# block 1

### src/rtl/uart_pkg.sv
`default_nettype none
// ============================================================================
//  Module      : uart_pkg
//  Description : Shared UART types and constants (receiver/transmitter).
//  Revision    : 1.0 - initial release
// ============================================================================
package uart_pkg;

    localparam int UART_DATA_W = 8;
    localparam int UART_COMP_W = 16;

    typedef enum logic [2:0] {
        ST_IDLE    = 3'd0,
        ST_START   = 3'd1,
        ST_RECEIVE = 3'd2,
        ST_STOP    = 3'd3,
        ST_RESYNC  = 3'd4
    } uart_rx_state_t;

endpackage
`default_nettype wire

### src/rtl/uart_receiver_if.sv
`default_nettype none
// ============================================================================
//  Module      : uart_receiver_if
//  Description : Byte hand-off and error-flag bundle between receiver and consumer.
//  Revision    : 1.0 - initial release
// ============================================================================
interface uart_receiver_if;
    import uart_pkg::*;

    logic [UART_DATA_W-1:0] rx_data;
    logic                   rx_valid;
    logic                   rx_ack;
    logic                   err_clr;
    logic                   frame_err;
    logic                   overrun_err;

    modport master (
        output rx_data, rx_valid, frame_err, overrun_err,
        input  rx_ack, err_clr
    );

    modport slave (
        input  rx_data, rx_valid, frame_err, overrun_err,
        output rx_ack, err_clr
    );

endinterface
`default_nettype wire

### src/rtl/uart_sync2.sv
`default_nettype none
// ============================================================================
//  Module      : uart_sync2
//  Description : Generic two-flop synchronizer, async active-low reset.
//  Revision    : 1.0 - initial release
// ============================================================================
module uart_sync2 #(
    parameter logic RST_VAL = 1'b1
) (
    input  wire  clk,
    input  wire  resetn,
    input  wire  i_d,
    output logic o_q
);

    logic r_meta;
    logic r_sync;

    always_ff @(posedge clk or negedge resetn) begin
        if (!resetn) begin
            r_meta <= RST_VAL;
            r_sync <= RST_VAL;
        end else begin
            r_meta <= i_d;
            r_sync <= r_meta;
        end
    end

    assign o_q = r_sync;

endmodule
`default_nettype wire

### src/rtl/uart_receiver.sv
`default_nettype none
// ============================================================================
//  Module      : uart_receiver
//  Description : 8N1 serial receiver with valid/ack hold register and sticky errors.
//  Revision    : 1.0 - initial release
// ============================================================================
module uart_receiver
    import uart_pkg::*;
(
    input  wire                    clk,
    input  wire                    resetn,
    input  wire  [UART_COMP_W-1:0] comp,
    input  wire                    rec_en,
    input  wire                    uart_rx,
    uart_receiver_if.master        rx_if
);

    logic                   w_rx_s;
    uart_rx_state_t         r_state;
    logic [UART_COMP_W-1:0] r_comp_int;
    logic [UART_COMP_W-1:0] r_comp_c;
    logic [3:0]             r_bit_c;
    logic [UART_DATA_W-1:0] r_shift;
    logic [UART_DATA_W-1:0] r_rx_data;
    logic                   r_rx_valid;
    logic                   r_frame_err;
    logic                   r_overrun_err;

    uart_sync2 #(.RST_VAL(1'b1)) u_sync (
        .clk    (clk),
        .resetn (resetn),
        .i_d    (uart_rx),
        .o_q    (w_rx_s)
    );

    always_ff @(posedge clk or negedge resetn) begin
        if (!resetn) begin
            r_state       <= ST_IDLE;
            r_comp_int    <= '0;
            r_comp_c      <= '0;
            r_bit_c       <= '0;
            r_shift       <= '0;
            r_rx_data     <= '0;
            r_rx_valid    <= 1'b0;
            r_frame_err   <= 1'b0;
            r_overrun_err <= 1'b0;
        end else if (!rec_en) begin
            r_state       <= ST_IDLE;
            r_comp_int    <= '0;
            r_comp_c      <= '0;
            r_bit_c       <= '0;
            r_shift       <= '0;
            r_rx_data     <= '0;
            r_rx_valid    <= 1'b0;
            r_frame_err   <= 1'b0;
            r_overrun_err <= 1'b0;
        end else begin
            // Clears come first so an error set later in this cycle wins.
            if (rx_if.err_clr) begin
                r_frame_err   <= 1'b0;
                r_overrun_err <= 1'b0;
            end
            if (rx_if.rx_ack && r_rx_valid) begin
                r_rx_valid <= 1'b0;
            end

            case (r_state)
                ST_IDLE: begin
                    if (!w_rx_s) begin
                        r_state    <= ST_START;
                        r_comp_int <= comp;
                        r_comp_c   <= '0;
                    end
                end
                ST_START: begin
                    if (r_comp_c >= (r_comp_int >> 1)) begin
                        r_comp_c <= '0;
                        r_state  <= w_rx_s ? ST_IDLE : ST_RECEIVE;
                    end else begin
                        r_comp_c <= r_comp_c + 16'd1;
                    end
                end
                ST_RECEIVE: begin
                    if (r_comp_c >= r_comp_int) begin
                        r_comp_c <= '0;
                        r_shift  <= {w_rx_s, r_shift[7:1]};
                        if (r_bit_c == 4'd7) begin
                            r_bit_c <= '0;
                            r_state <= ST_STOP;
                        end else begin
                            r_bit_c <= r_bit_c + 4'd1;
                        end
                    end else begin
                        r_comp_c <= r_comp_c + 16'd1;
                    end
                end
                ST_STOP: begin
                    if (r_comp_c >= r_comp_int) begin
                        r_comp_c <= '0;
                        if (w_rx_s) begin
                            r_state <= ST_IDLE;
                            if (!r_rx_valid || rx_if.rx_ack) begin
                                r_rx_data  <= r_shift;
                                r_rx_valid <= 1'b1;
                            end else begin
                                r_overrun_err <= 1'b1;
                            end
                        end else begin
                            r_frame_err <= 1'b1;
                            r_state     <= ST_RESYNC;
                        end
                    end else begin
                        r_comp_c <= r_comp_c + 16'd1;
                    end
                end
                // A held-low line (break) must not look like a fresh start bit.
                ST_RESYNC: begin
                    if (w_rx_s) begin
                        r_state <= ST_IDLE;
                    end
                end
                default: r_state <= ST_IDLE;
            endcase
        end
    end

    assign rx_if.rx_data     = r_rx_data;
    assign rx_if.rx_valid    = r_rx_valid;
    assign rx_if.frame_err   = r_frame_err;
    assign rx_if.overrun_err = r_overrun_err;

endmodule
`default_nettype wire

### src/flat_wrapper.sv
// flat-port wrapper written by rule: the top's interface ports become plain ports
module uart_receiver_flat import uart_pkg::*;
  (clk, resetn, comp, rec_en, uart_rx, rx_if_rx_data, rx_if_rx_valid, rx_if_frame_err, rx_if_overrun_err, rx_if_rx_ack, rx_if_err_clr);
  uart_receiver_if rx_if_i ();
  input  wire clk;
  input  wire resetn;
  input  wire  [UART_COMP_W-1:0] comp;
  input  wire rec_en;
  input  wire uart_rx;
  output wire logic [$bits(rx_if_i.rx_data)-1:0] rx_if_rx_data;
  output wire logic [$bits(rx_if_i.rx_valid)-1:0] rx_if_rx_valid;
  output wire logic [$bits(rx_if_i.frame_err)-1:0] rx_if_frame_err;
  output wire logic [$bits(rx_if_i.overrun_err)-1:0] rx_if_overrun_err;
  input wire logic [$bits(rx_if_i.rx_ack)-1:0] rx_if_rx_ack;
  input wire logic [$bits(rx_if_i.err_clr)-1:0] rx_if_err_clr;
  assign rx_if_rx_data = rx_if_i.rx_data;
  assign rx_if_rx_valid = rx_if_i.rx_valid;
  assign rx_if_frame_err = rx_if_i.frame_err;
  assign rx_if_overrun_err = rx_if_i.overrun_err;
  assign rx_if_i.rx_ack = rx_if_rx_ack;
  assign rx_if_i.err_clr = rx_if_err_clr;
  uart_receiver u_core (.clk(clk), .resetn(resetn), .comp(comp), .rec_en(rec_en), .uart_rx(uart_rx), .rx_if(rx_if_i));
endmodule
### config.mk
export PLATFORM = sky130hd
export DESIGN_NAME = uart_receiver_flat
export DESIGN_NICKNAME = d
export VERILOG_FILES = /design/src/rtl/uart_pkg.sv /design/src/rtl/uart_receiver_if.sv /design/src/rtl/uart_sync2.sv /design/src/rtl/uart_receiver.sv /design/src/flat_wrapper.sv
export SDC_FILE = /design/constraint.sdc
export NUM_CORES = 1
export LEC_CHECK = 0
export ABC_AREA = 1
export CORE_ASPECT_RATIO = 1.5
export CORE_MARGIN = 8
export CORE_UTILIZATION = 50
export CTS_CLUSTER_SIZE = 12
export DETAILED_ROUTE_END_ITERATION = 7
export PLACE_DENSITY = 0.7
export SETUP_SLACK_MARGIN = 0.3
export SLEW_MARGIN = 40
export SYNTH_ARGS = -nofsm -noshare
export SYNTH_HDL_FRONTEND = slang
export SYNTH_HIERARCHICAL = 1
export SYNTH_SLANG_ARGS = --single-unit
### constraint.sdc
create_clock -name clk -period 1.6 [get_ports clk]
set_input_delay 0.32 -clock clk [delete_from_list [all_inputs] [get_ports clk]]
set_output_delay 0.32 -clock clk [all_outputs]
set_load 0.1 [all_outputs]
# block 2

--- config.mk ---
export PLATFORM = sky130hd
export DESIGN_NAME = id_ex_stage
export DESIGN_NICKNAME = d
export VERILOG_FILES = /design/src/rtl/id_ex_stage_pkg.sv /design/src/rtl/id_ex_stage_hazard_detect.sv /design/src/rtl/id_ex_stage.sv
export SDC_FILE = /design/constraint.sdc
export NUM_CORES = 1
export LEC_CHECK = 0
export ABC_AREA = 0
export CAP_MARGIN = 20
export CORE_ASPECT_RATIO = 0.8
export CORE_UTILIZATION = 39
export CTS_BUF_LIST = sky130_fd_sc_hd__clkbuf_4 sky130_fd_sc_hd__clkbuf_8 sky130_fd_sc_hd__clkbuf_16
export DETAILED_ROUTE_END_ITERATION = 7
export HOLD_SLACK_MARGIN = 0.03
export PLACE_DENSITY = 0.81
export SYNTH_ARGS = -nofsm -noshare
export SYNTH_HDL_FRONTEND = slang
export SYNTH_SLANG_ARGS = --single-unit
export TNS_END_PERCENT = 50
--- constraint.sdc ---
create_clock -name clk -period 2.1 [get_ports clk]
set_input_delay 0.315 -clock clk [delete_from_list [all_inputs] [get_ports clk]]
set_output_delay 0.315 -clock clk [all_outputs]
set_load 0.005 [all_outputs]
--- src/rtl/id_ex_stage_pkg.sv ---
// Shared definitions for the decode->execute pipeline register.
//   REG_OP_*     : destination register class carried down the pipe
//   WB_DATA_OP_* : writeback data source selector
//   DATA_ZERO    : zero word of the core data width
//   CTRL_*       : bit offsets/widths of the packed execute/memory control word
package id_ex_stage_pkg;

  localparam int unsigned CORE_DATA_W = 16;

  localparam logic [CORE_DATA_W-1:0] DATA_ZERO = '0;

  // Destination register class.
  localparam logic [2:0] REG_OP_NOP = 3'd0;
  localparam logic [2:0] REG_OP_REG = 3'd1;
  localparam logic [2:0] REG_OP_IH  = 3'd2;
  localparam logic [2:0] REG_OP_SP  = 3'd3;
  localparam logic [2:0] REG_OP_T   = 3'd4;

  // Writeback data source.
  localparam logic [2:0] WB_DATA_OP_NOP = 3'd0;
  localparam logic [2:0] WB_DATA_OP_ALU = 3'd1;
  localparam logic [2:0] WB_DATA_OP_MEM = 3'd2;
  localparam logic [2:0] WB_DATA_OP_IH  = 3'd3;
  localparam logic [2:0] WB_DATA_OP_PC  = 3'd4;

  // Packed control word layout: {mem_wr, mem_rd, op2_sel, op1_sel, alu_op}.
  localparam int unsigned CTRL_ALU_OP_LSB  = 0;
  localparam int unsigned CTRL_ALU_OP_W    = 4;
  localparam int unsigned CTRL_OP1_SEL_LSB = 4;
  localparam int unsigned CTRL_OP1_SEL_W   = 3;
  localparam int unsigned CTRL_OP2_SEL_LSB = 7;
  localparam int unsigned CTRL_OP2_SEL_W   = 3;
  localparam int unsigned CTRL_MEM_RD_BIT  = 10;
  localparam int unsigned CTRL_MEM_WR_BIT  = 11;

  // Register update decision taken each clock edge.
  typedef enum logic [1:0] {
    UpdAdvance,
    UpdHold,
    UpdBubble,
    UpdLoadUse
  } upd_e;

endpackage

--- src/rtl/id_ex_stage_hazard_detect.sv ---
// Combinational load-use hazard detection.
// Flags when the instruction held in execute is a load into a general
// register and the instruction in decode reads that register.
//   ex_valid_i, ex_wb_data_op_i, ex_reg_op_i, ex_wb_addr_i : execute slot state
//   id_valid_i, id_reg{1,2}_addr_i, id_reg{1,2}_used_i     : decode slot sources
//   load_use_stall_o                                       : hazard present
module id_ex_stage_hazard_detect
  import id_ex_stage_pkg::*;
#(
  parameter int unsigned REG_ADDR_W = 4
) (
  input  logic                  ex_valid_i,
  input  logic [2:0]            ex_wb_data_op_i,
  input  logic [2:0]            ex_reg_op_i,
  input  logic [REG_ADDR_W-1:0] ex_wb_addr_i,
  input  logic                  id_valid_i,
  input  logic [REG_ADDR_W-1:0] id_reg1_addr_i,
  input  logic [REG_ADDR_W-1:0] id_reg2_addr_i,
  input  logic                  id_reg1_used_i,
  input  logic                  id_reg2_used_i,
  output logic                  load_use_stall_o
);

  logic ex_is_load;
  logic src_match;

  assign ex_is_load = ex_valid_i && (ex_wb_data_op_i == WB_DATA_OP_MEM) &&
                      (ex_reg_op_i == REG_OP_REG);

  assign src_match = (id_reg1_used_i && (id_reg1_addr_i == ex_wb_addr_i)) ||
                     (id_reg2_used_i && (id_reg2_addr_i == ex_wb_addr_i));

  assign load_use_stall_o = ex_is_load && id_valid_i && src_match;

endmodule

--- src/rtl/id_ex_stage.sv ---
// Decode->execute pipeline register of the 16-bit 5-stage core.
// Captures decoded fields, selects forwarded or register-file operands,
// inserts a bubble on load-use hazards (requesting an upstream stall),
// honours stall/flush and counts injected load-use bubbles (saturating).
//   clk, rst (async, active low)
//   id_*                   : decoded instruction fields
//   reg{1,2}_forward_*     : forwarding enable/data pairs
//   stall, flush           : global pipeline control
//   ex_*                   : registered execute-stage fields
//   load_use_stall         : combinational upstream hold request
//   bubble_count           : saturating load-use bubble counter
module id_ex_stage
  import id_ex_stage_pkg::*;
#(
  parameter int unsigned DATA_W     = 16,
  parameter int unsigned REG_ADDR_W = 4,
  parameter int unsigned CTRL_W     = 12,
  parameter int unsigned CNT_W      = 16
) (
  input  logic                  clk,
  input  logic                  rst,
  input  logic                  id_valid,
  input  logic [DATA_W-1:0]     id_pc,
  input  logic [DATA_W-1:0]     id_imm,
  input  logic [DATA_W-1:0]     id_reg1_data,
  input  logic [DATA_W-1:0]     id_reg2_data,
  input  logic [REG_ADDR_W-1:0] id_reg1_addr,
  input  logic [REG_ADDR_W-1:0] id_reg2_addr,
  input  logic                  id_reg1_used,
  input  logic                  id_reg2_used,
  input  logic [REG_ADDR_W-1:0] id_wb_addr,
  input  logic [2:0]            id_reg_op,
  input  logic [2:0]            id_wb_data_op,
  input  logic [CTRL_W-1:0]     id_ctrl,
  input  logic                  reg1_forward_enable,
  input  logic [DATA_W-1:0]     reg1_forward_data,
  input  logic                  reg2_forward_enable,
  input  logic [DATA_W-1:0]     reg2_forward_data,
  input  logic                  stall,
  input  logic                  flush,
  output logic                  ex_valid,
  output logic [DATA_W-1:0]     ex_pc,
  output logic [DATA_W-1:0]     ex_imm,
  output logic [DATA_W-1:0]     ex_reg1_data,
  output logic [DATA_W-1:0]     ex_reg2_data,
  output logic [REG_ADDR_W-1:0] ex_wb_addr,
  output logic [2:0]            ex_reg_op,
  output logic [2:0]            ex_wb_data_op,
  output logic [CTRL_W-1:0]     ex_ctrl,
  output logic                  load_use_stall,
  output logic [CNT_W-1:0]      bubble_count
);

  localparam logic [DATA_W-1:0] Zero = DATA_W'(DATA_ZERO);

  logic                  valid_q, valid_d;
  logic [DATA_W-1:0]     pc_q, pc_d;
  logic [DATA_W-1:0]     imm_q, imm_d;
  logic [DATA_W-1:0]     reg1_q, reg1_d;
  logic [DATA_W-1:0]     reg2_q, reg2_d;
  logic [REG_ADDR_W-1:0] wb_addr_q, wb_addr_d;
  logic [2:0]            reg_op_q, reg_op_d;
  logic [2:0]            wb_op_q, wb_op_d;
  logic [CTRL_W-1:0]     ctrl_q, ctrl_d;
  logic [CNT_W-1:0]      bub_cnt_q, bub_cnt_d;

  logic hazard;
  upd_e upd;

  id_ex_stage_hazard_detect #(
    .REG_ADDR_W(REG_ADDR_W)
  ) u_hazard_detect (
    .ex_valid_i      (valid_q),
    .ex_wb_data_op_i (wb_op_q),
    .ex_reg_op_i     (reg_op_q),
    .ex_wb_addr_i    (wb_addr_q),
    .id_valid_i      (id_valid),
    .id_reg1_addr_i  (id_reg1_addr),
    .id_reg2_addr_i  (id_reg2_addr),
    .id_reg1_used_i  (id_reg1_used),
    .id_reg2_used_i  (id_reg2_used),
    .load_use_stall_o(hazard)
  );

  // Flush beats everything; a load-use bubble only happens while not stalled.
  always_comb begin
    upd = UpdAdvance;
    if (flush) begin
      upd = UpdBubble;
    end else if (hazard && !stall) begin
      upd = UpdLoadUse;
    end else if (stall) begin
      upd = UpdHold;
    end else if (!id_valid) begin
      // A not-valid slot must never carry a register write downstream.
      upd = UpdBubble;
    end
  end

  always_comb begin
    valid_d   = valid_q;
    pc_d      = pc_q;
    imm_d     = imm_q;
    reg1_d    = reg1_q;
    reg2_d    = reg2_q;
    wb_addr_d = wb_addr_q;
    reg_op_d  = reg_op_q;
    wb_op_d   = wb_op_q;
    ctrl_d    = ctrl_q;
    bub_cnt_d = bub_cnt_q;
    unique case (upd)
      UpdBubble, UpdLoadUse: begin
        valid_d   = 1'b0;
        pc_d      = Zero;
        imm_d     = Zero;
        reg1_d    = Zero;
        reg2_d    = Zero;
        wb_addr_d = '0;
        reg_op_d  = REG_OP_NOP;
        wb_op_d   = WB_DATA_OP_NOP;
        ctrl_d    = '0;
        if (upd == UpdLoadUse && bub_cnt_q != '1) begin
          bub_cnt_d = bub_cnt_q + CNT_W'(1);
        end
      end
      UpdAdvance: begin
        valid_d   = 1'b1;
        pc_d      = id_pc;
        imm_d     = id_imm;
        reg1_d    = reg1_forward_enable ? reg1_forward_data : id_reg1_data;
        reg2_d    = reg2_forward_enable ? reg2_forward_data : id_reg2_data;
        wb_addr_d = id_wb_addr;
        reg_op_d  = id_reg_op;
        wb_op_d   = id_wb_data_op;
        ctrl_d    = id_ctrl;
      end
      default: ;  // UpdHold keeps every field
    endcase
  end

  always_ff @(posedge clk or negedge rst) begin
    if (!rst) begin
      valid_q   <= 1'b0;
      pc_q      <= Zero;
      imm_q     <= Zero;
      reg1_q    <= Zero;
      reg2_q    <= Zero;
      wb_addr_q <= '0;
      reg_op_q  <= REG_OP_NOP;
      wb_op_q   <= WB_DATA_OP_NOP;
      ctrl_q    <= '0;
      bub_cnt_q <= '0;
    end else begin
      valid_q   <= valid_d;
      pc_q      <= pc_d;
      imm_q     <= imm_d;
      reg1_q    <= reg1_d;
      reg2_q    <= reg2_d;
      wb_addr_q <= wb_addr_d;
      reg_op_q  <= reg_op_d;
      wb_op_q   <= wb_op_d;
      ctrl_q    <= ctrl_d;
      bub_cnt_q <= bub_cnt_d;
    end
  end

  assign ex_valid       = valid_q;
  assign ex_pc          = pc_q;
  assign ex_imm         = imm_q;
  assign ex_reg1_data   = reg1_q;
  assign ex_reg2_data   = reg2_q;
  assign ex_wb_addr     = wb_addr_q;
  assign ex_reg_op      = reg_op_q;
  assign ex_wb_data_op  = wb_op_q;
  assign ex_ctrl        = ctrl_q;
  assign load_use_stall = hazard;
  assign bubble_count   = bub_cnt_q;

endmodule


## Gallery

Routed metal, one color a layer.
(3 px per um) Two of the layers only.
picture 1
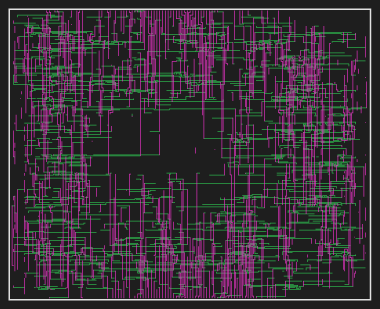
picture 2
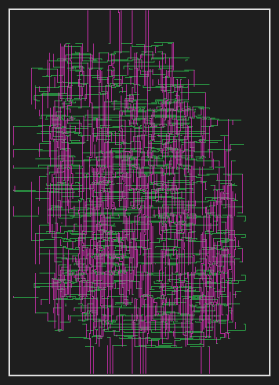
Of these, most wire: picture 1
picture 1: block 2
picture 2: block 1

Fig. 1: block 1, placement view
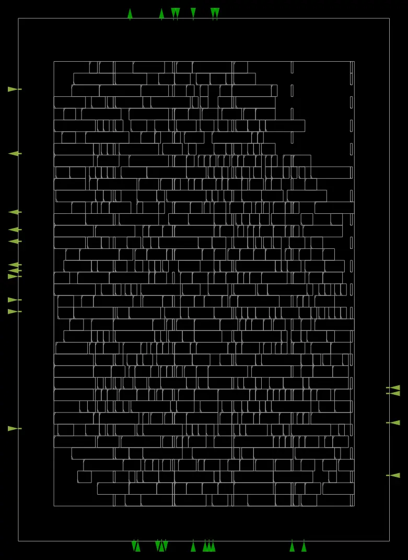
number of fillers in the final layout: 474
final sequential cell count: 60
CORE AREA: 7230 sq um
final cell count without fillers: 667

==> results.txt, block 1 <==
run metrics: DR WL met2=6.07 mm, cell with the biggest individual delay on the critical path=dfrtp_1, Clock Sinks=60, TritonCTS clock tree=built, WHS=0.357 ns, Worst setup endpoint=u_core/r_comp_c[13], pin count of the biggest net entering global routing=61, post-CTS setup repair buffer count=7, total number of warnings across the stage logs=29, data arrival time of the worst path=2.29 ns, share of final layout cell area taken by clock buffers and inverters=2.87%, combinational cell area excluding buffers and inverters=2470 sq um, number of signal-net buffers in the layout=106, endpoints failing setup=42, dpl cell area=4640 sq um, clk_buf instances=11, portion of total power attributed to the clock network=19.4%, most used standard cell by instance count after synthesis=nand2_1, estimated wirelength of the detail-placed design=6.90 mm, number of placed I/O pins=33, cell total in the yosys stat output=454, post-synthesis adder-cell area fraction=11.1%, final core utilization=77.2%, area figure in the yosys stat output=3710 sq um, RSZ-0062 raised after global routing=yes, startpoint of the lowest-slack hold path=u_core/u_sync/r_meta, Sw Share=42.3%, Synth top area share=39.1%, power group with the largest share=combinational cells, hold bufs inserted after CTS=1, max incr delay on CP=0.42 ns, overall power after layout=0.00597 W, crit path time final=2.02 ns, cells after synthesis=454, clock network latency to the later pin of the worst-skew pair=0.35 ns, async set or reset register ratio after synthesis=100%, antenna violations before repair=0, Crit Path Max Fanout=8, xor and xnor fraction of the mapped netlist area=2.59%, result of the run=complete, but fails checks, detailed-route via count=3626, violation count after the first detailed-route iteration=202, Setup WS post-layout=-0.416 ns, count of endpoints failing hold in the final timing report=0, area occupied by registers=1510 sq um, Worst Hold Depth=0, source of the critical timing path=u_core/r_comp_int[0], failing checks=negative setup slack, Area-dominant class=multi-input combinational cells, combinational share of cell area=44.3%, number of global-route vias before repair=3579, Reg power frac=28.9%, final-layout setup total negative slack=-14.56 ns, All-Layer GR Usage=20.3%, Met1 Wirelength=4.33 mm, dominant register cell=dfrtp_1, met1 usage=21.6%, kind of path behind the tightest hold check=flip-flop to flip-flop, number of design rule violations left after detail routing=0, count of multi-input gates=327, most crowded layer after global routing=met2, post-synth cell types=38, FF-to-FF End=u_core/r_comp_c[13], cell chain of the critical path=ha_1 > nand2_2 > nor2_1 > nor2_1 > nand2_1 > nand2_2 > nand2_4 > nand2_8 > nand2_8 > o21ai_4 > nand2_1 > o21ai_2, detailed route wirelength on metal3=418 um, Int Pwr=0.00345 W
## block 1: state kept, by name, indices dropped and copies added, names as in the netlist
| name | flops |
|---|---|
| u_core/r_bit_c | 4 |
| u_core/r_state | 3 |
| u_core/r_comp_int | 16 |
| u_core/u_sync/o_q | 1 |
| u_core/r_shift | 8 |
| u_core/rx_if.rx_valid | 1 |
| u_core/u_sync/r_meta | 1 |
| u_core/rx_if.rx_data | 8 |
| u_core/rx_if.overrun_err | 1 |
| u_core/r_comp_c | 16 |
| u_core/rx_if.frame_err | 1 |
Fig. 2: block 2, I/O pins on the die edge
(4 px per um) Pins as bars across the die edge, other pins in gray.
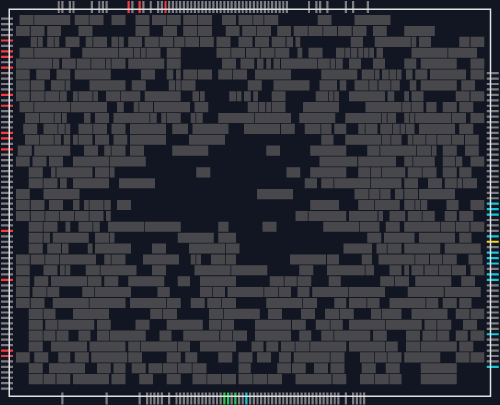
Yellow is stall, pins 1, direction input, edge right. Cyan is ex_ctrl, pins 12, direction output, edge 11 right, 1 bottom. Green is ex_wb_data_op, pins 3, direction output, edge bottom. Red is id_reg2_data, pins 16, direction input, edge 13 left, 3 top.
All pins by edge: 69 left, 59 bottom, 56 top, 55 right.
overall die height: 96.4 um
die boundary width: 120 um
count of input and output buffers: 238

==> results.txt, block 2 <==
run metrics: result of the run=finished clean, vias per cell=5.06, fraction of area in registers=34.8%, data required time at the worst endpoint=2.33 ns, post-synthesis adder-cell area fraction=0.288%, fmax=495 MHz, non-clock buffer share of cell area=35.5%, weighted congestion reported at the end of routability-driven placement=0.806, portion of total power attributed to the clock network=37.5%, final sequential cell count=103, Post-synth EDFFs=0, TritonCTS buffer count=9, sort of element at the start of the critical path=flip-flop, number of fillers in the final layout=799, post-CTS setup repair buffer count=3, pin count of the biggest net entering global routing=75, final cell count without fillers=757, number of global-route vias before repair=3793, MUX share of area=7.64%, Met1 Wirelength=5.38 mm, endpoints failing setup=0, area figure in the yosys stat output=4340 sq um, synthesized-area fraction occupied by ao, oa, aoi and oai cells=15.7%, Synth top area share=59.4%, startpoint of the lowest-slack hold path=ex_reg1_data[7], clk_buf instances=11, total gr overflow=0, Sw Share=23.5%, fp_density=40.0%, Critical Path Stages=8, biggest area consumer among synthesized cells=dfrtp_1, hold bufs inserted after CTS=1, first drt pass iteration count=4, post-route clock skew=0.00806 ns, maxcap violations=0, detailed route wirelength on metal3=1.18 mm, antenna violations before repair=0, Worst setup endpoint=ex_pc[6], top cells by count, synth=103 x dfrtp_1, 54 x a22o_1, 39 x nand2_1, remaining number of nets flagged by the antenna check after routing=0, count of multi-input gates=228, data arrival time of the worst path=2.25 ns, crit path time final=2.02 ns, overall power after layout=0.00441 W, kind of path behind the tightest hold check=flip-flop to flip-flop, largest delay contributor family on the critical path=simple AND/OR/NAND/NOR gates, post-layout period usage=96.2%, combinational cell fraction of total power=15.1%, fraction of layout instances using a drive strength above 1=9.46%, async set or reset register ratio after synthesis=100%, power density cells=594 nW/um^2, area occupied by registers=2580 sq um, All-Layer GR Usage=22.4%, worst setup path category=flip-flop to flip-flop, Clock Sinks=103, number of placed I/O pins=239, CTS Root Cell=clkbuf_16, DR WL met2=6.59 mm
-- block 2: stage by stage --
stage / hold WS (ns) / area, sq um
6_report: 0.481 / 7420
5_1_grt: 0.516 / 7420
4_1_cts: 0.484 / 7290
3_5_place_dp: 0.357 / 6940
3_3_place_gp: 0.354 / 6940
2_1_floorplan: 0.0194 / 4340
-- block 2: power groups by stage --
stage               Combinational [W]  Clock [W]  Sequential (W)
global route                 0.000715    0.00177         0.00210
detailed placement           0.000645          0         0.00213
finish                       0.000665    0.00165         0.00209
global placement             0.000632          0         0.00213
CTS                          0.000654    0.00170         0.00209
floorplan                    0.000160          0         0.00213

# block 3

Fig. 3: block 3, routed metal, one color a layer
(4 px per um) Two of the layers only.
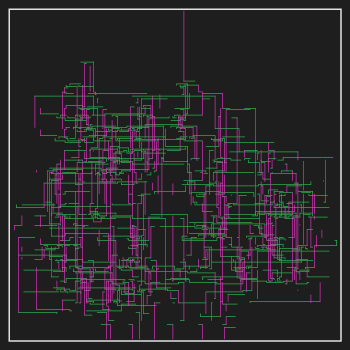

[src/rtl/fifo_uart_tx.sv]
// UART transmitter that drains a first-word-fall-through FIFO: start, LSB-first data, optional parity, stop.
// Latency: pop strobe and start bit appear one cycle after the load edge; frame = (2 + DATA_WIDTH + parity)*P cycles.
// Backpressure: loads only while idle and FIFO non-empty; one pop per frame. Optional: FIFO_UART_TX_TWO_STOP_EN = two stop bits.
module fifo_uart_tx #(
   parameter int DATA_WIDTH     = 8,
   parameter int PRESCALE_WIDTH = 6
) (
   input  logic                      CLK,
   input  logic                      RST,
   input  logic                      FIFO_EMPTY,
   input  logic [DATA_WIDTH-1:0]     FIFO_RD_DATA,
   output logic                      FIFO_R_INC,
   input  logic                      PAR_EN,
   input  logic                      PAR_TYP,
   input  logic [PRESCALE_WIDTH-1:0] PRESCALE,
   output logic                      TX_OUT,
   output logic                      BUSY
);

`ifdef FIFO_UART_TX_TWO_STOP_EN
   localparam int STOP_BITS = 2;
`else
   localparam int STOP_BITS = 1;
`endif

   // Index counter is shared between data bits and stop bits.
   localparam int IDX_W = (DATA_WIDTH > 1) ? $clog2(DATA_WIDTH) : 1;

   typedef enum logic [2:0] {
      IDLE   = 3'd0,
      START  = 3'd1,
      DATA   = 3'd2,
      PARITY = 3'd3,
      STOP   = 3'd4
   } state_t;

   state_t                    state_q;
   logic [PRESCALE_WIDTH-1:0] cnt_q;
   logic [PRESCALE_WIDTH-1:0] presc_q;
   logic [IDX_W-1:0]          idx_q;
   logic [DATA_WIDTH-1:0]     shreg_q;
   logic                      par_en_q;
   logic                      par_q;
   logic                      tx_q;
   logic                      busy_q;
   logic                      r_inc_q;

   logic [PRESCALE_WIDTH-1:0] presc_d;
   logic                      par_d;
   logic [DATA_WIDTH-1:0]     shreg_d;
   logic                      bit_end;

   // Load-time values: prescale of zero is promoted to one, parity computed from the word being popped.
   always_comb begin
      presc_d = (PRESCALE == '0) ? PRESCALE_WIDTH'(1) : PRESCALE;
      par_d   = (^FIFO_RD_DATA) ^ PAR_TYP;
      shreg_d = shreg_q >> 1;
      bit_end = (cnt_q == (presc_q - PRESCALE_WIDTH'(1)));
   end

   // Frame sequencer; every output is registered and updated on the same edge as the state change.
   always_ff @(posedge CLK or negedge RST) begin
      if (!RST) begin
         state_q  <= IDLE;
         cnt_q    <= '0;
         presc_q  <= '0;
         idx_q    <= '0;
         shreg_q  <= '0;
         par_en_q <= 1'b0;
         par_q    <= 1'b0;
         tx_q     <= 1'b1;
         busy_q   <= 1'b0;
         r_inc_q  <= 1'b0;
      end else begin
         r_inc_q <= 1'b0;
         case (state_q)
            IDLE: begin
               tx_q   <= 1'b1;
               busy_q <= 1'b0;
               cnt_q  <= '0;
               idx_q  <= '0;
               if (!FIFO_EMPTY) begin
                  shreg_q  <= FIFO_RD_DATA;
                  par_en_q <= PAR_EN;
                  par_q    <= par_d;
                  presc_q  <= presc_d;
                  r_inc_q  <= 1'b1;
                  busy_q   <= 1'b1;
                  tx_q     <= 1'b0;
                  state_q  <= START;
               end
            end
            START: begin
               if (bit_end) begin
                  cnt_q   <= '0;
                  tx_q    <= shreg_q[0];
                  state_q <= DATA;
               end else begin
                  cnt_q <= cnt_q + PRESCALE_WIDTH'(1);
               end
            end
            DATA: begin
               if (bit_end) begin
                  cnt_q <= '0;
                  if (idx_q == IDX_W'(DATA_WIDTH - 1)) begin
                     idx_q <= '0;
                     if (par_en_q) begin
                        tx_q    <= par_q;
                        state_q <= PARITY;
                     end else begin
                        tx_q    <= 1'b1;
                        state_q <= STOP;
                     end
                  end else begin
                     idx_q   <= idx_q + IDX_W'(1);
                     shreg_q <= shreg_d;
                     tx_q    <= shreg_d[0];
                  end
               end else begin
                  cnt_q <= cnt_q + PRESCALE_WIDTH'(1);
               end
            end
            PARITY: begin
               if (bit_end) begin
                  cnt_q   <= '0;
                  tx_q    <= 1'b1;
                  state_q <= STOP;
               end else begin
                  cnt_q <= cnt_q + PRESCALE_WIDTH'(1);
               end
            end
            STOP: begin
               tx_q <= 1'b1;
               if (bit_end) begin
                  cnt_q <= '0;
                  if (idx_q == IDX_W'(STOP_BITS - 1)) begin
                     idx_q   <= '0;
                     busy_q  <= 1'b0;
                     state_q <= IDLE;
                  end else begin
                     idx_q <= idx_q + IDX_W'(1);
                  end
               end else begin
                  cnt_q <= cnt_q + PRESCALE_WIDTH'(1);
               end
            end
            default: begin
               state_q <= IDLE;
               tx_q    <= 1'b1;
               busy_q  <= 1'b0;
            end
         endcase
      end
   end

   assign TX_OUT     = tx_q;
   assign BUSY       = busy_q;
   assign FIFO_R_INC = r_inc_q;

endmodule

[config.mk]
export PLATFORM = sky130hd
export DESIGN_NAME = fifo_uart_tx
export DESIGN_NICKNAME = d
export VERILOG_FILES = /design/src/rtl/fifo_uart_tx.sv
export SDC_FILE = /design/constraint.sdc
export NUM_CORES = 1
export LEC_CHECK = 0
export ABC_AREA = 1
export CAP_MARGIN = 25
export CORE_UTILIZATION = 30
export CTS_CLUSTER_SIZE = 14
export DETAILED_ROUTE_END_ITERATION = 7
export SKIP_LAST_GASP = 1
export SLEW_MARGIN = 20
export SYNTH_ARGS = -nofsm -noshare
export SYNTH_HDL_FRONTEND = slang
export SYNTH_SLANG_ARGS = --single-unit
[constraint.sdc]
create_clock -name CLK -period 1.8 [get_ports CLK]
set_input_delay 0.54 -clock CLK [delete_from_list [all_inputs] [get_ports CLK]]
set_output_delay 0.54 -clock CLK [all_outputs]
set_load 0.005 [all_outputs]
# block 4

===== src/rtl/uart_tx_serializer.sv =====
// UART transmit serializer: pops bytes from a first-word-fall-through TX FIFO
// and shifts them out as start / 8 data / optional parity / 1-2 stop frames.
module uart_tx_serializer #(
  parameter int unsigned DATA_WIDTH = 32,
  parameter int unsigned BAUD_WIDTH = 20
) (
  input  logic                  UCLK,
  input  logic                  reset,
  input  logic [3:0]            Cntrl,
  input  logic [BAUD_WIDTH-1:0] BaudDiv,
  input  logic                  Empty,
  input  logic [DATA_WIDTH-1:0] RData,
  output logic                  RInc,
  output logic                  TXD,
  output logic                  Busy
);

  localparam int unsigned NBITS = 8;
  localparam int unsigned IDX_W = 3;

  typedef enum logic [2:0] {
    IDLE,
    START,
    DATA,
    PARITY,
    STOP
  } state_t;

  state_t                  state_q, state_d;
  logic [BAUD_WIDTH-1:0]   cnt_q, cnt_d;
  logic [BAUD_WIDTH-1:0]   baud_q;
  logic [NBITS-1:0]        data_q;
  logic                    par_en_q, par_odd_q, two_stop_q;
  logic [IDX_W-1:0]        idx_q, idx_d;
  logic                    stop2_q, stop2_d;
  logic                    txd_q, txd_d;
  logic                    busy_q;
  logic                    parity_bit;

  // Only the low byte of the FIFO word is serialized.
  logic unused_rdata;
  assign unused_rdata = ^RData;

  assign parity_bit = (^data_q) ^ par_odd_q;
  assign TXD        = txd_q;
  assign Busy       = busy_q;

  // Next-state, bit timing and next TXD value; RInc is the pop strobe itself.
  always_comb begin
    state_d = state_q;
    cnt_d   = cnt_q;
    idx_d   = idx_q;
    stop2_d = stop2_q;
    txd_d   = txd_q;
    RInc    = 1'b0;

    case (state_q)
      IDLE: begin
        txd_d = 1'b1;
        if (Cntrl[0] && !Empty && !reset) begin
          RInc    = 1'b1;
          state_d = START;
          cnt_d   = BaudDiv;
          idx_d   = '0;
          stop2_d = 1'b0;
          txd_d   = 1'b0;
        end
      end
      START: begin
        if (cnt_q == '0) begin
          state_d = DATA;
          cnt_d   = baud_q;
          idx_d   = '0;
          txd_d   = data_q[0];
        end else begin
          cnt_d = cnt_q - BAUD_WIDTH'(1);
        end
      end
      DATA: begin
        if (cnt_q == '0) begin
          cnt_d = baud_q;
          if (idx_q == IDX_W'(NBITS - 1)) begin
            if (par_en_q) begin
              state_d = PARITY;
              txd_d   = parity_bit;
            end else begin
              state_d = STOP;
              stop2_d = 1'b0;
              txd_d   = 1'b1;
            end
          end else begin
            idx_d = idx_q + IDX_W'(1);
            txd_d = data_q[idx_q + IDX_W'(1)];
          end
        end else begin
          cnt_d = cnt_q - BAUD_WIDTH'(1);
        end
      end
      PARITY: begin
        if (cnt_q == '0) begin
          state_d = STOP;
          cnt_d   = baud_q;
          stop2_d = 1'b0;
          txd_d   = 1'b1;
        end else begin
          cnt_d = cnt_q - BAUD_WIDTH'(1);
        end
      end
      STOP: begin
        txd_d = 1'b1;
        if (cnt_q == '0) begin
          if (two_stop_q && !stop2_q) begin
            stop2_d = 1'b1;
            cnt_d   = baud_q;
          end else begin
            state_d = IDLE;
          end
        end else begin
          cnt_d = cnt_q - BAUD_WIDTH'(1);
        end
      end
      default: begin
        state_d = IDLE;
        txd_d   = 1'b1;
      end
    endcase
  end

  // State, counters and frame registers; frame config is captured only on a pop.
  always_ff @(posedge UCLK) begin
    if (reset) begin
      state_q    <= IDLE;
      cnt_q      <= '0;
      baud_q     <= '0;
      data_q     <= '0;
      par_en_q   <= 1'b0;
      par_odd_q  <= 1'b0;
      two_stop_q <= 1'b0;
      idx_q      <= '0;
      stop2_q    <= 1'b0;
      txd_q      <= 1'b1;
      busy_q     <= 1'b0;
    end else begin
      state_q <= state_d;
      cnt_q   <= cnt_d;
      idx_q   <= idx_d;
      stop2_q <= stop2_d;
      txd_q   <= txd_d;
      busy_q  <= (state_d != IDLE);
      if (RInc) begin
        data_q     <= RData[NBITS-1:0];
        par_en_q   <= Cntrl[1];
        par_odd_q  <= Cntrl[2];
        two_stop_q <= Cntrl[3];
        baud_q     <= BaudDiv;
      end
    end
  end

endmodule


===== config.mk =====
export PLATFORM = sky130hd
export DESIGN_NAME = uart_tx_serializer
export DESIGN_NICKNAME = d
export VERILOG_FILES = /design/src/rtl/uart_tx_serializer.sv
export SDC_FILE = /design/constraint.sdc
export NUM_CORES = 1
export LEC_CHECK = 0
export CORE_MARGIN = 1.5
export CORE_UTILIZATION = 52
export DETAILED_ROUTE_END_ITERATION = 7
export GPL_ROUTABILITY_DRIVEN = 0
export PLACE_DENSITY = 0.85
export SYNTH_ARGS = -nofsm -noshare
export SYNTH_HDL_FRONTEND = slang
export SYNTH_SLANG_ARGS = --single-unit

===== constraint.sdc =====
create_clock -name UCLK -period 3.2 [get_ports UCLK]
set_input_delay 0.32 -clock UCLK [delete_from_list [all_inputs] [get_ports UCLK]]
set_output_delay 0.32 -clock UCLK [all_outputs]
set_load 0.005 [all_outputs]

# block 5

--- src/rtl/tank_pkg.sv ---
// Shared tank/bullet geometry, arbiter FSM states and small spawn helpers.
// Pure definitions, no state; the collision checker uses the same constants.
// Pose math carries two extra bits so both underflow and >255 show up in bits [9:8].
package tank_pkg;

    localparam int N_SLOTS        = 8;
    localparam int SLOT_W         = 3;
    localparam int MAX_PER_PLAYER = 4;
    localparam int COOLDOWN       = 12;
    localparam int PEND_TIMEOUT   = 16;

    localparam int TANK_W      = 3;
    localparam int TANK_H      = 4;
    localparam int BULLET_SIZE = 2;
    // Vertical offset that centres a horizontal shot on the tank body
    localparam int SIDE_OFS    = (TANK_H - BULLET_SIZE) / 2;

    localparam logic [1:0] DIR_UP    = 2'd0;
    localparam logic [1:0] DIR_RIGHT = 2'd1;
    localparam logic [1:0] DIR_DOWN  = 2'd2;
    localparam logic [1:0] DIR_LEFT  = 2'd3;

    typedef enum logic [1:0] {
        ST_IDLE   = 2'd0,
        ST_ARB    = 2'd1,
        ST_SPAWN  = 2'd2,
        ST_SETTLE = 2'd3
    } arb_state_t;

    typedef struct packed {
        logic       ok;
        logic [7:0] x;
        logic [7:0] y;
    } pose_t;

    // Bullet spawn position from tank top-left and firing direction
    function automatic pose_t calc_spawn(input logic [7:0] x, input logic [7:0] y,
                                         input logic [1:0] dir);
        logic [9:0] vx;
        logic [9:0] vy;
        pose_t      p;
        vx = {2'b00, x};
        vy = {2'b00, y};
        case (dir)
            DIR_UP:    vy = vy - 10'(BULLET_SIZE);
            DIR_RIGHT: begin
                vx = vx + 10'(TANK_W);
                vy = vy + 10'(SIDE_OFS);
            end
            DIR_DOWN:  vy = vy + 10'(TANK_H);
            DIR_LEFT:  begin
                vx = vx - 10'(BULLET_SIZE);
                vy = vy + 10'(SIDE_OFS);
            end
            default: ;
        endcase
        p.ok = ~|{vx[9:8], vy[9:8]};
        p.x  = vx[7:0];
        p.y  = vy[7:0];
        return p;
    endfunction

    function automatic logic [3:0] popcount(input logic [N_SLOTS-1:0] v);
        logic [3:0] c;
        c = 4'd0;
        for (int i = 0; i < N_SLOTS; i++) c = c + {3'b000, v[i]};
        return c;
    endfunction

    // Index of the lowest set bit (0 when none set; callers qualify with |v)
    function automatic logic [SLOT_W-1:0] lowest_set(input logic [N_SLOTS-1:0] v);
        logic [SLOT_W-1:0] s;
        s = '0;
        for (int i = N_SLOTS - 1; i >= 0; i--) if (v[i]) s = SLOT_W'(i);
        return s;
    endfunction

endpackage

--- src/rtl/fire_req_ctrl.sv ---
// Per-player fire request tracker: pending flag, latched dir, cooldown and pending-timeout timers.
// Capture takes effect the cycle after the fire pulse; ack/drop are combinational 1-cycle pulses.
// No backpressure: fire pulses are dropped silently while pending, in cooldown or dead.
module fire_req_ctrl
    import tank_pkg::*;
(
    input  logic       clk,
    input  logic       rst,
    input  logic       game_tick,
    input  logic       fire,
    input  logic       alive,
    input  logic [1:0] fire_dir,
    input  logic       busy,       // arbiter is currently serving this player
    input  logic       grant,      // spawn handshake for this player
    input  logic       pose_drop,  // arbiter rejected the spawn pose
    output logic       pend,
    output logic [1:0] pend_dir,
    output logic       ack,
    output logic       drop
);

    localparam logic [3:0] CD_LOAD  = 4'(COOLDOWN);
    localparam logic [4:0] TOUT_MAX = 5'(PEND_TIMEOUT);

    logic [3:0] cooldown;
    logic [4:0] tout;

    // Discard conditions; death and timeout are ignored once the arbiter owns the request
    always_comb begin
        ack  = grant;
        drop = pose_drop || (pend && !busy && (!alive || tout == TOUT_MAX));
    end

    // Request flag, latched direction and the two game_tick timers
    always_ff @(posedge clk) begin
        if (rst) begin
            pend     <= 1'b0;
            pend_dir <= 2'd0;
            cooldown <= 4'd0;
            tout     <= 5'd0;
        end else begin
            if (game_tick && cooldown != 4'd0)
                cooldown <= cooldown - 4'd1;
            if (game_tick && pend && !busy && tout != TOUT_MAX)
                tout <= tout + 5'd1;
            if (grant) begin
                pend     <= 1'b0;
                cooldown <= CD_LOAD;
            end else if (drop) begin
                pend <= 1'b0;
            end else if (fire && alive && cooldown == 4'd0 && !pend) begin
                pend     <= 1'b1;
                pend_dir <= fire_dir;
                tout     <= 5'd0;
            end
        end
    end

endmodule

--- src/rtl/bullet_slot_arbiter.sv ---
// Shares the 8-slot bullet pool between P1/P2: picks a free slot, computes spawn pose, owns bullet_owner.
// Fire pulse at t -> spawn_valid at t+3 earliest; ack in the same cycle as the accepting spawn_ready.
// spawn_* held stable while spawn_ready is low; requests wait (up to the timeout) for a slot.
module bullet_slot_arbiter
    import tank_pkg::*;
(
    input  logic       clk,
    input  logic       rst,
    input  logic       game_tick,
    input  logic       p1_fire,
    input  logic       p2_fire,
    input  logic [7:0] p1_x,
    input  logic [7:0] p1_y,
    input  logic [7:0] p2_x,
    input  logic [7:0] p2_y,
    input  logic [1:0] p1_dir,
    input  logic [1:0] p2_dir,
    input  logic       p1_alive,
    input  logic       p2_alive,
    input  logic [7:0] bullet_active,
    output logic       spawn_valid,
    input  logic       spawn_ready,
    output logic [2:0] spawn_slot,
    output logic [7:0] spawn_x,
    output logic [7:0] spawn_y,
    output logic [1:0] spawn_dir,
    output logic [7:0] bullet_owner,
    output logic       p1_ack,
    output logic       p2_ack,
    output logic       p1_drop,
    output logic       p2_drop
);

    arb_state_t state;
    arb_state_t state_next;

    logic       rr_last;      // player granted most recently, 0=P1 1=P2
    logic       spawn_owner;  // player being served in SPAWN
    logic       p1_pend, p2_pend;
    logic [1:0] p1_pend_dir, p2_pend_dir;

    logic [7:0] free;
    logic       any_free;
    logic [2:0] free_slot;
    logic [3:0] p1_count, p2_count;
    logic       p1_elig, p2_elig, any_elig, pick;
    logic [7:0] pick_x, pick_y;
    logic [1:0] pick_dir;
    pose_t      pose;

    logic       handshake, arb_load;
    logic       p1_busy, p2_busy, p1_grant, p2_grant, p1_pose_drop, p2_pose_drop;

    fire_req_ctrl u_p1 (
        .clk(clk), .rst(rst), .game_tick(game_tick),
        .fire(p1_fire), .alive(p1_alive), .fire_dir(p1_dir),
        .busy(p1_busy), .grant(p1_grant), .pose_drop(p1_pose_drop),
        .pend(p1_pend), .pend_dir(p1_pend_dir), .ack(p1_ack), .drop(p1_drop)
    );

    fire_req_ctrl u_p2 (
        .clk(clk), .rst(rst), .game_tick(game_tick),
        .fire(p2_fire), .alive(p2_alive), .fire_dir(p2_dir),
        .busy(p2_busy), .grant(p2_grant), .pose_drop(p2_pose_drop),
        .pend(p2_pend), .pend_dir(p2_pend_dir), .ack(p2_ack), .drop(p2_drop)
    );

    // Slot availability, per-player caps, round-robin pick and pose of the picked player
    always_comb begin
        free      = ~bullet_active;
        any_free  = |free;
        free_slot = lowest_set(free);
        p1_count  = popcount(bullet_active & ~bullet_owner);
        p2_count  = popcount(bullet_active & bullet_owner);
        p1_elig   = p1_pend && (p1_count < 4'(MAX_PER_PLAYER)) && any_free;
        p2_elig   = p2_pend && (p2_count < 4'(MAX_PER_PLAYER)) && any_free;
        any_elig  = p1_elig || p2_elig;
        pick      = (p1_elig && p2_elig) ? ~rr_last : p2_elig;
        pick_x    = pick ? p2_x : p1_x;
        pick_y    = pick ? p2_y : p1_y;
        pick_dir  = pick ? p2_pend_dir : p1_pend_dir;
        pose      = calc_spawn(pick_x, pick_y, pick_dir);
    end

    // FSM state register
    always_ff @(posedge clk) begin
        if (rst) state <= ST_IDLE;
        else     state <= state_next;
    end

    // FSM next state; ARB falls back to IDLE if eligibility vanished or the pose is off-grid
    always_comb begin
        state_next = state;
        case (state)
            ST_IDLE:   if (any_elig) state_next = ST_ARB;
            ST_ARB:    state_next = (any_elig && pose.ok) ? ST_SPAWN : ST_IDLE;
            ST_SPAWN:  if (spawn_ready) state_next = ST_SETTLE;
            ST_SETTLE: state_next = ST_IDLE;
            default:   state_next = ST_IDLE;
        endcase
    end

    // FSM outputs and per-player control strobes
    always_comb begin
        spawn_valid  = (state == ST_SPAWN);
        handshake    = spawn_valid && spawn_ready;
        arb_load     = (state == ST_ARB) && any_elig && pose.ok;
        p1_pose_drop = (state == ST_ARB) && any_elig && !pose.ok && !pick;
        p2_pose_drop = (state == ST_ARB) && any_elig && !pose.ok && pick;
        p1_busy      = ((state == ST_ARB) && any_elig && !pick) || (spawn_valid && !spawn_owner);
        p2_busy      = ((state == ST_ARB) && any_elig && pick) || (spawn_valid && spawn_owner);
        p1_grant     = handshake && !spawn_owner;
        p2_grant     = handshake && spawn_owner;
    end

    // Spawn payload capture in ARB; owner table and round-robin update on handshake
    always_ff @(posedge clk) begin
        if (rst) begin
            spawn_slot   <= 3'd0;
            spawn_x      <= 8'd0;
            spawn_y      <= 8'd0;
            spawn_dir    <= 2'd0;
            spawn_owner  <= 1'b0;
            bullet_owner <= 8'd0;
            rr_last      <= 1'b1;
        end else begin
            if (arb_load) begin
                spawn_slot  <= free_slot;
                spawn_x     <= pose.x;
                spawn_y     <= pose.y;
                spawn_dir   <= pick_dir;
                spawn_owner <= pick;
            end
            if (handshake) begin
                bullet_owner[spawn_slot] <= spawn_owner;
                rr_last                  <= spawn_owner;
            end
        end
    end

endmodule

--- config.mk ---
export PLATFORM = sky130hd
export DESIGN_NAME = bullet_slot_arbiter
export DESIGN_NICKNAME = d
export VERILOG_FILES = /design/src/rtl/tank_pkg.sv /design/src/rtl/fire_req_ctrl.sv /design/src/rtl/bullet_slot_arbiter.sv
export SDC_FILE = /design/constraint.sdc
export NUM_CORES = 1
export LEC_CHECK = 0
export CORE_MARGIN = 5
export CORE_UTILIZATION = 45
export DETAILED_ROUTE_END_ITERATION = 8
export PLACE_DENSITY_LB_ADDON = 0.2
export SLEW_MARGIN = 10
export SYNTH_ARGS = -nofsm -noshare
export SYNTH_HDL_FRONTEND = slang
export SYNTH_SLANG_ARGS = --single-unit
--- constraint.sdc ---
create_clock -name clk -period 8.1 [get_ports clk]
set_input_delay 1.62 -clock clk [delete_from_list [all_inputs] [get_ports clk]]
set_output_delay 1.62 -clock clk [all_outputs]
set_load 0.01 [all_outputs]
# block 6

### config.mk
export PLATFORM = sky130hd
export DESIGN_NAME = spike_sram_ctrl_flat
export DESIGN_NICKNAME = d
export VERILOG_FILES = /design/src/rtl/spike_sram_ctrl_if.sv /design/src/rtl/spike_sram_ctrl.sv /design/src/flat_wrapper.sv
export SDC_FILE = /design/constraint.sdc
export NUM_CORES = 1
export LEC_CHECK = 0
export CORE_ASPECT_RATIO = 1.25
export CORE_MARGIN = 2
export CORE_UTILIZATION = 49
export DETAILED_ROUTE_END_ITERATION = 6
export PLACE_DENSITY = 0.85
export SLEW_MARGIN = 30
export SYNTH_ARGS = -nofsm -noshare
export SYNTH_HDL_FRONTEND = slang
export SYNTH_SLANG_ARGS = --single-unit
export TNS_END_PERCENT = 5
### constraint.sdc
create_clock -name clk -period 3 [get_ports clk]
set_input_delay 0.45 -clock clk [delete_from_list [all_inputs] [get_ports clk]]
set_output_delay 0.45 -clock clk [all_outputs]
set_load 0.02 [all_outputs]
### src/rtl/spike_sram_ctrl_if.sv
// Request/grant, readback and SRAM-pin bundle for spike_sram_ctrl.
// master = requesters plus SRAM macro side, slave = the controller.
interface spike_sram_ctrl_if #(
    parameter int ADDR_W    = 10,
    parameter int BIT_WIDTH = 1
);
    logic                 wr_req;
    logic [ADDR_W-1:0]    wr_addr;
    logic [BIT_WIDTH-1:0] wr_data;
    logic                 wr_gnt;

    logic                 clr_start;
    logic                 clr_busy;
    logic                 clr_done;

    logic                 ra_req;
    logic                 rb_req;
    logic [ADDR_W-1:0]    ra_addr;
    logic [ADDR_W-1:0]    rb_addr;
    logic                 ra_gnt;
    logic                 rb_gnt;
    logic                 rd_vld;
    logic                 rd_id;
    logic [BIT_WIDTH-1:0] rd_data;

    logic                 sram_csb;
    logic                 sram_wsb;
    logic [ADDR_W-1:0]    sram_waddr;
    logic [ADDR_W-1:0]    sram_raddr;
    logic [BIT_WIDTH-1:0] sram_wdata;
    logic [BIT_WIDTH-1:0] sram_rdata;

    modport master (
        output wr_req, wr_addr, wr_data, clr_start,
        output ra_req, rb_req, ra_addr, rb_addr, sram_rdata,
        input  wr_gnt, clr_busy, clr_done, ra_gnt, rb_gnt,
        input  rd_vld, rd_id, rd_data,
        input  sram_csb, sram_wsb, sram_waddr, sram_raddr, sram_wdata
    );

    modport slave (
        input  wr_req, wr_addr, wr_data, clr_start,
        input  ra_req, rb_req, ra_addr, rb_addr, sram_rdata,
        output wr_gnt, clr_busy, clr_done, ra_gnt, rb_gnt,
        output rd_vld, rd_id, rd_data,
        output sram_csb, sram_wsb, sram_waddr, sram_raddr, sram_wdata
    );
endinterface

### src/rtl/spike_sram_ctrl.sv
// Write/clear and round-robin read sequencer in front of one spike SRAM.
// Define SPIKE_SRAM_RAW_FWD_EN to return fresh data on a same-cycle read/write collision.
module spike_sram_ctrl #(
    parameter int WORD_NUM  = 350,
    parameter int BIT_WIDTH = 1,
    parameter int ADDR_W    = 10
) (
    input  logic             clk,
    input  logic             rst,
    spike_sram_ctrl_if.slave bus
);
    localparam logic [ADDR_W:0]   WORD_LIM  = WORD_NUM[ADDR_W:0];
    localparam logic [ADDR_W-1:0] LAST_ADDR = ADDR_W'(WORD_NUM - 1);

    typedef enum logic [1:0] {CLR_IDLE, CLR_RUN, CLR_DONE} clr_state_e;

    clr_state_e           clrState_q, clrState_d;
    logic [ADDR_W-1:0]    clrCnt_q, clrCnt_d;
    logic                 clrWr, clrBusy, clrDone;

    logic                 wrGnt, raGnt, rbGnt, rdGnt;
    logic                 wrInRange, rdInRange, doWr;
    logic [ADDR_W-1:0]    rdAddr, wAddr;
    logic [BIT_WIDTH-1:0] wData, rdSrc;

    logic                 csb_q, wsb_q;
    logic [ADDR_W-1:0]    waddr_q, raddr_q;
    logic [BIT_WIDTH-1:0] wdata_q;
    logic                 rrPtr_q;
    logic                 rdVld1_q, rdId1_q, rdOor1_q;
    logic                 rdVld_q, rdId_q;
    logic [BIT_WIDTH-1:0] rdData_q;

    always_ff @(posedge clk or posedge rst) begin
        if (rst) begin
            clrState_q <= CLR_IDLE;
            clrCnt_q   <= '0;
        end else begin
            clrState_q <= clrState_d;
            clrCnt_q   <= clrCnt_d;
        end
    end

    always_comb begin
        clrState_d = clrState_q;
        clrCnt_d   = clrCnt_q;
        clrWr      = 1'b0;
        clrBusy    = 1'b0;
        clrDone    = 1'b0;
        case (clrState_q)
            CLR_IDLE: begin
                if (bus.clr_start) begin
                    clrState_d = CLR_RUN;
                    clrCnt_d   = '0;
                end
            end
            CLR_RUN: begin
                clrBusy = 1'b1;
                clrWr   = 1'b1;
                if (clrCnt_q == LAST_ADDR) clrState_d = CLR_DONE;
                else                       clrCnt_d   = clrCnt_q + ADDR_W'(1);
            end
            CLR_DONE: begin
                clrDone    = 1'b1;
                clrState_d = CLR_IDLE;
            end
            default: clrState_d = CLR_IDLE;
        endcase
    end

    // Out-of-range requests are still granted; they just never enable the macro.
    always_comb begin
        wrGnt     = bus.wr_req & ~clrBusy;
        raGnt     = bus.ra_req & (~bus.rb_req | ~rrPtr_q);
        rbGnt     = bus.rb_req & (~bus.ra_req | rrPtr_q);
        rdGnt     = raGnt | rbGnt;
        rdAddr    = raGnt ? bus.ra_addr : bus.rb_addr;
        wrInRange = wrGnt & ({1'b0, bus.wr_addr} < WORD_LIM);
        rdInRange = rdGnt & ({1'b0, rdAddr} < WORD_LIM);
        doWr      = clrWr | wrInRange;
        wAddr     = clrWr ? clrCnt_q : bus.wr_addr;
        wData     = clrWr ? '0 : bus.wr_data;
    end

    always_ff @(posedge clk or posedge rst) begin
        if (rst) begin
            csb_q    <= 1'b1;
            wsb_q    <= 1'b1;
            waddr_q  <= '0;
            raddr_q  <= '0;
            wdata_q  <= '0;
            rrPtr_q  <= 1'b0;
            rdVld1_q <= 1'b0;
            rdId1_q  <= 1'b0;
            rdOor1_q <= 1'b0;
            rdVld_q  <= 1'b0;
            rdId_q   <= 1'b0;
            rdData_q <= '0;
        end else begin
            csb_q <= ~(doWr | rdInRange);
            wsb_q <= ~doWr;
            if (doWr) begin
                waddr_q <= wAddr;
                wdata_q <= wData;
            end
            if (rdInRange) raddr_q <= rdAddr;
            if (raGnt)      rrPtr_q <= 1'b1;
            else if (rbGnt) rrPtr_q <= 1'b0;
            rdVld1_q <= rdGnt;
            rdId1_q  <= rbGnt;
            rdOor1_q <= ~rdInRange;
            rdVld_q  <= rdVld1_q;
            rdId_q   <= rdId1_q;
            if (rdVld1_q) rdData_q <= rdOor1_q ? '0 : rdSrc;
        end
    end

`ifdef SPIKE_SRAM_RAW_FWD_EN
    logic                 fwdHit_q;
    logic [BIT_WIDTH-1:0] fwdData_q;

    // Remember a colliding write so its data can replace the stale macro output.
    always_ff @(posedge clk or posedge rst) begin
        if (rst) begin
            fwdHit_q  <= 1'b0;
            fwdData_q <= '0;
        end else begin
            fwdHit_q  <= rdInRange & doWr & (wAddr == rdAddr);
            fwdData_q <= wData;
        end
    end

    assign rdSrc = fwdHit_q ? fwdData_q : bus.sram_rdata;
`else
    assign rdSrc = bus.sram_rdata;
`endif

    assign bus.wr_gnt     = wrGnt;
    assign bus.ra_gnt     = raGnt;
    assign bus.rb_gnt     = rbGnt;
    assign bus.clr_busy   = clrBusy;
    assign bus.clr_done   = clrDone;
    assign bus.rd_vld     = rdVld_q;
    assign bus.rd_id      = rdId_q;
    assign bus.rd_data    = rdData_q;
    assign bus.sram_csb   = csb_q;
    assign bus.sram_wsb   = wsb_q;
    assign bus.sram_waddr = waddr_q;
    assign bus.sram_raddr = raddr_q;
    assign bus.sram_wdata = wdata_q;
endmodule

### src/flat_wrapper.sv
// flat-port wrapper written by rule: the top's interface ports become plain ports
module spike_sram_ctrl_flat 
#(
    parameter int WORD_NUM  = 350,
    parameter int BIT_WIDTH = 1,
    parameter int ADDR_W    = 10
)
  (clk, rst, bus_wr_req, bus_wr_addr, bus_wr_data, bus_clr_start, bus_ra_req, bus_rb_req, bus_ra_addr, bus_rb_addr, bus_sram_rdata, bus_wr_gnt, bus_clr_busy, bus_clr_done, bus_ra_gnt, bus_rb_gnt, bus_rd_vld, bus_rd_id, bus_rd_data, bus_sram_csb, bus_sram_wsb, bus_sram_waddr, bus_sram_raddr, bus_sram_wdata);
  spike_sram_ctrl_if #(.ADDR_W(ADDR_W), .BIT_WIDTH(BIT_WIDTH)) bus_i ();
  input  logic clk;
  input  logic rst;
  input wire logic [$bits(bus_i.wr_req)-1:0] bus_wr_req;
  input wire logic [$bits(bus_i.wr_addr)-1:0] bus_wr_addr;
  input wire logic [$bits(bus_i.wr_data)-1:0] bus_wr_data;
  input wire logic [$bits(bus_i.clr_start)-1:0] bus_clr_start;
  input wire logic [$bits(bus_i.ra_req)-1:0] bus_ra_req;
  input wire logic [$bits(bus_i.rb_req)-1:0] bus_rb_req;
  input wire logic [$bits(bus_i.ra_addr)-1:0] bus_ra_addr;
  input wire logic [$bits(bus_i.rb_addr)-1:0] bus_rb_addr;
  input wire logic [$bits(bus_i.sram_rdata)-1:0] bus_sram_rdata;
  output wire logic [$bits(bus_i.wr_gnt)-1:0] bus_wr_gnt;
  output wire logic [$bits(bus_i.clr_busy)-1:0] bus_clr_busy;
  output wire logic [$bits(bus_i.clr_done)-1:0] bus_clr_done;
  output wire logic [$bits(bus_i.ra_gnt)-1:0] bus_ra_gnt;
  output wire logic [$bits(bus_i.rb_gnt)-1:0] bus_rb_gnt;
  output wire logic [$bits(bus_i.rd_vld)-1:0] bus_rd_vld;
  output wire logic [$bits(bus_i.rd_id)-1:0] bus_rd_id;
  output wire logic [$bits(bus_i.rd_data)-1:0] bus_rd_data;
  output wire logic [$bits(bus_i.sram_csb)-1:0] bus_sram_csb;
  output wire logic [$bits(bus_i.sram_wsb)-1:0] bus_sram_wsb;
  output wire logic [$bits(bus_i.sram_waddr)-1:0] bus_sram_waddr;
  output wire logic [$bits(bus_i.sram_raddr)-1:0] bus_sram_raddr;
  output wire logic [$bits(bus_i.sram_wdata)-1:0] bus_sram_wdata;
  assign bus_i.wr_req = bus_wr_req;
  assign bus_i.wr_addr = bus_wr_addr;
  assign bus_i.wr_data = bus_wr_data;
  assign bus_i.clr_start = bus_clr_start;
  assign bus_i.ra_req = bus_ra_req;
  assign bus_i.rb_req = bus_rb_req;
  assign bus_i.ra_addr = bus_ra_addr;
  assign bus_i.rb_addr = bus_rb_addr;
  assign bus_i.sram_rdata = bus_sram_rdata;
  assign bus_wr_gnt = bus_i.wr_gnt;
  assign bus_clr_busy = bus_i.clr_busy;
  assign bus_clr_done = bus_i.clr_done;
  assign bus_ra_gnt = bus_i.ra_gnt;
  assign bus_rb_gnt = bus_i.rb_gnt;
  assign bus_rd_vld = bus_i.rd_vld;
  assign bus_rd_id = bus_i.rd_id;
  assign bus_rd_data = bus_i.rd_data;
  assign bus_sram_csb = bus_i.sram_csb;
  assign bus_sram_wsb = bus_i.sram_wsb;
  assign bus_sram_waddr = bus_i.sram_waddr;
  assign bus_sram_raddr = bus_i.sram_raddr;
  assign bus_sram_wdata = bus_i.sram_wdata;
  spike_sram_ctrl #(.WORD_NUM(WORD_NUM), .BIT_WIDTH(BIT_WIDTH), .ADDR_W(ADDR_W)) u_core (.clk(clk), .rst(rst), .bus(bus_i));
endmodule
Fig. 4: block 3, I/O pins on the die edge
(6 px per um) Pins as bars across the die edge, other pins in gray.
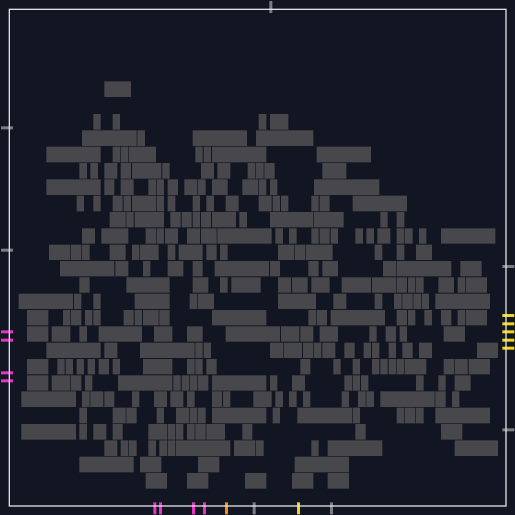
Orange is PAR_EN, pins 1, direction input, edge bottom. Magenta is FIFO_RD_DATA, pins 8, direction input, edge 4 left, 4 bottom. Yellow is PRESCALE, pins 6, direction input, edge 5 right, 1 bottom.
All pins by edge: 8 bottom, 7 right, 6 left, 1 top.
die boundary width: 82.6 um
overall die height: 82.6 um
count of input and output buffers: 21

Fig. 5: block 3, the metal 2 layer
(4 px per um) Cells faint in the background.
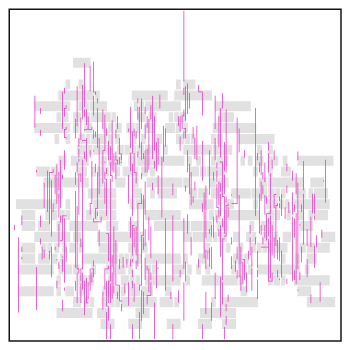
252 nets have wire on it. The layer holds 47% of the routed length.
met2 capacity usage during global routing: 25.4%
detailed-route via count: 1776
overall routed net length: 4.37 mm

Notes on Fig. 3 above:
Magenta is met2, wire length 2040 um. Green is met1, wire length 2100 um.
All-Layer GR Usage: 14.6%
detailed-route wire length per cell: 11.4 um

==> results.txt, block 3 <==
run metrics: worst setup path category=flip-flop to flip-flop, final-layout setup total negative slack=0 ns, Crit Path Max Fanout=8, kind of path behind the tightest hold check=flip-flop to flip-flop, portion of total power attributed to the clock network=17.4%, fraction of layout instances using a drive strength above 1=20.5%, violation count after the first detailed-route iteration=47, maxcap violations=0, clock network latency to the later pin of the worst-skew pair=0.28 ns, Worst Hold Depth=2, net count of the mapped netlist=292, data required time at the worst endpoint=1.98 ns, switching power=0.00184 W, most prevalent standard cell on the critical path=nand2_2, combinational cell fraction of total power=53.6%, post-synthesis cell area=1950 sq um, number of buffers between clock root and the deepest sink=2, average cell area after synthesis=7.26 sq um, pin count of the biggest net entering global routing=32, Commonest Layout Cell=nand2_1, antenna diode instance count=0, synthesized-area fraction occupied by ao, oa, aoi and oai cells=8.16%, result of the run=finished clean, area figure in the yosys stat output=1950 sq um, number of global-route vias before repair=1706
block 3: through the flow:
stage                     hold WS, ns  power [W]  utilization [%]
final                           0.489    0.00421             42.0
after global routing            0.509    0.00461             42.0
after CTS                       0.477    0.00394             40.1
after detailed placement        0.458    0.00319             38.2
after global placement          0.455    0.00317             38.2
after floorplan                 0.244    0.00261                -
block 3: final cells by class:
type                       count  area, sq um
clock buffer                   6         82.6
clock inverter                 2         35.0
fill                         652         3530
inverter                      33          124
multi-input combinational    201         1120
sequential                    31          777
tap                           75         93.8
timing repair buffer          35          330
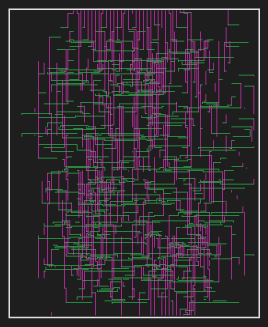
Fig. 6. Routed metal, one color a layer (block 6).
(4 px per um) Two of the layers only.
Magenta is met2, wire length 2480 um. Green is met1, wire length 2040 um.
detailed-route via count: 1704
All-Layer GR Usage: 21.1%

Fig. 7: block 6, close-up of the layout
Region (11, 18) to (51, 58) um. Cells in gray, sequential cells in the stronger gray; small squares are vias.
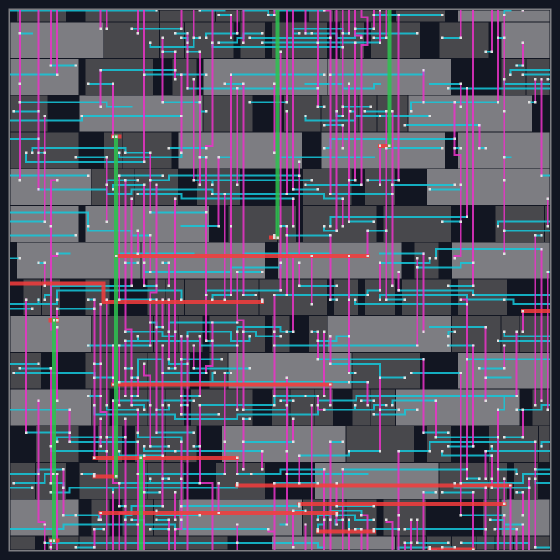
Green is met4. Cyan is met1. Magenta is met2. Red is met3.
Sequential cells in the window: 27. Most frequent: dfrtp_1 (25), nor2_1 (11), a21oi_1 (10). 117 logic cells have their middle in the window. Netlist names of flops here include u_core.bus.sram_raddr (9), u_core.clrCnt_q (8), u_core.bus.sram_waddr (6).

==> results.txt, block 6 <==
run metrics: async set or reset register ratio after synthesis=100%, violation count after the first detailed-route iteration=70, sort of element at the start of the critical path=primary input, power in sequential cells=0.000877 W, post-route cell area=2940 sq um, result of the run=finished clean, Met1 Wirelength=2.04 mm, area occupied by registers=1050 sq um, Crit Path Max Fanout=13, Worst Hold Depth=0, combinational cell area excluding buffers and inverters=947 sq um, Reg power frac=42.0%, number of design rule violations left after detail routing=0, met1 usage=27.7%, biggest area consumer among synthesized cells=dfrtp_1, most crowded layer after global routing=met2, count of input and output buffers=68, Critical Path Stages=4, weighted congestion reported at the end of routability-driven placement=0.928, power group with the largest share=sequential cells, number of rows in the core area=26, remaining number of nets flagged by the antenna check after routing=0, H-tree depth=2, worst setup path category=primary input to output port, final-layout setup total negative slack=0 ns, overall power after layout=0.00209 W, max incr delay on CP=0.66 ns, first-pass GRT wire length=8.01 mm, antenna violations before repair=0, detailed-route wire length per cell=15.1 um, fmax=419 MHz, top area cells in the synthesized netlist=dfrtp_1 48%, mux2_4 4.4%, a21oi_1 3.9%, nor2_1 3.4%, mux2i_1 3.4%, worst-margin pin slew=0.581 ns, pre-CTS setup slack=0.354 ns, final sequential cell count=42, clk_buf instances=7, vias per cell=5.26, number of placed I/O pins=69, maxcap violations=0, combinational share of cell area=32.2%, power dissipated in the clock network=0.000456 W, Synth top area share=48.4%, commonest non-fill, non-tap cells in the layout=68 x clkdlybuf4s50_1, 40 x dfrtp_1, 19 x nor2_1, fraction of area in registers=35.8%, most prevalent standard cell on the critical path=clkdlybuf4s50_1
block 6: flip-flops by register name, indices dropped and copies added (netlist names):
name                   flops
u_core.bus.sram_raddr     10
u_core.bus.sram_waddr     10
u_core.clrCnt_q           10
u_core.clrState_q          2
u_core.bus.rd_data         1
u_core.bus.rd_id           1
u_core.bus.rd_vld          1
u_core.bus.sram_csb        1
u_core.bus.sram_wdata      1
u_core.bus.sram_wsb        1
u_core.rdId1_q             1
u_core.rdOor1_q            1
u_core.rdVld1_q            1
u_core.rrPtr_q             1
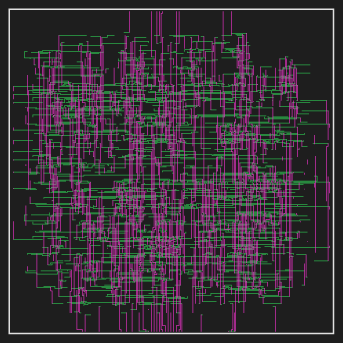
Fig. 8. Routed metal, one color a layer (block 5).
(3 px per um) Two of the layers only.
Magenta is met2, wire length 6550 um. Green is met1, wire length 5920 um.
detailed-route via count: 4472
detailed-route wire length per cell: 17.2 um
All-Layer GR Usage: 23.9%
overall routed net length: 13.5 mm

==> results.txt, block 5 <==
run metrics: CTS Root Cell=clkbuf_8, commonest non-fill, non-tap cells in the layout=82 x clkdlybuf4s50_1, 69 x nor2_1, 57 x dfxtp_1, result of the run=finished clean, maxcap violations=0, worst-margin pin slew=0.729 ns, die boundary width=108 um, YS warnings=0, post-synthesis register bit count=57, endpoints failing setup=0, cell chain of the critical path=clkdlybuf4s50_1 > nand2_1 > fa_1 > fa_1 > fa_1 > inv_1 > ha_1 > nand4b_1 > nand3_2 > nor3_4 > buf_6 > mux2_2 > ha_1 > nor2b_1 > nand4_1 > o311a_1 > a22oi_1 > buf_4 > o31ai_4 > buf_2, FF-to-FF End=spawn_x[3], DR WL met2=6.55 mm, largest delay contributor family on the critical path=adder cells, max incr delay on CP=0.52 ns, Critical Path Stages=20, combinational share of cell area=51.8%, antenna violations before repair=0, total gr overflow=0, worst flop-to-flop path startpoint=bullet_owner[0], final sequential cell count=57, Area growth syn-to-layout=32.3%, worst setup slack for register-to-register paths=2.93 ns, power in sequential cells=0.000346 W, kind of path behind the tightest hold check=flip-flop to flip-flop, number of buffers between clock root and the deepest sink=2, hold bufs inserted after CTS=0, startpoint of the lowest-slack hold path=state[0], worst setup path category=primary input to output port, most used standard cell by instance count after synthesis=nor2_1, post-synthesis cell area=4280 sq um, Commonest Layout Cell=clkdlybuf4s50_1, cells after synthesis=544, worst vdd rail ir drop=82.9 uV, dominant kind of combinational cell=simple AND/OR/NAND/NOR gates, async set or reset register ratio after synthesis=0%, H-tree depth=3, fin nets=728, data arrival time of the worst path=6.24 ns, data required time at the worst endpoint=6.48 ns, total number of warnings across the stage logs=33, met1 usage=29.4%, fp_density=46.4%, Met1 Wirelength=5.92 mm, post-synthesis adder-cell area fraction=8.36%, first drt pass iteration count=5, first-pass GRT wire length=22.2 mm, fmax=127 MHz, Post-synth EDFFs=0, crit path time final=7.86 ns, depth of the most critical reg-to-reg path=22, count of endpoints failing hold in the final timing report=0
## block 5: stage by stage
stage | worst slack (ns) | total power [W] | hold WS, ns | utilization (%) | cell area, sq um
finish | 0.239 | 0.00105 | 0.460 | 61.3 | 5660
global route | 0.0118 | 0.00112 | 0.471 | 61.3 | 5660
CTS | -0.00262 | 0.00104 | 0.454 | 60.8 | 5620
detailed placement | -0.373 | 0.000811 | 0.445 | 59.0 | 5450
global placement | -0.209 | 0.000798 | 0.435 | 59.0 | 5450
floorplan | 0.515 | 0.000646 | 0.425 | - | 4280
Fig. 9: block 4, routed metal, one color a layer
(4 px per um) Two of the layers only.
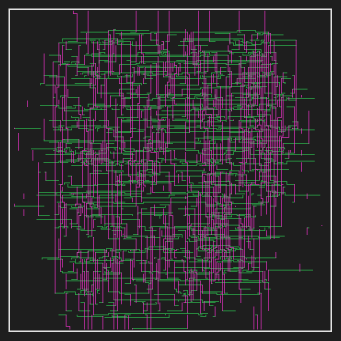
Magenta is met2, wire length 3510 um. Green is met1, wire length 3360 um.
All-Layer GR Usage: 24.9%
overall routed net length: 7.39 mm

==> results.txt, block 4 <==
run metrics: number of gates given a new drive strength after cts=0, sort of element at the start of the critical path=flip-flop, number of design rule violations left after detail routing=0, total gr overflow=0, met3 Resource Use GR=4.09%, Critical Path Stages=7, Pleak=1.34 nW, final-layout setup total negative slack=0 ns, count of multi-input gates=294, most used standard cell by instance count after synthesis=nand2_1, estimated wirelength of the detail-placed design=4.91 mm, post-synthesis register bit count=60, CTS Root Cell=clkbuf_8, combinational share of cell area=47.1%, depth of the most critical reg-to-reg path=7, dominant kind of combinational cell=AND-OR/OR-AND gates, MUX share of area=1.82%, top routing layer in use=met4, DR WL met2=3.51 mm, count of endpoints failing hold in the final timing report=0, final max-slew violation count=0, result of the run=finished clean, fin nets=481, most crowded layer after global routing=met2, top area cells in the synthesized netlist=dfxtp_1 39%, nand2_1 11%, a21oi_1 6.1%, o211ai_1 3.6%, o21ai_0 3.6%, total number of warnings across the stage logs=50, area occupied by registers=1200 sq um, non-clock buffer share of cell area=12.3%, post-layout period usage=91.8%, endpoint type of the worst setup path=flip-flop, Commonest Layout Cell=nand2_1, largest registers ranked by flip-flop count=baud_q (20), cnt_q (20), data_q (8), xor and xnor fraction of the mapped netlist area=6.67%, data required time at the worst endpoint=3.42 ns, first-pass GRT wire length=12.6 mm, startpoint of the lowest-slack hold path=baud_q[19], worst-margin pin slew=0.641 ns, fmax=340 MHz, Rel. slew slack=56.9%, vias per cell=5.89, number of placed I/O pins=62, remaining number of nets flagged by the antenna check after routing=0, post-CTS setup repair buffer count=0, Post-synth EDFFs=0, Synth top area share=38.8%, synthesized-area fraction occupied by ao, oa, aoi and oai cells=24.5%, die area=6420 sq um, maxcap violations=0, count of input and output buffers=37, worst vdd rail ir drop=312 uV, average cell area after synthesis=7.87 sq um, clock network latency to the later pin of the worst-skew pair=0.34 ns, Worst setup endpoint=cnt_q[1], violation count after the first detailed-route iteration=238, share of final layout cell area taken by clock buffers and inverters=4.64%, fraction of layout instances using a drive strength above 1=8.02%, Worst Hold Depth=2, crit path time final=2.94 ns
==> block 4: power breakdown <==
group	leakage (nW)	switching (W)	internal [W]
Sequential	0.489	0.0000427	0.000789
Combinational	0.773	0.000219	0.000182
Clock	0.0824	0.000294	0.000300
==> block 4: through the flow <==
stage               total power (W)  util (%)  hold WS [ns]  cell area, sq um
detailed placement          0.00124      62.3         0.449              3490
finish                      0.00183      65.4         0.455              3670
global placement            0.00123      62.3         0.442              3490
CTS                         0.00184      65.3         0.458              3660
global route                0.00193      65.4         0.469              3670
floorplan                   0.00113         -         0.433              3090

==> screenshots <==
Placement view.
Plate I
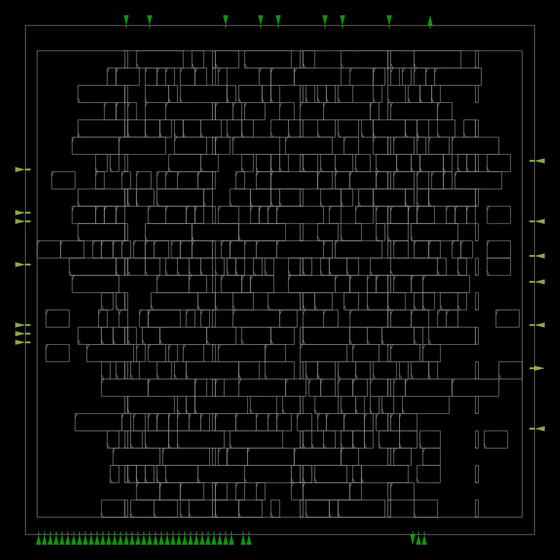
Plate II
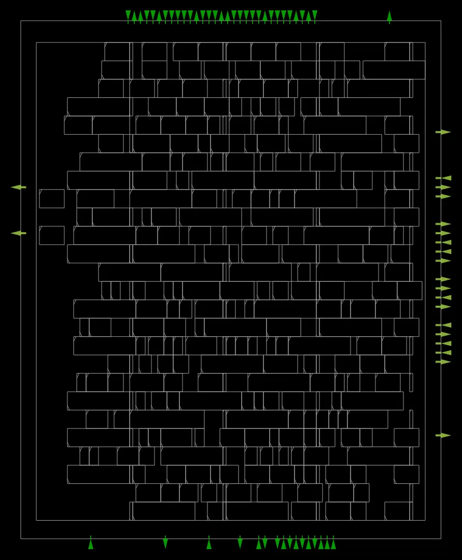
Plate III
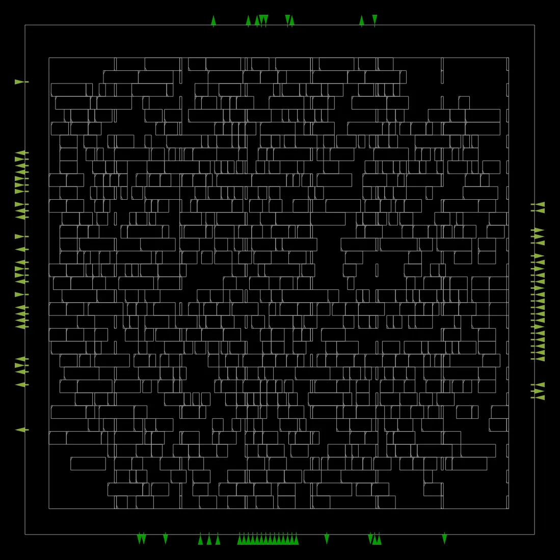
Plate IV
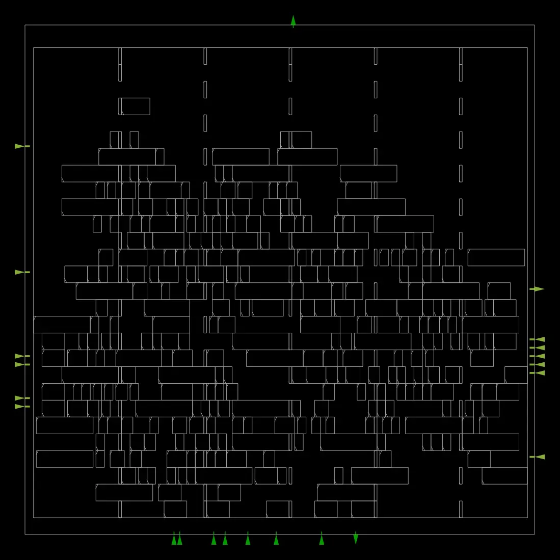
| from | picture |
|---|---|
| block 3 | Plate IV |
| block 4 | Plate I |
| block 5 | Plate III |
| block 6 | Plate II |



## Gallery

I/O pins on the die edge.
panel A
(4 px per um) Pins as bars across the die edge, other pins in gray.
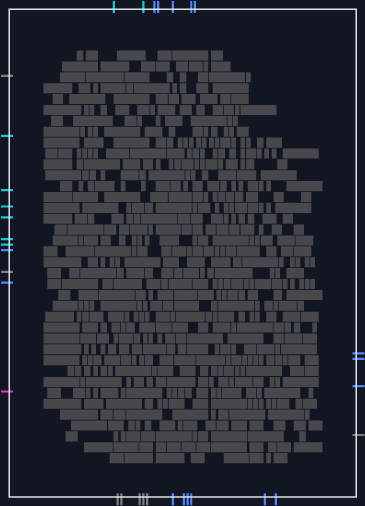
panel B
(6 px per um) Pins as bars across the die edge, other pins in gray.
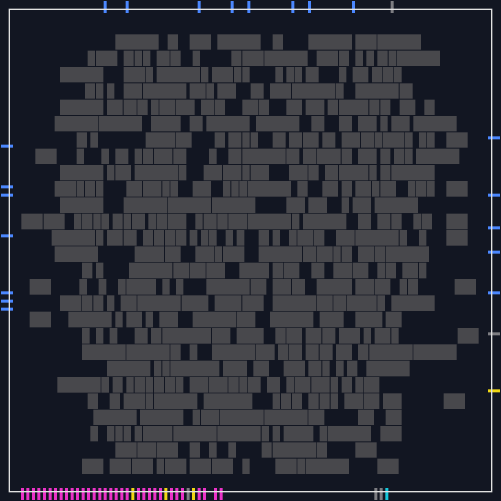
panel C
(6 px per um) Pins as bars across the die edge, other pins in gray.
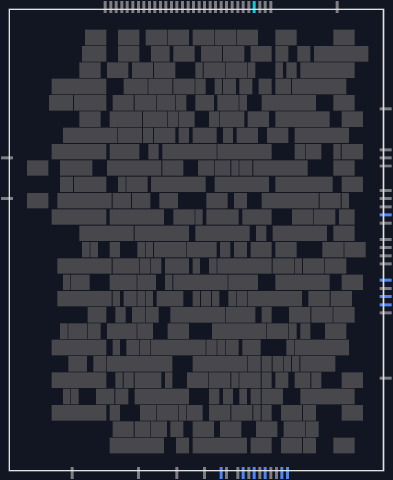
panel D
(4 px per um) Pins as bars across the die edge, other pins in gray.
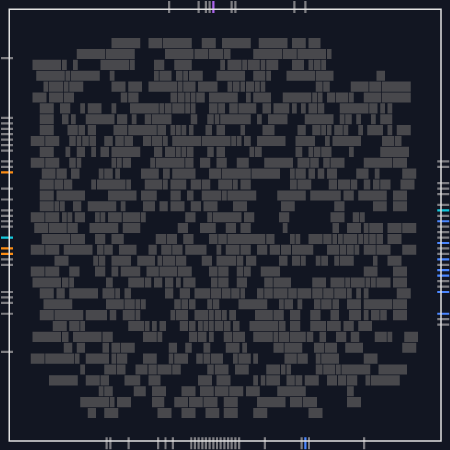
Of these, most pins: panel D
Of these, fewest pins: panel A
- block 6 = panel C
- block 1 = panel A
- block 4 = panel B
- block 5 = panel D

Key to panel B:
Cyan is Empty, pins 1, direction input, edge bottom. Yellow is Cntrl, pins 4, direction input, edge 3 bottom, 1 right. Magenta is RData, pins 32, direction input, edge bottom. Blue is BaudDiv, pins 20, direction input, edge 8 top, 7 left, 5 right.
All pins by edge: 39 bottom, 9 top, 7 left, 7 right.


==> screenshots <==
Close-up of the layout.
shot_01.png
Region (23, 41) to (63, 81) um. Cells in gray, sequential cells in the stronger gray; small squares are vias.
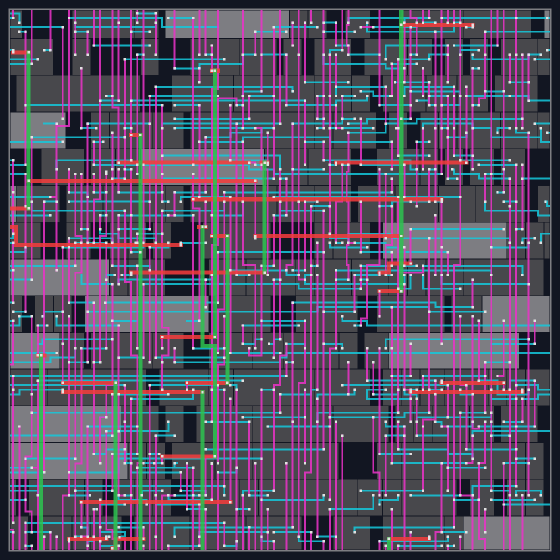
shot_02.png
Region (34, 34) to (74, 74) um. Cells in gray, sequential cells in the stronger gray; small squares are vias.
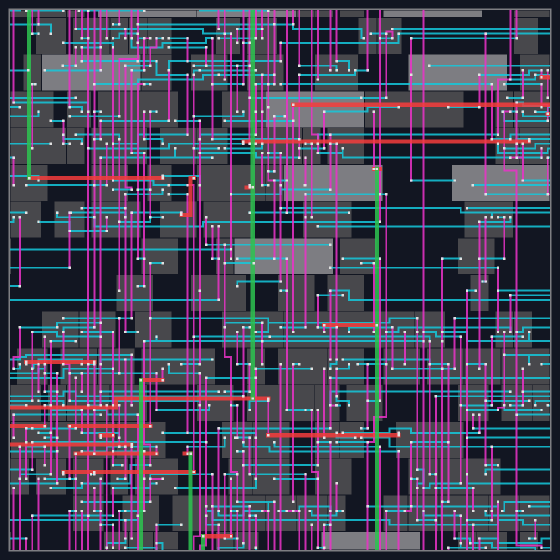
shot_03.png
Region (40, 28) to (80, 68) um. Cells in gray, sequential cells in the stronger gray; small squares are vias.
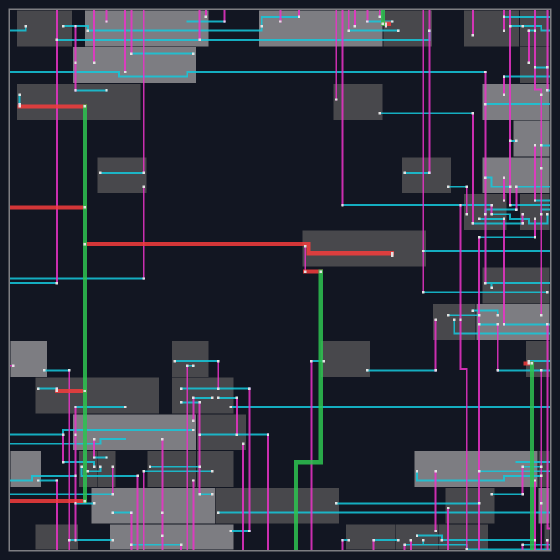
shot_04.png
Region (21, 21) to (61, 61) um. Cells in gray, sequential cells in the stronger gray; small squares are vias.
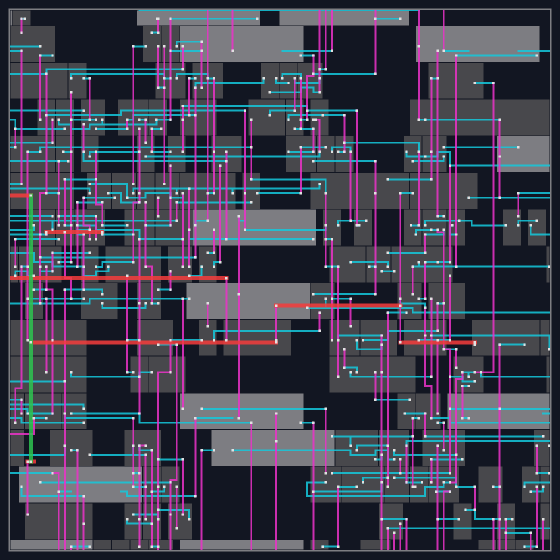
shot_05.png
Region (20, 20) to (60, 60) um. Cells in gray, sequential cells in the stronger gray; small squares are vias.
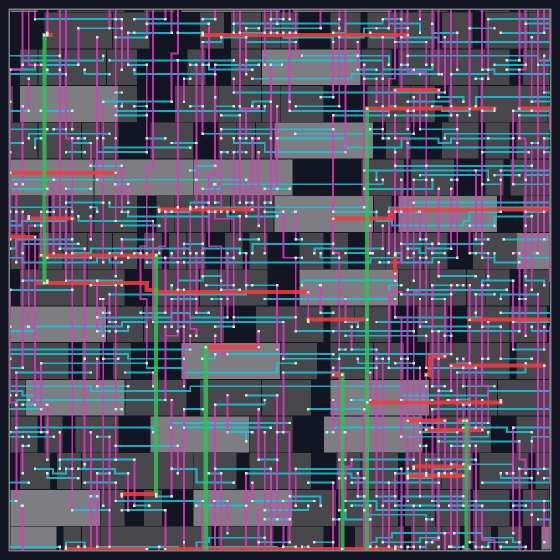
- shot_05.png = block 4
- shot_04.png = block 3
- shot_03.png = block 2
- shot_02.png = block 5
- shot_01.png = block 1

Power is estimated from default activity; no workload was simulated.
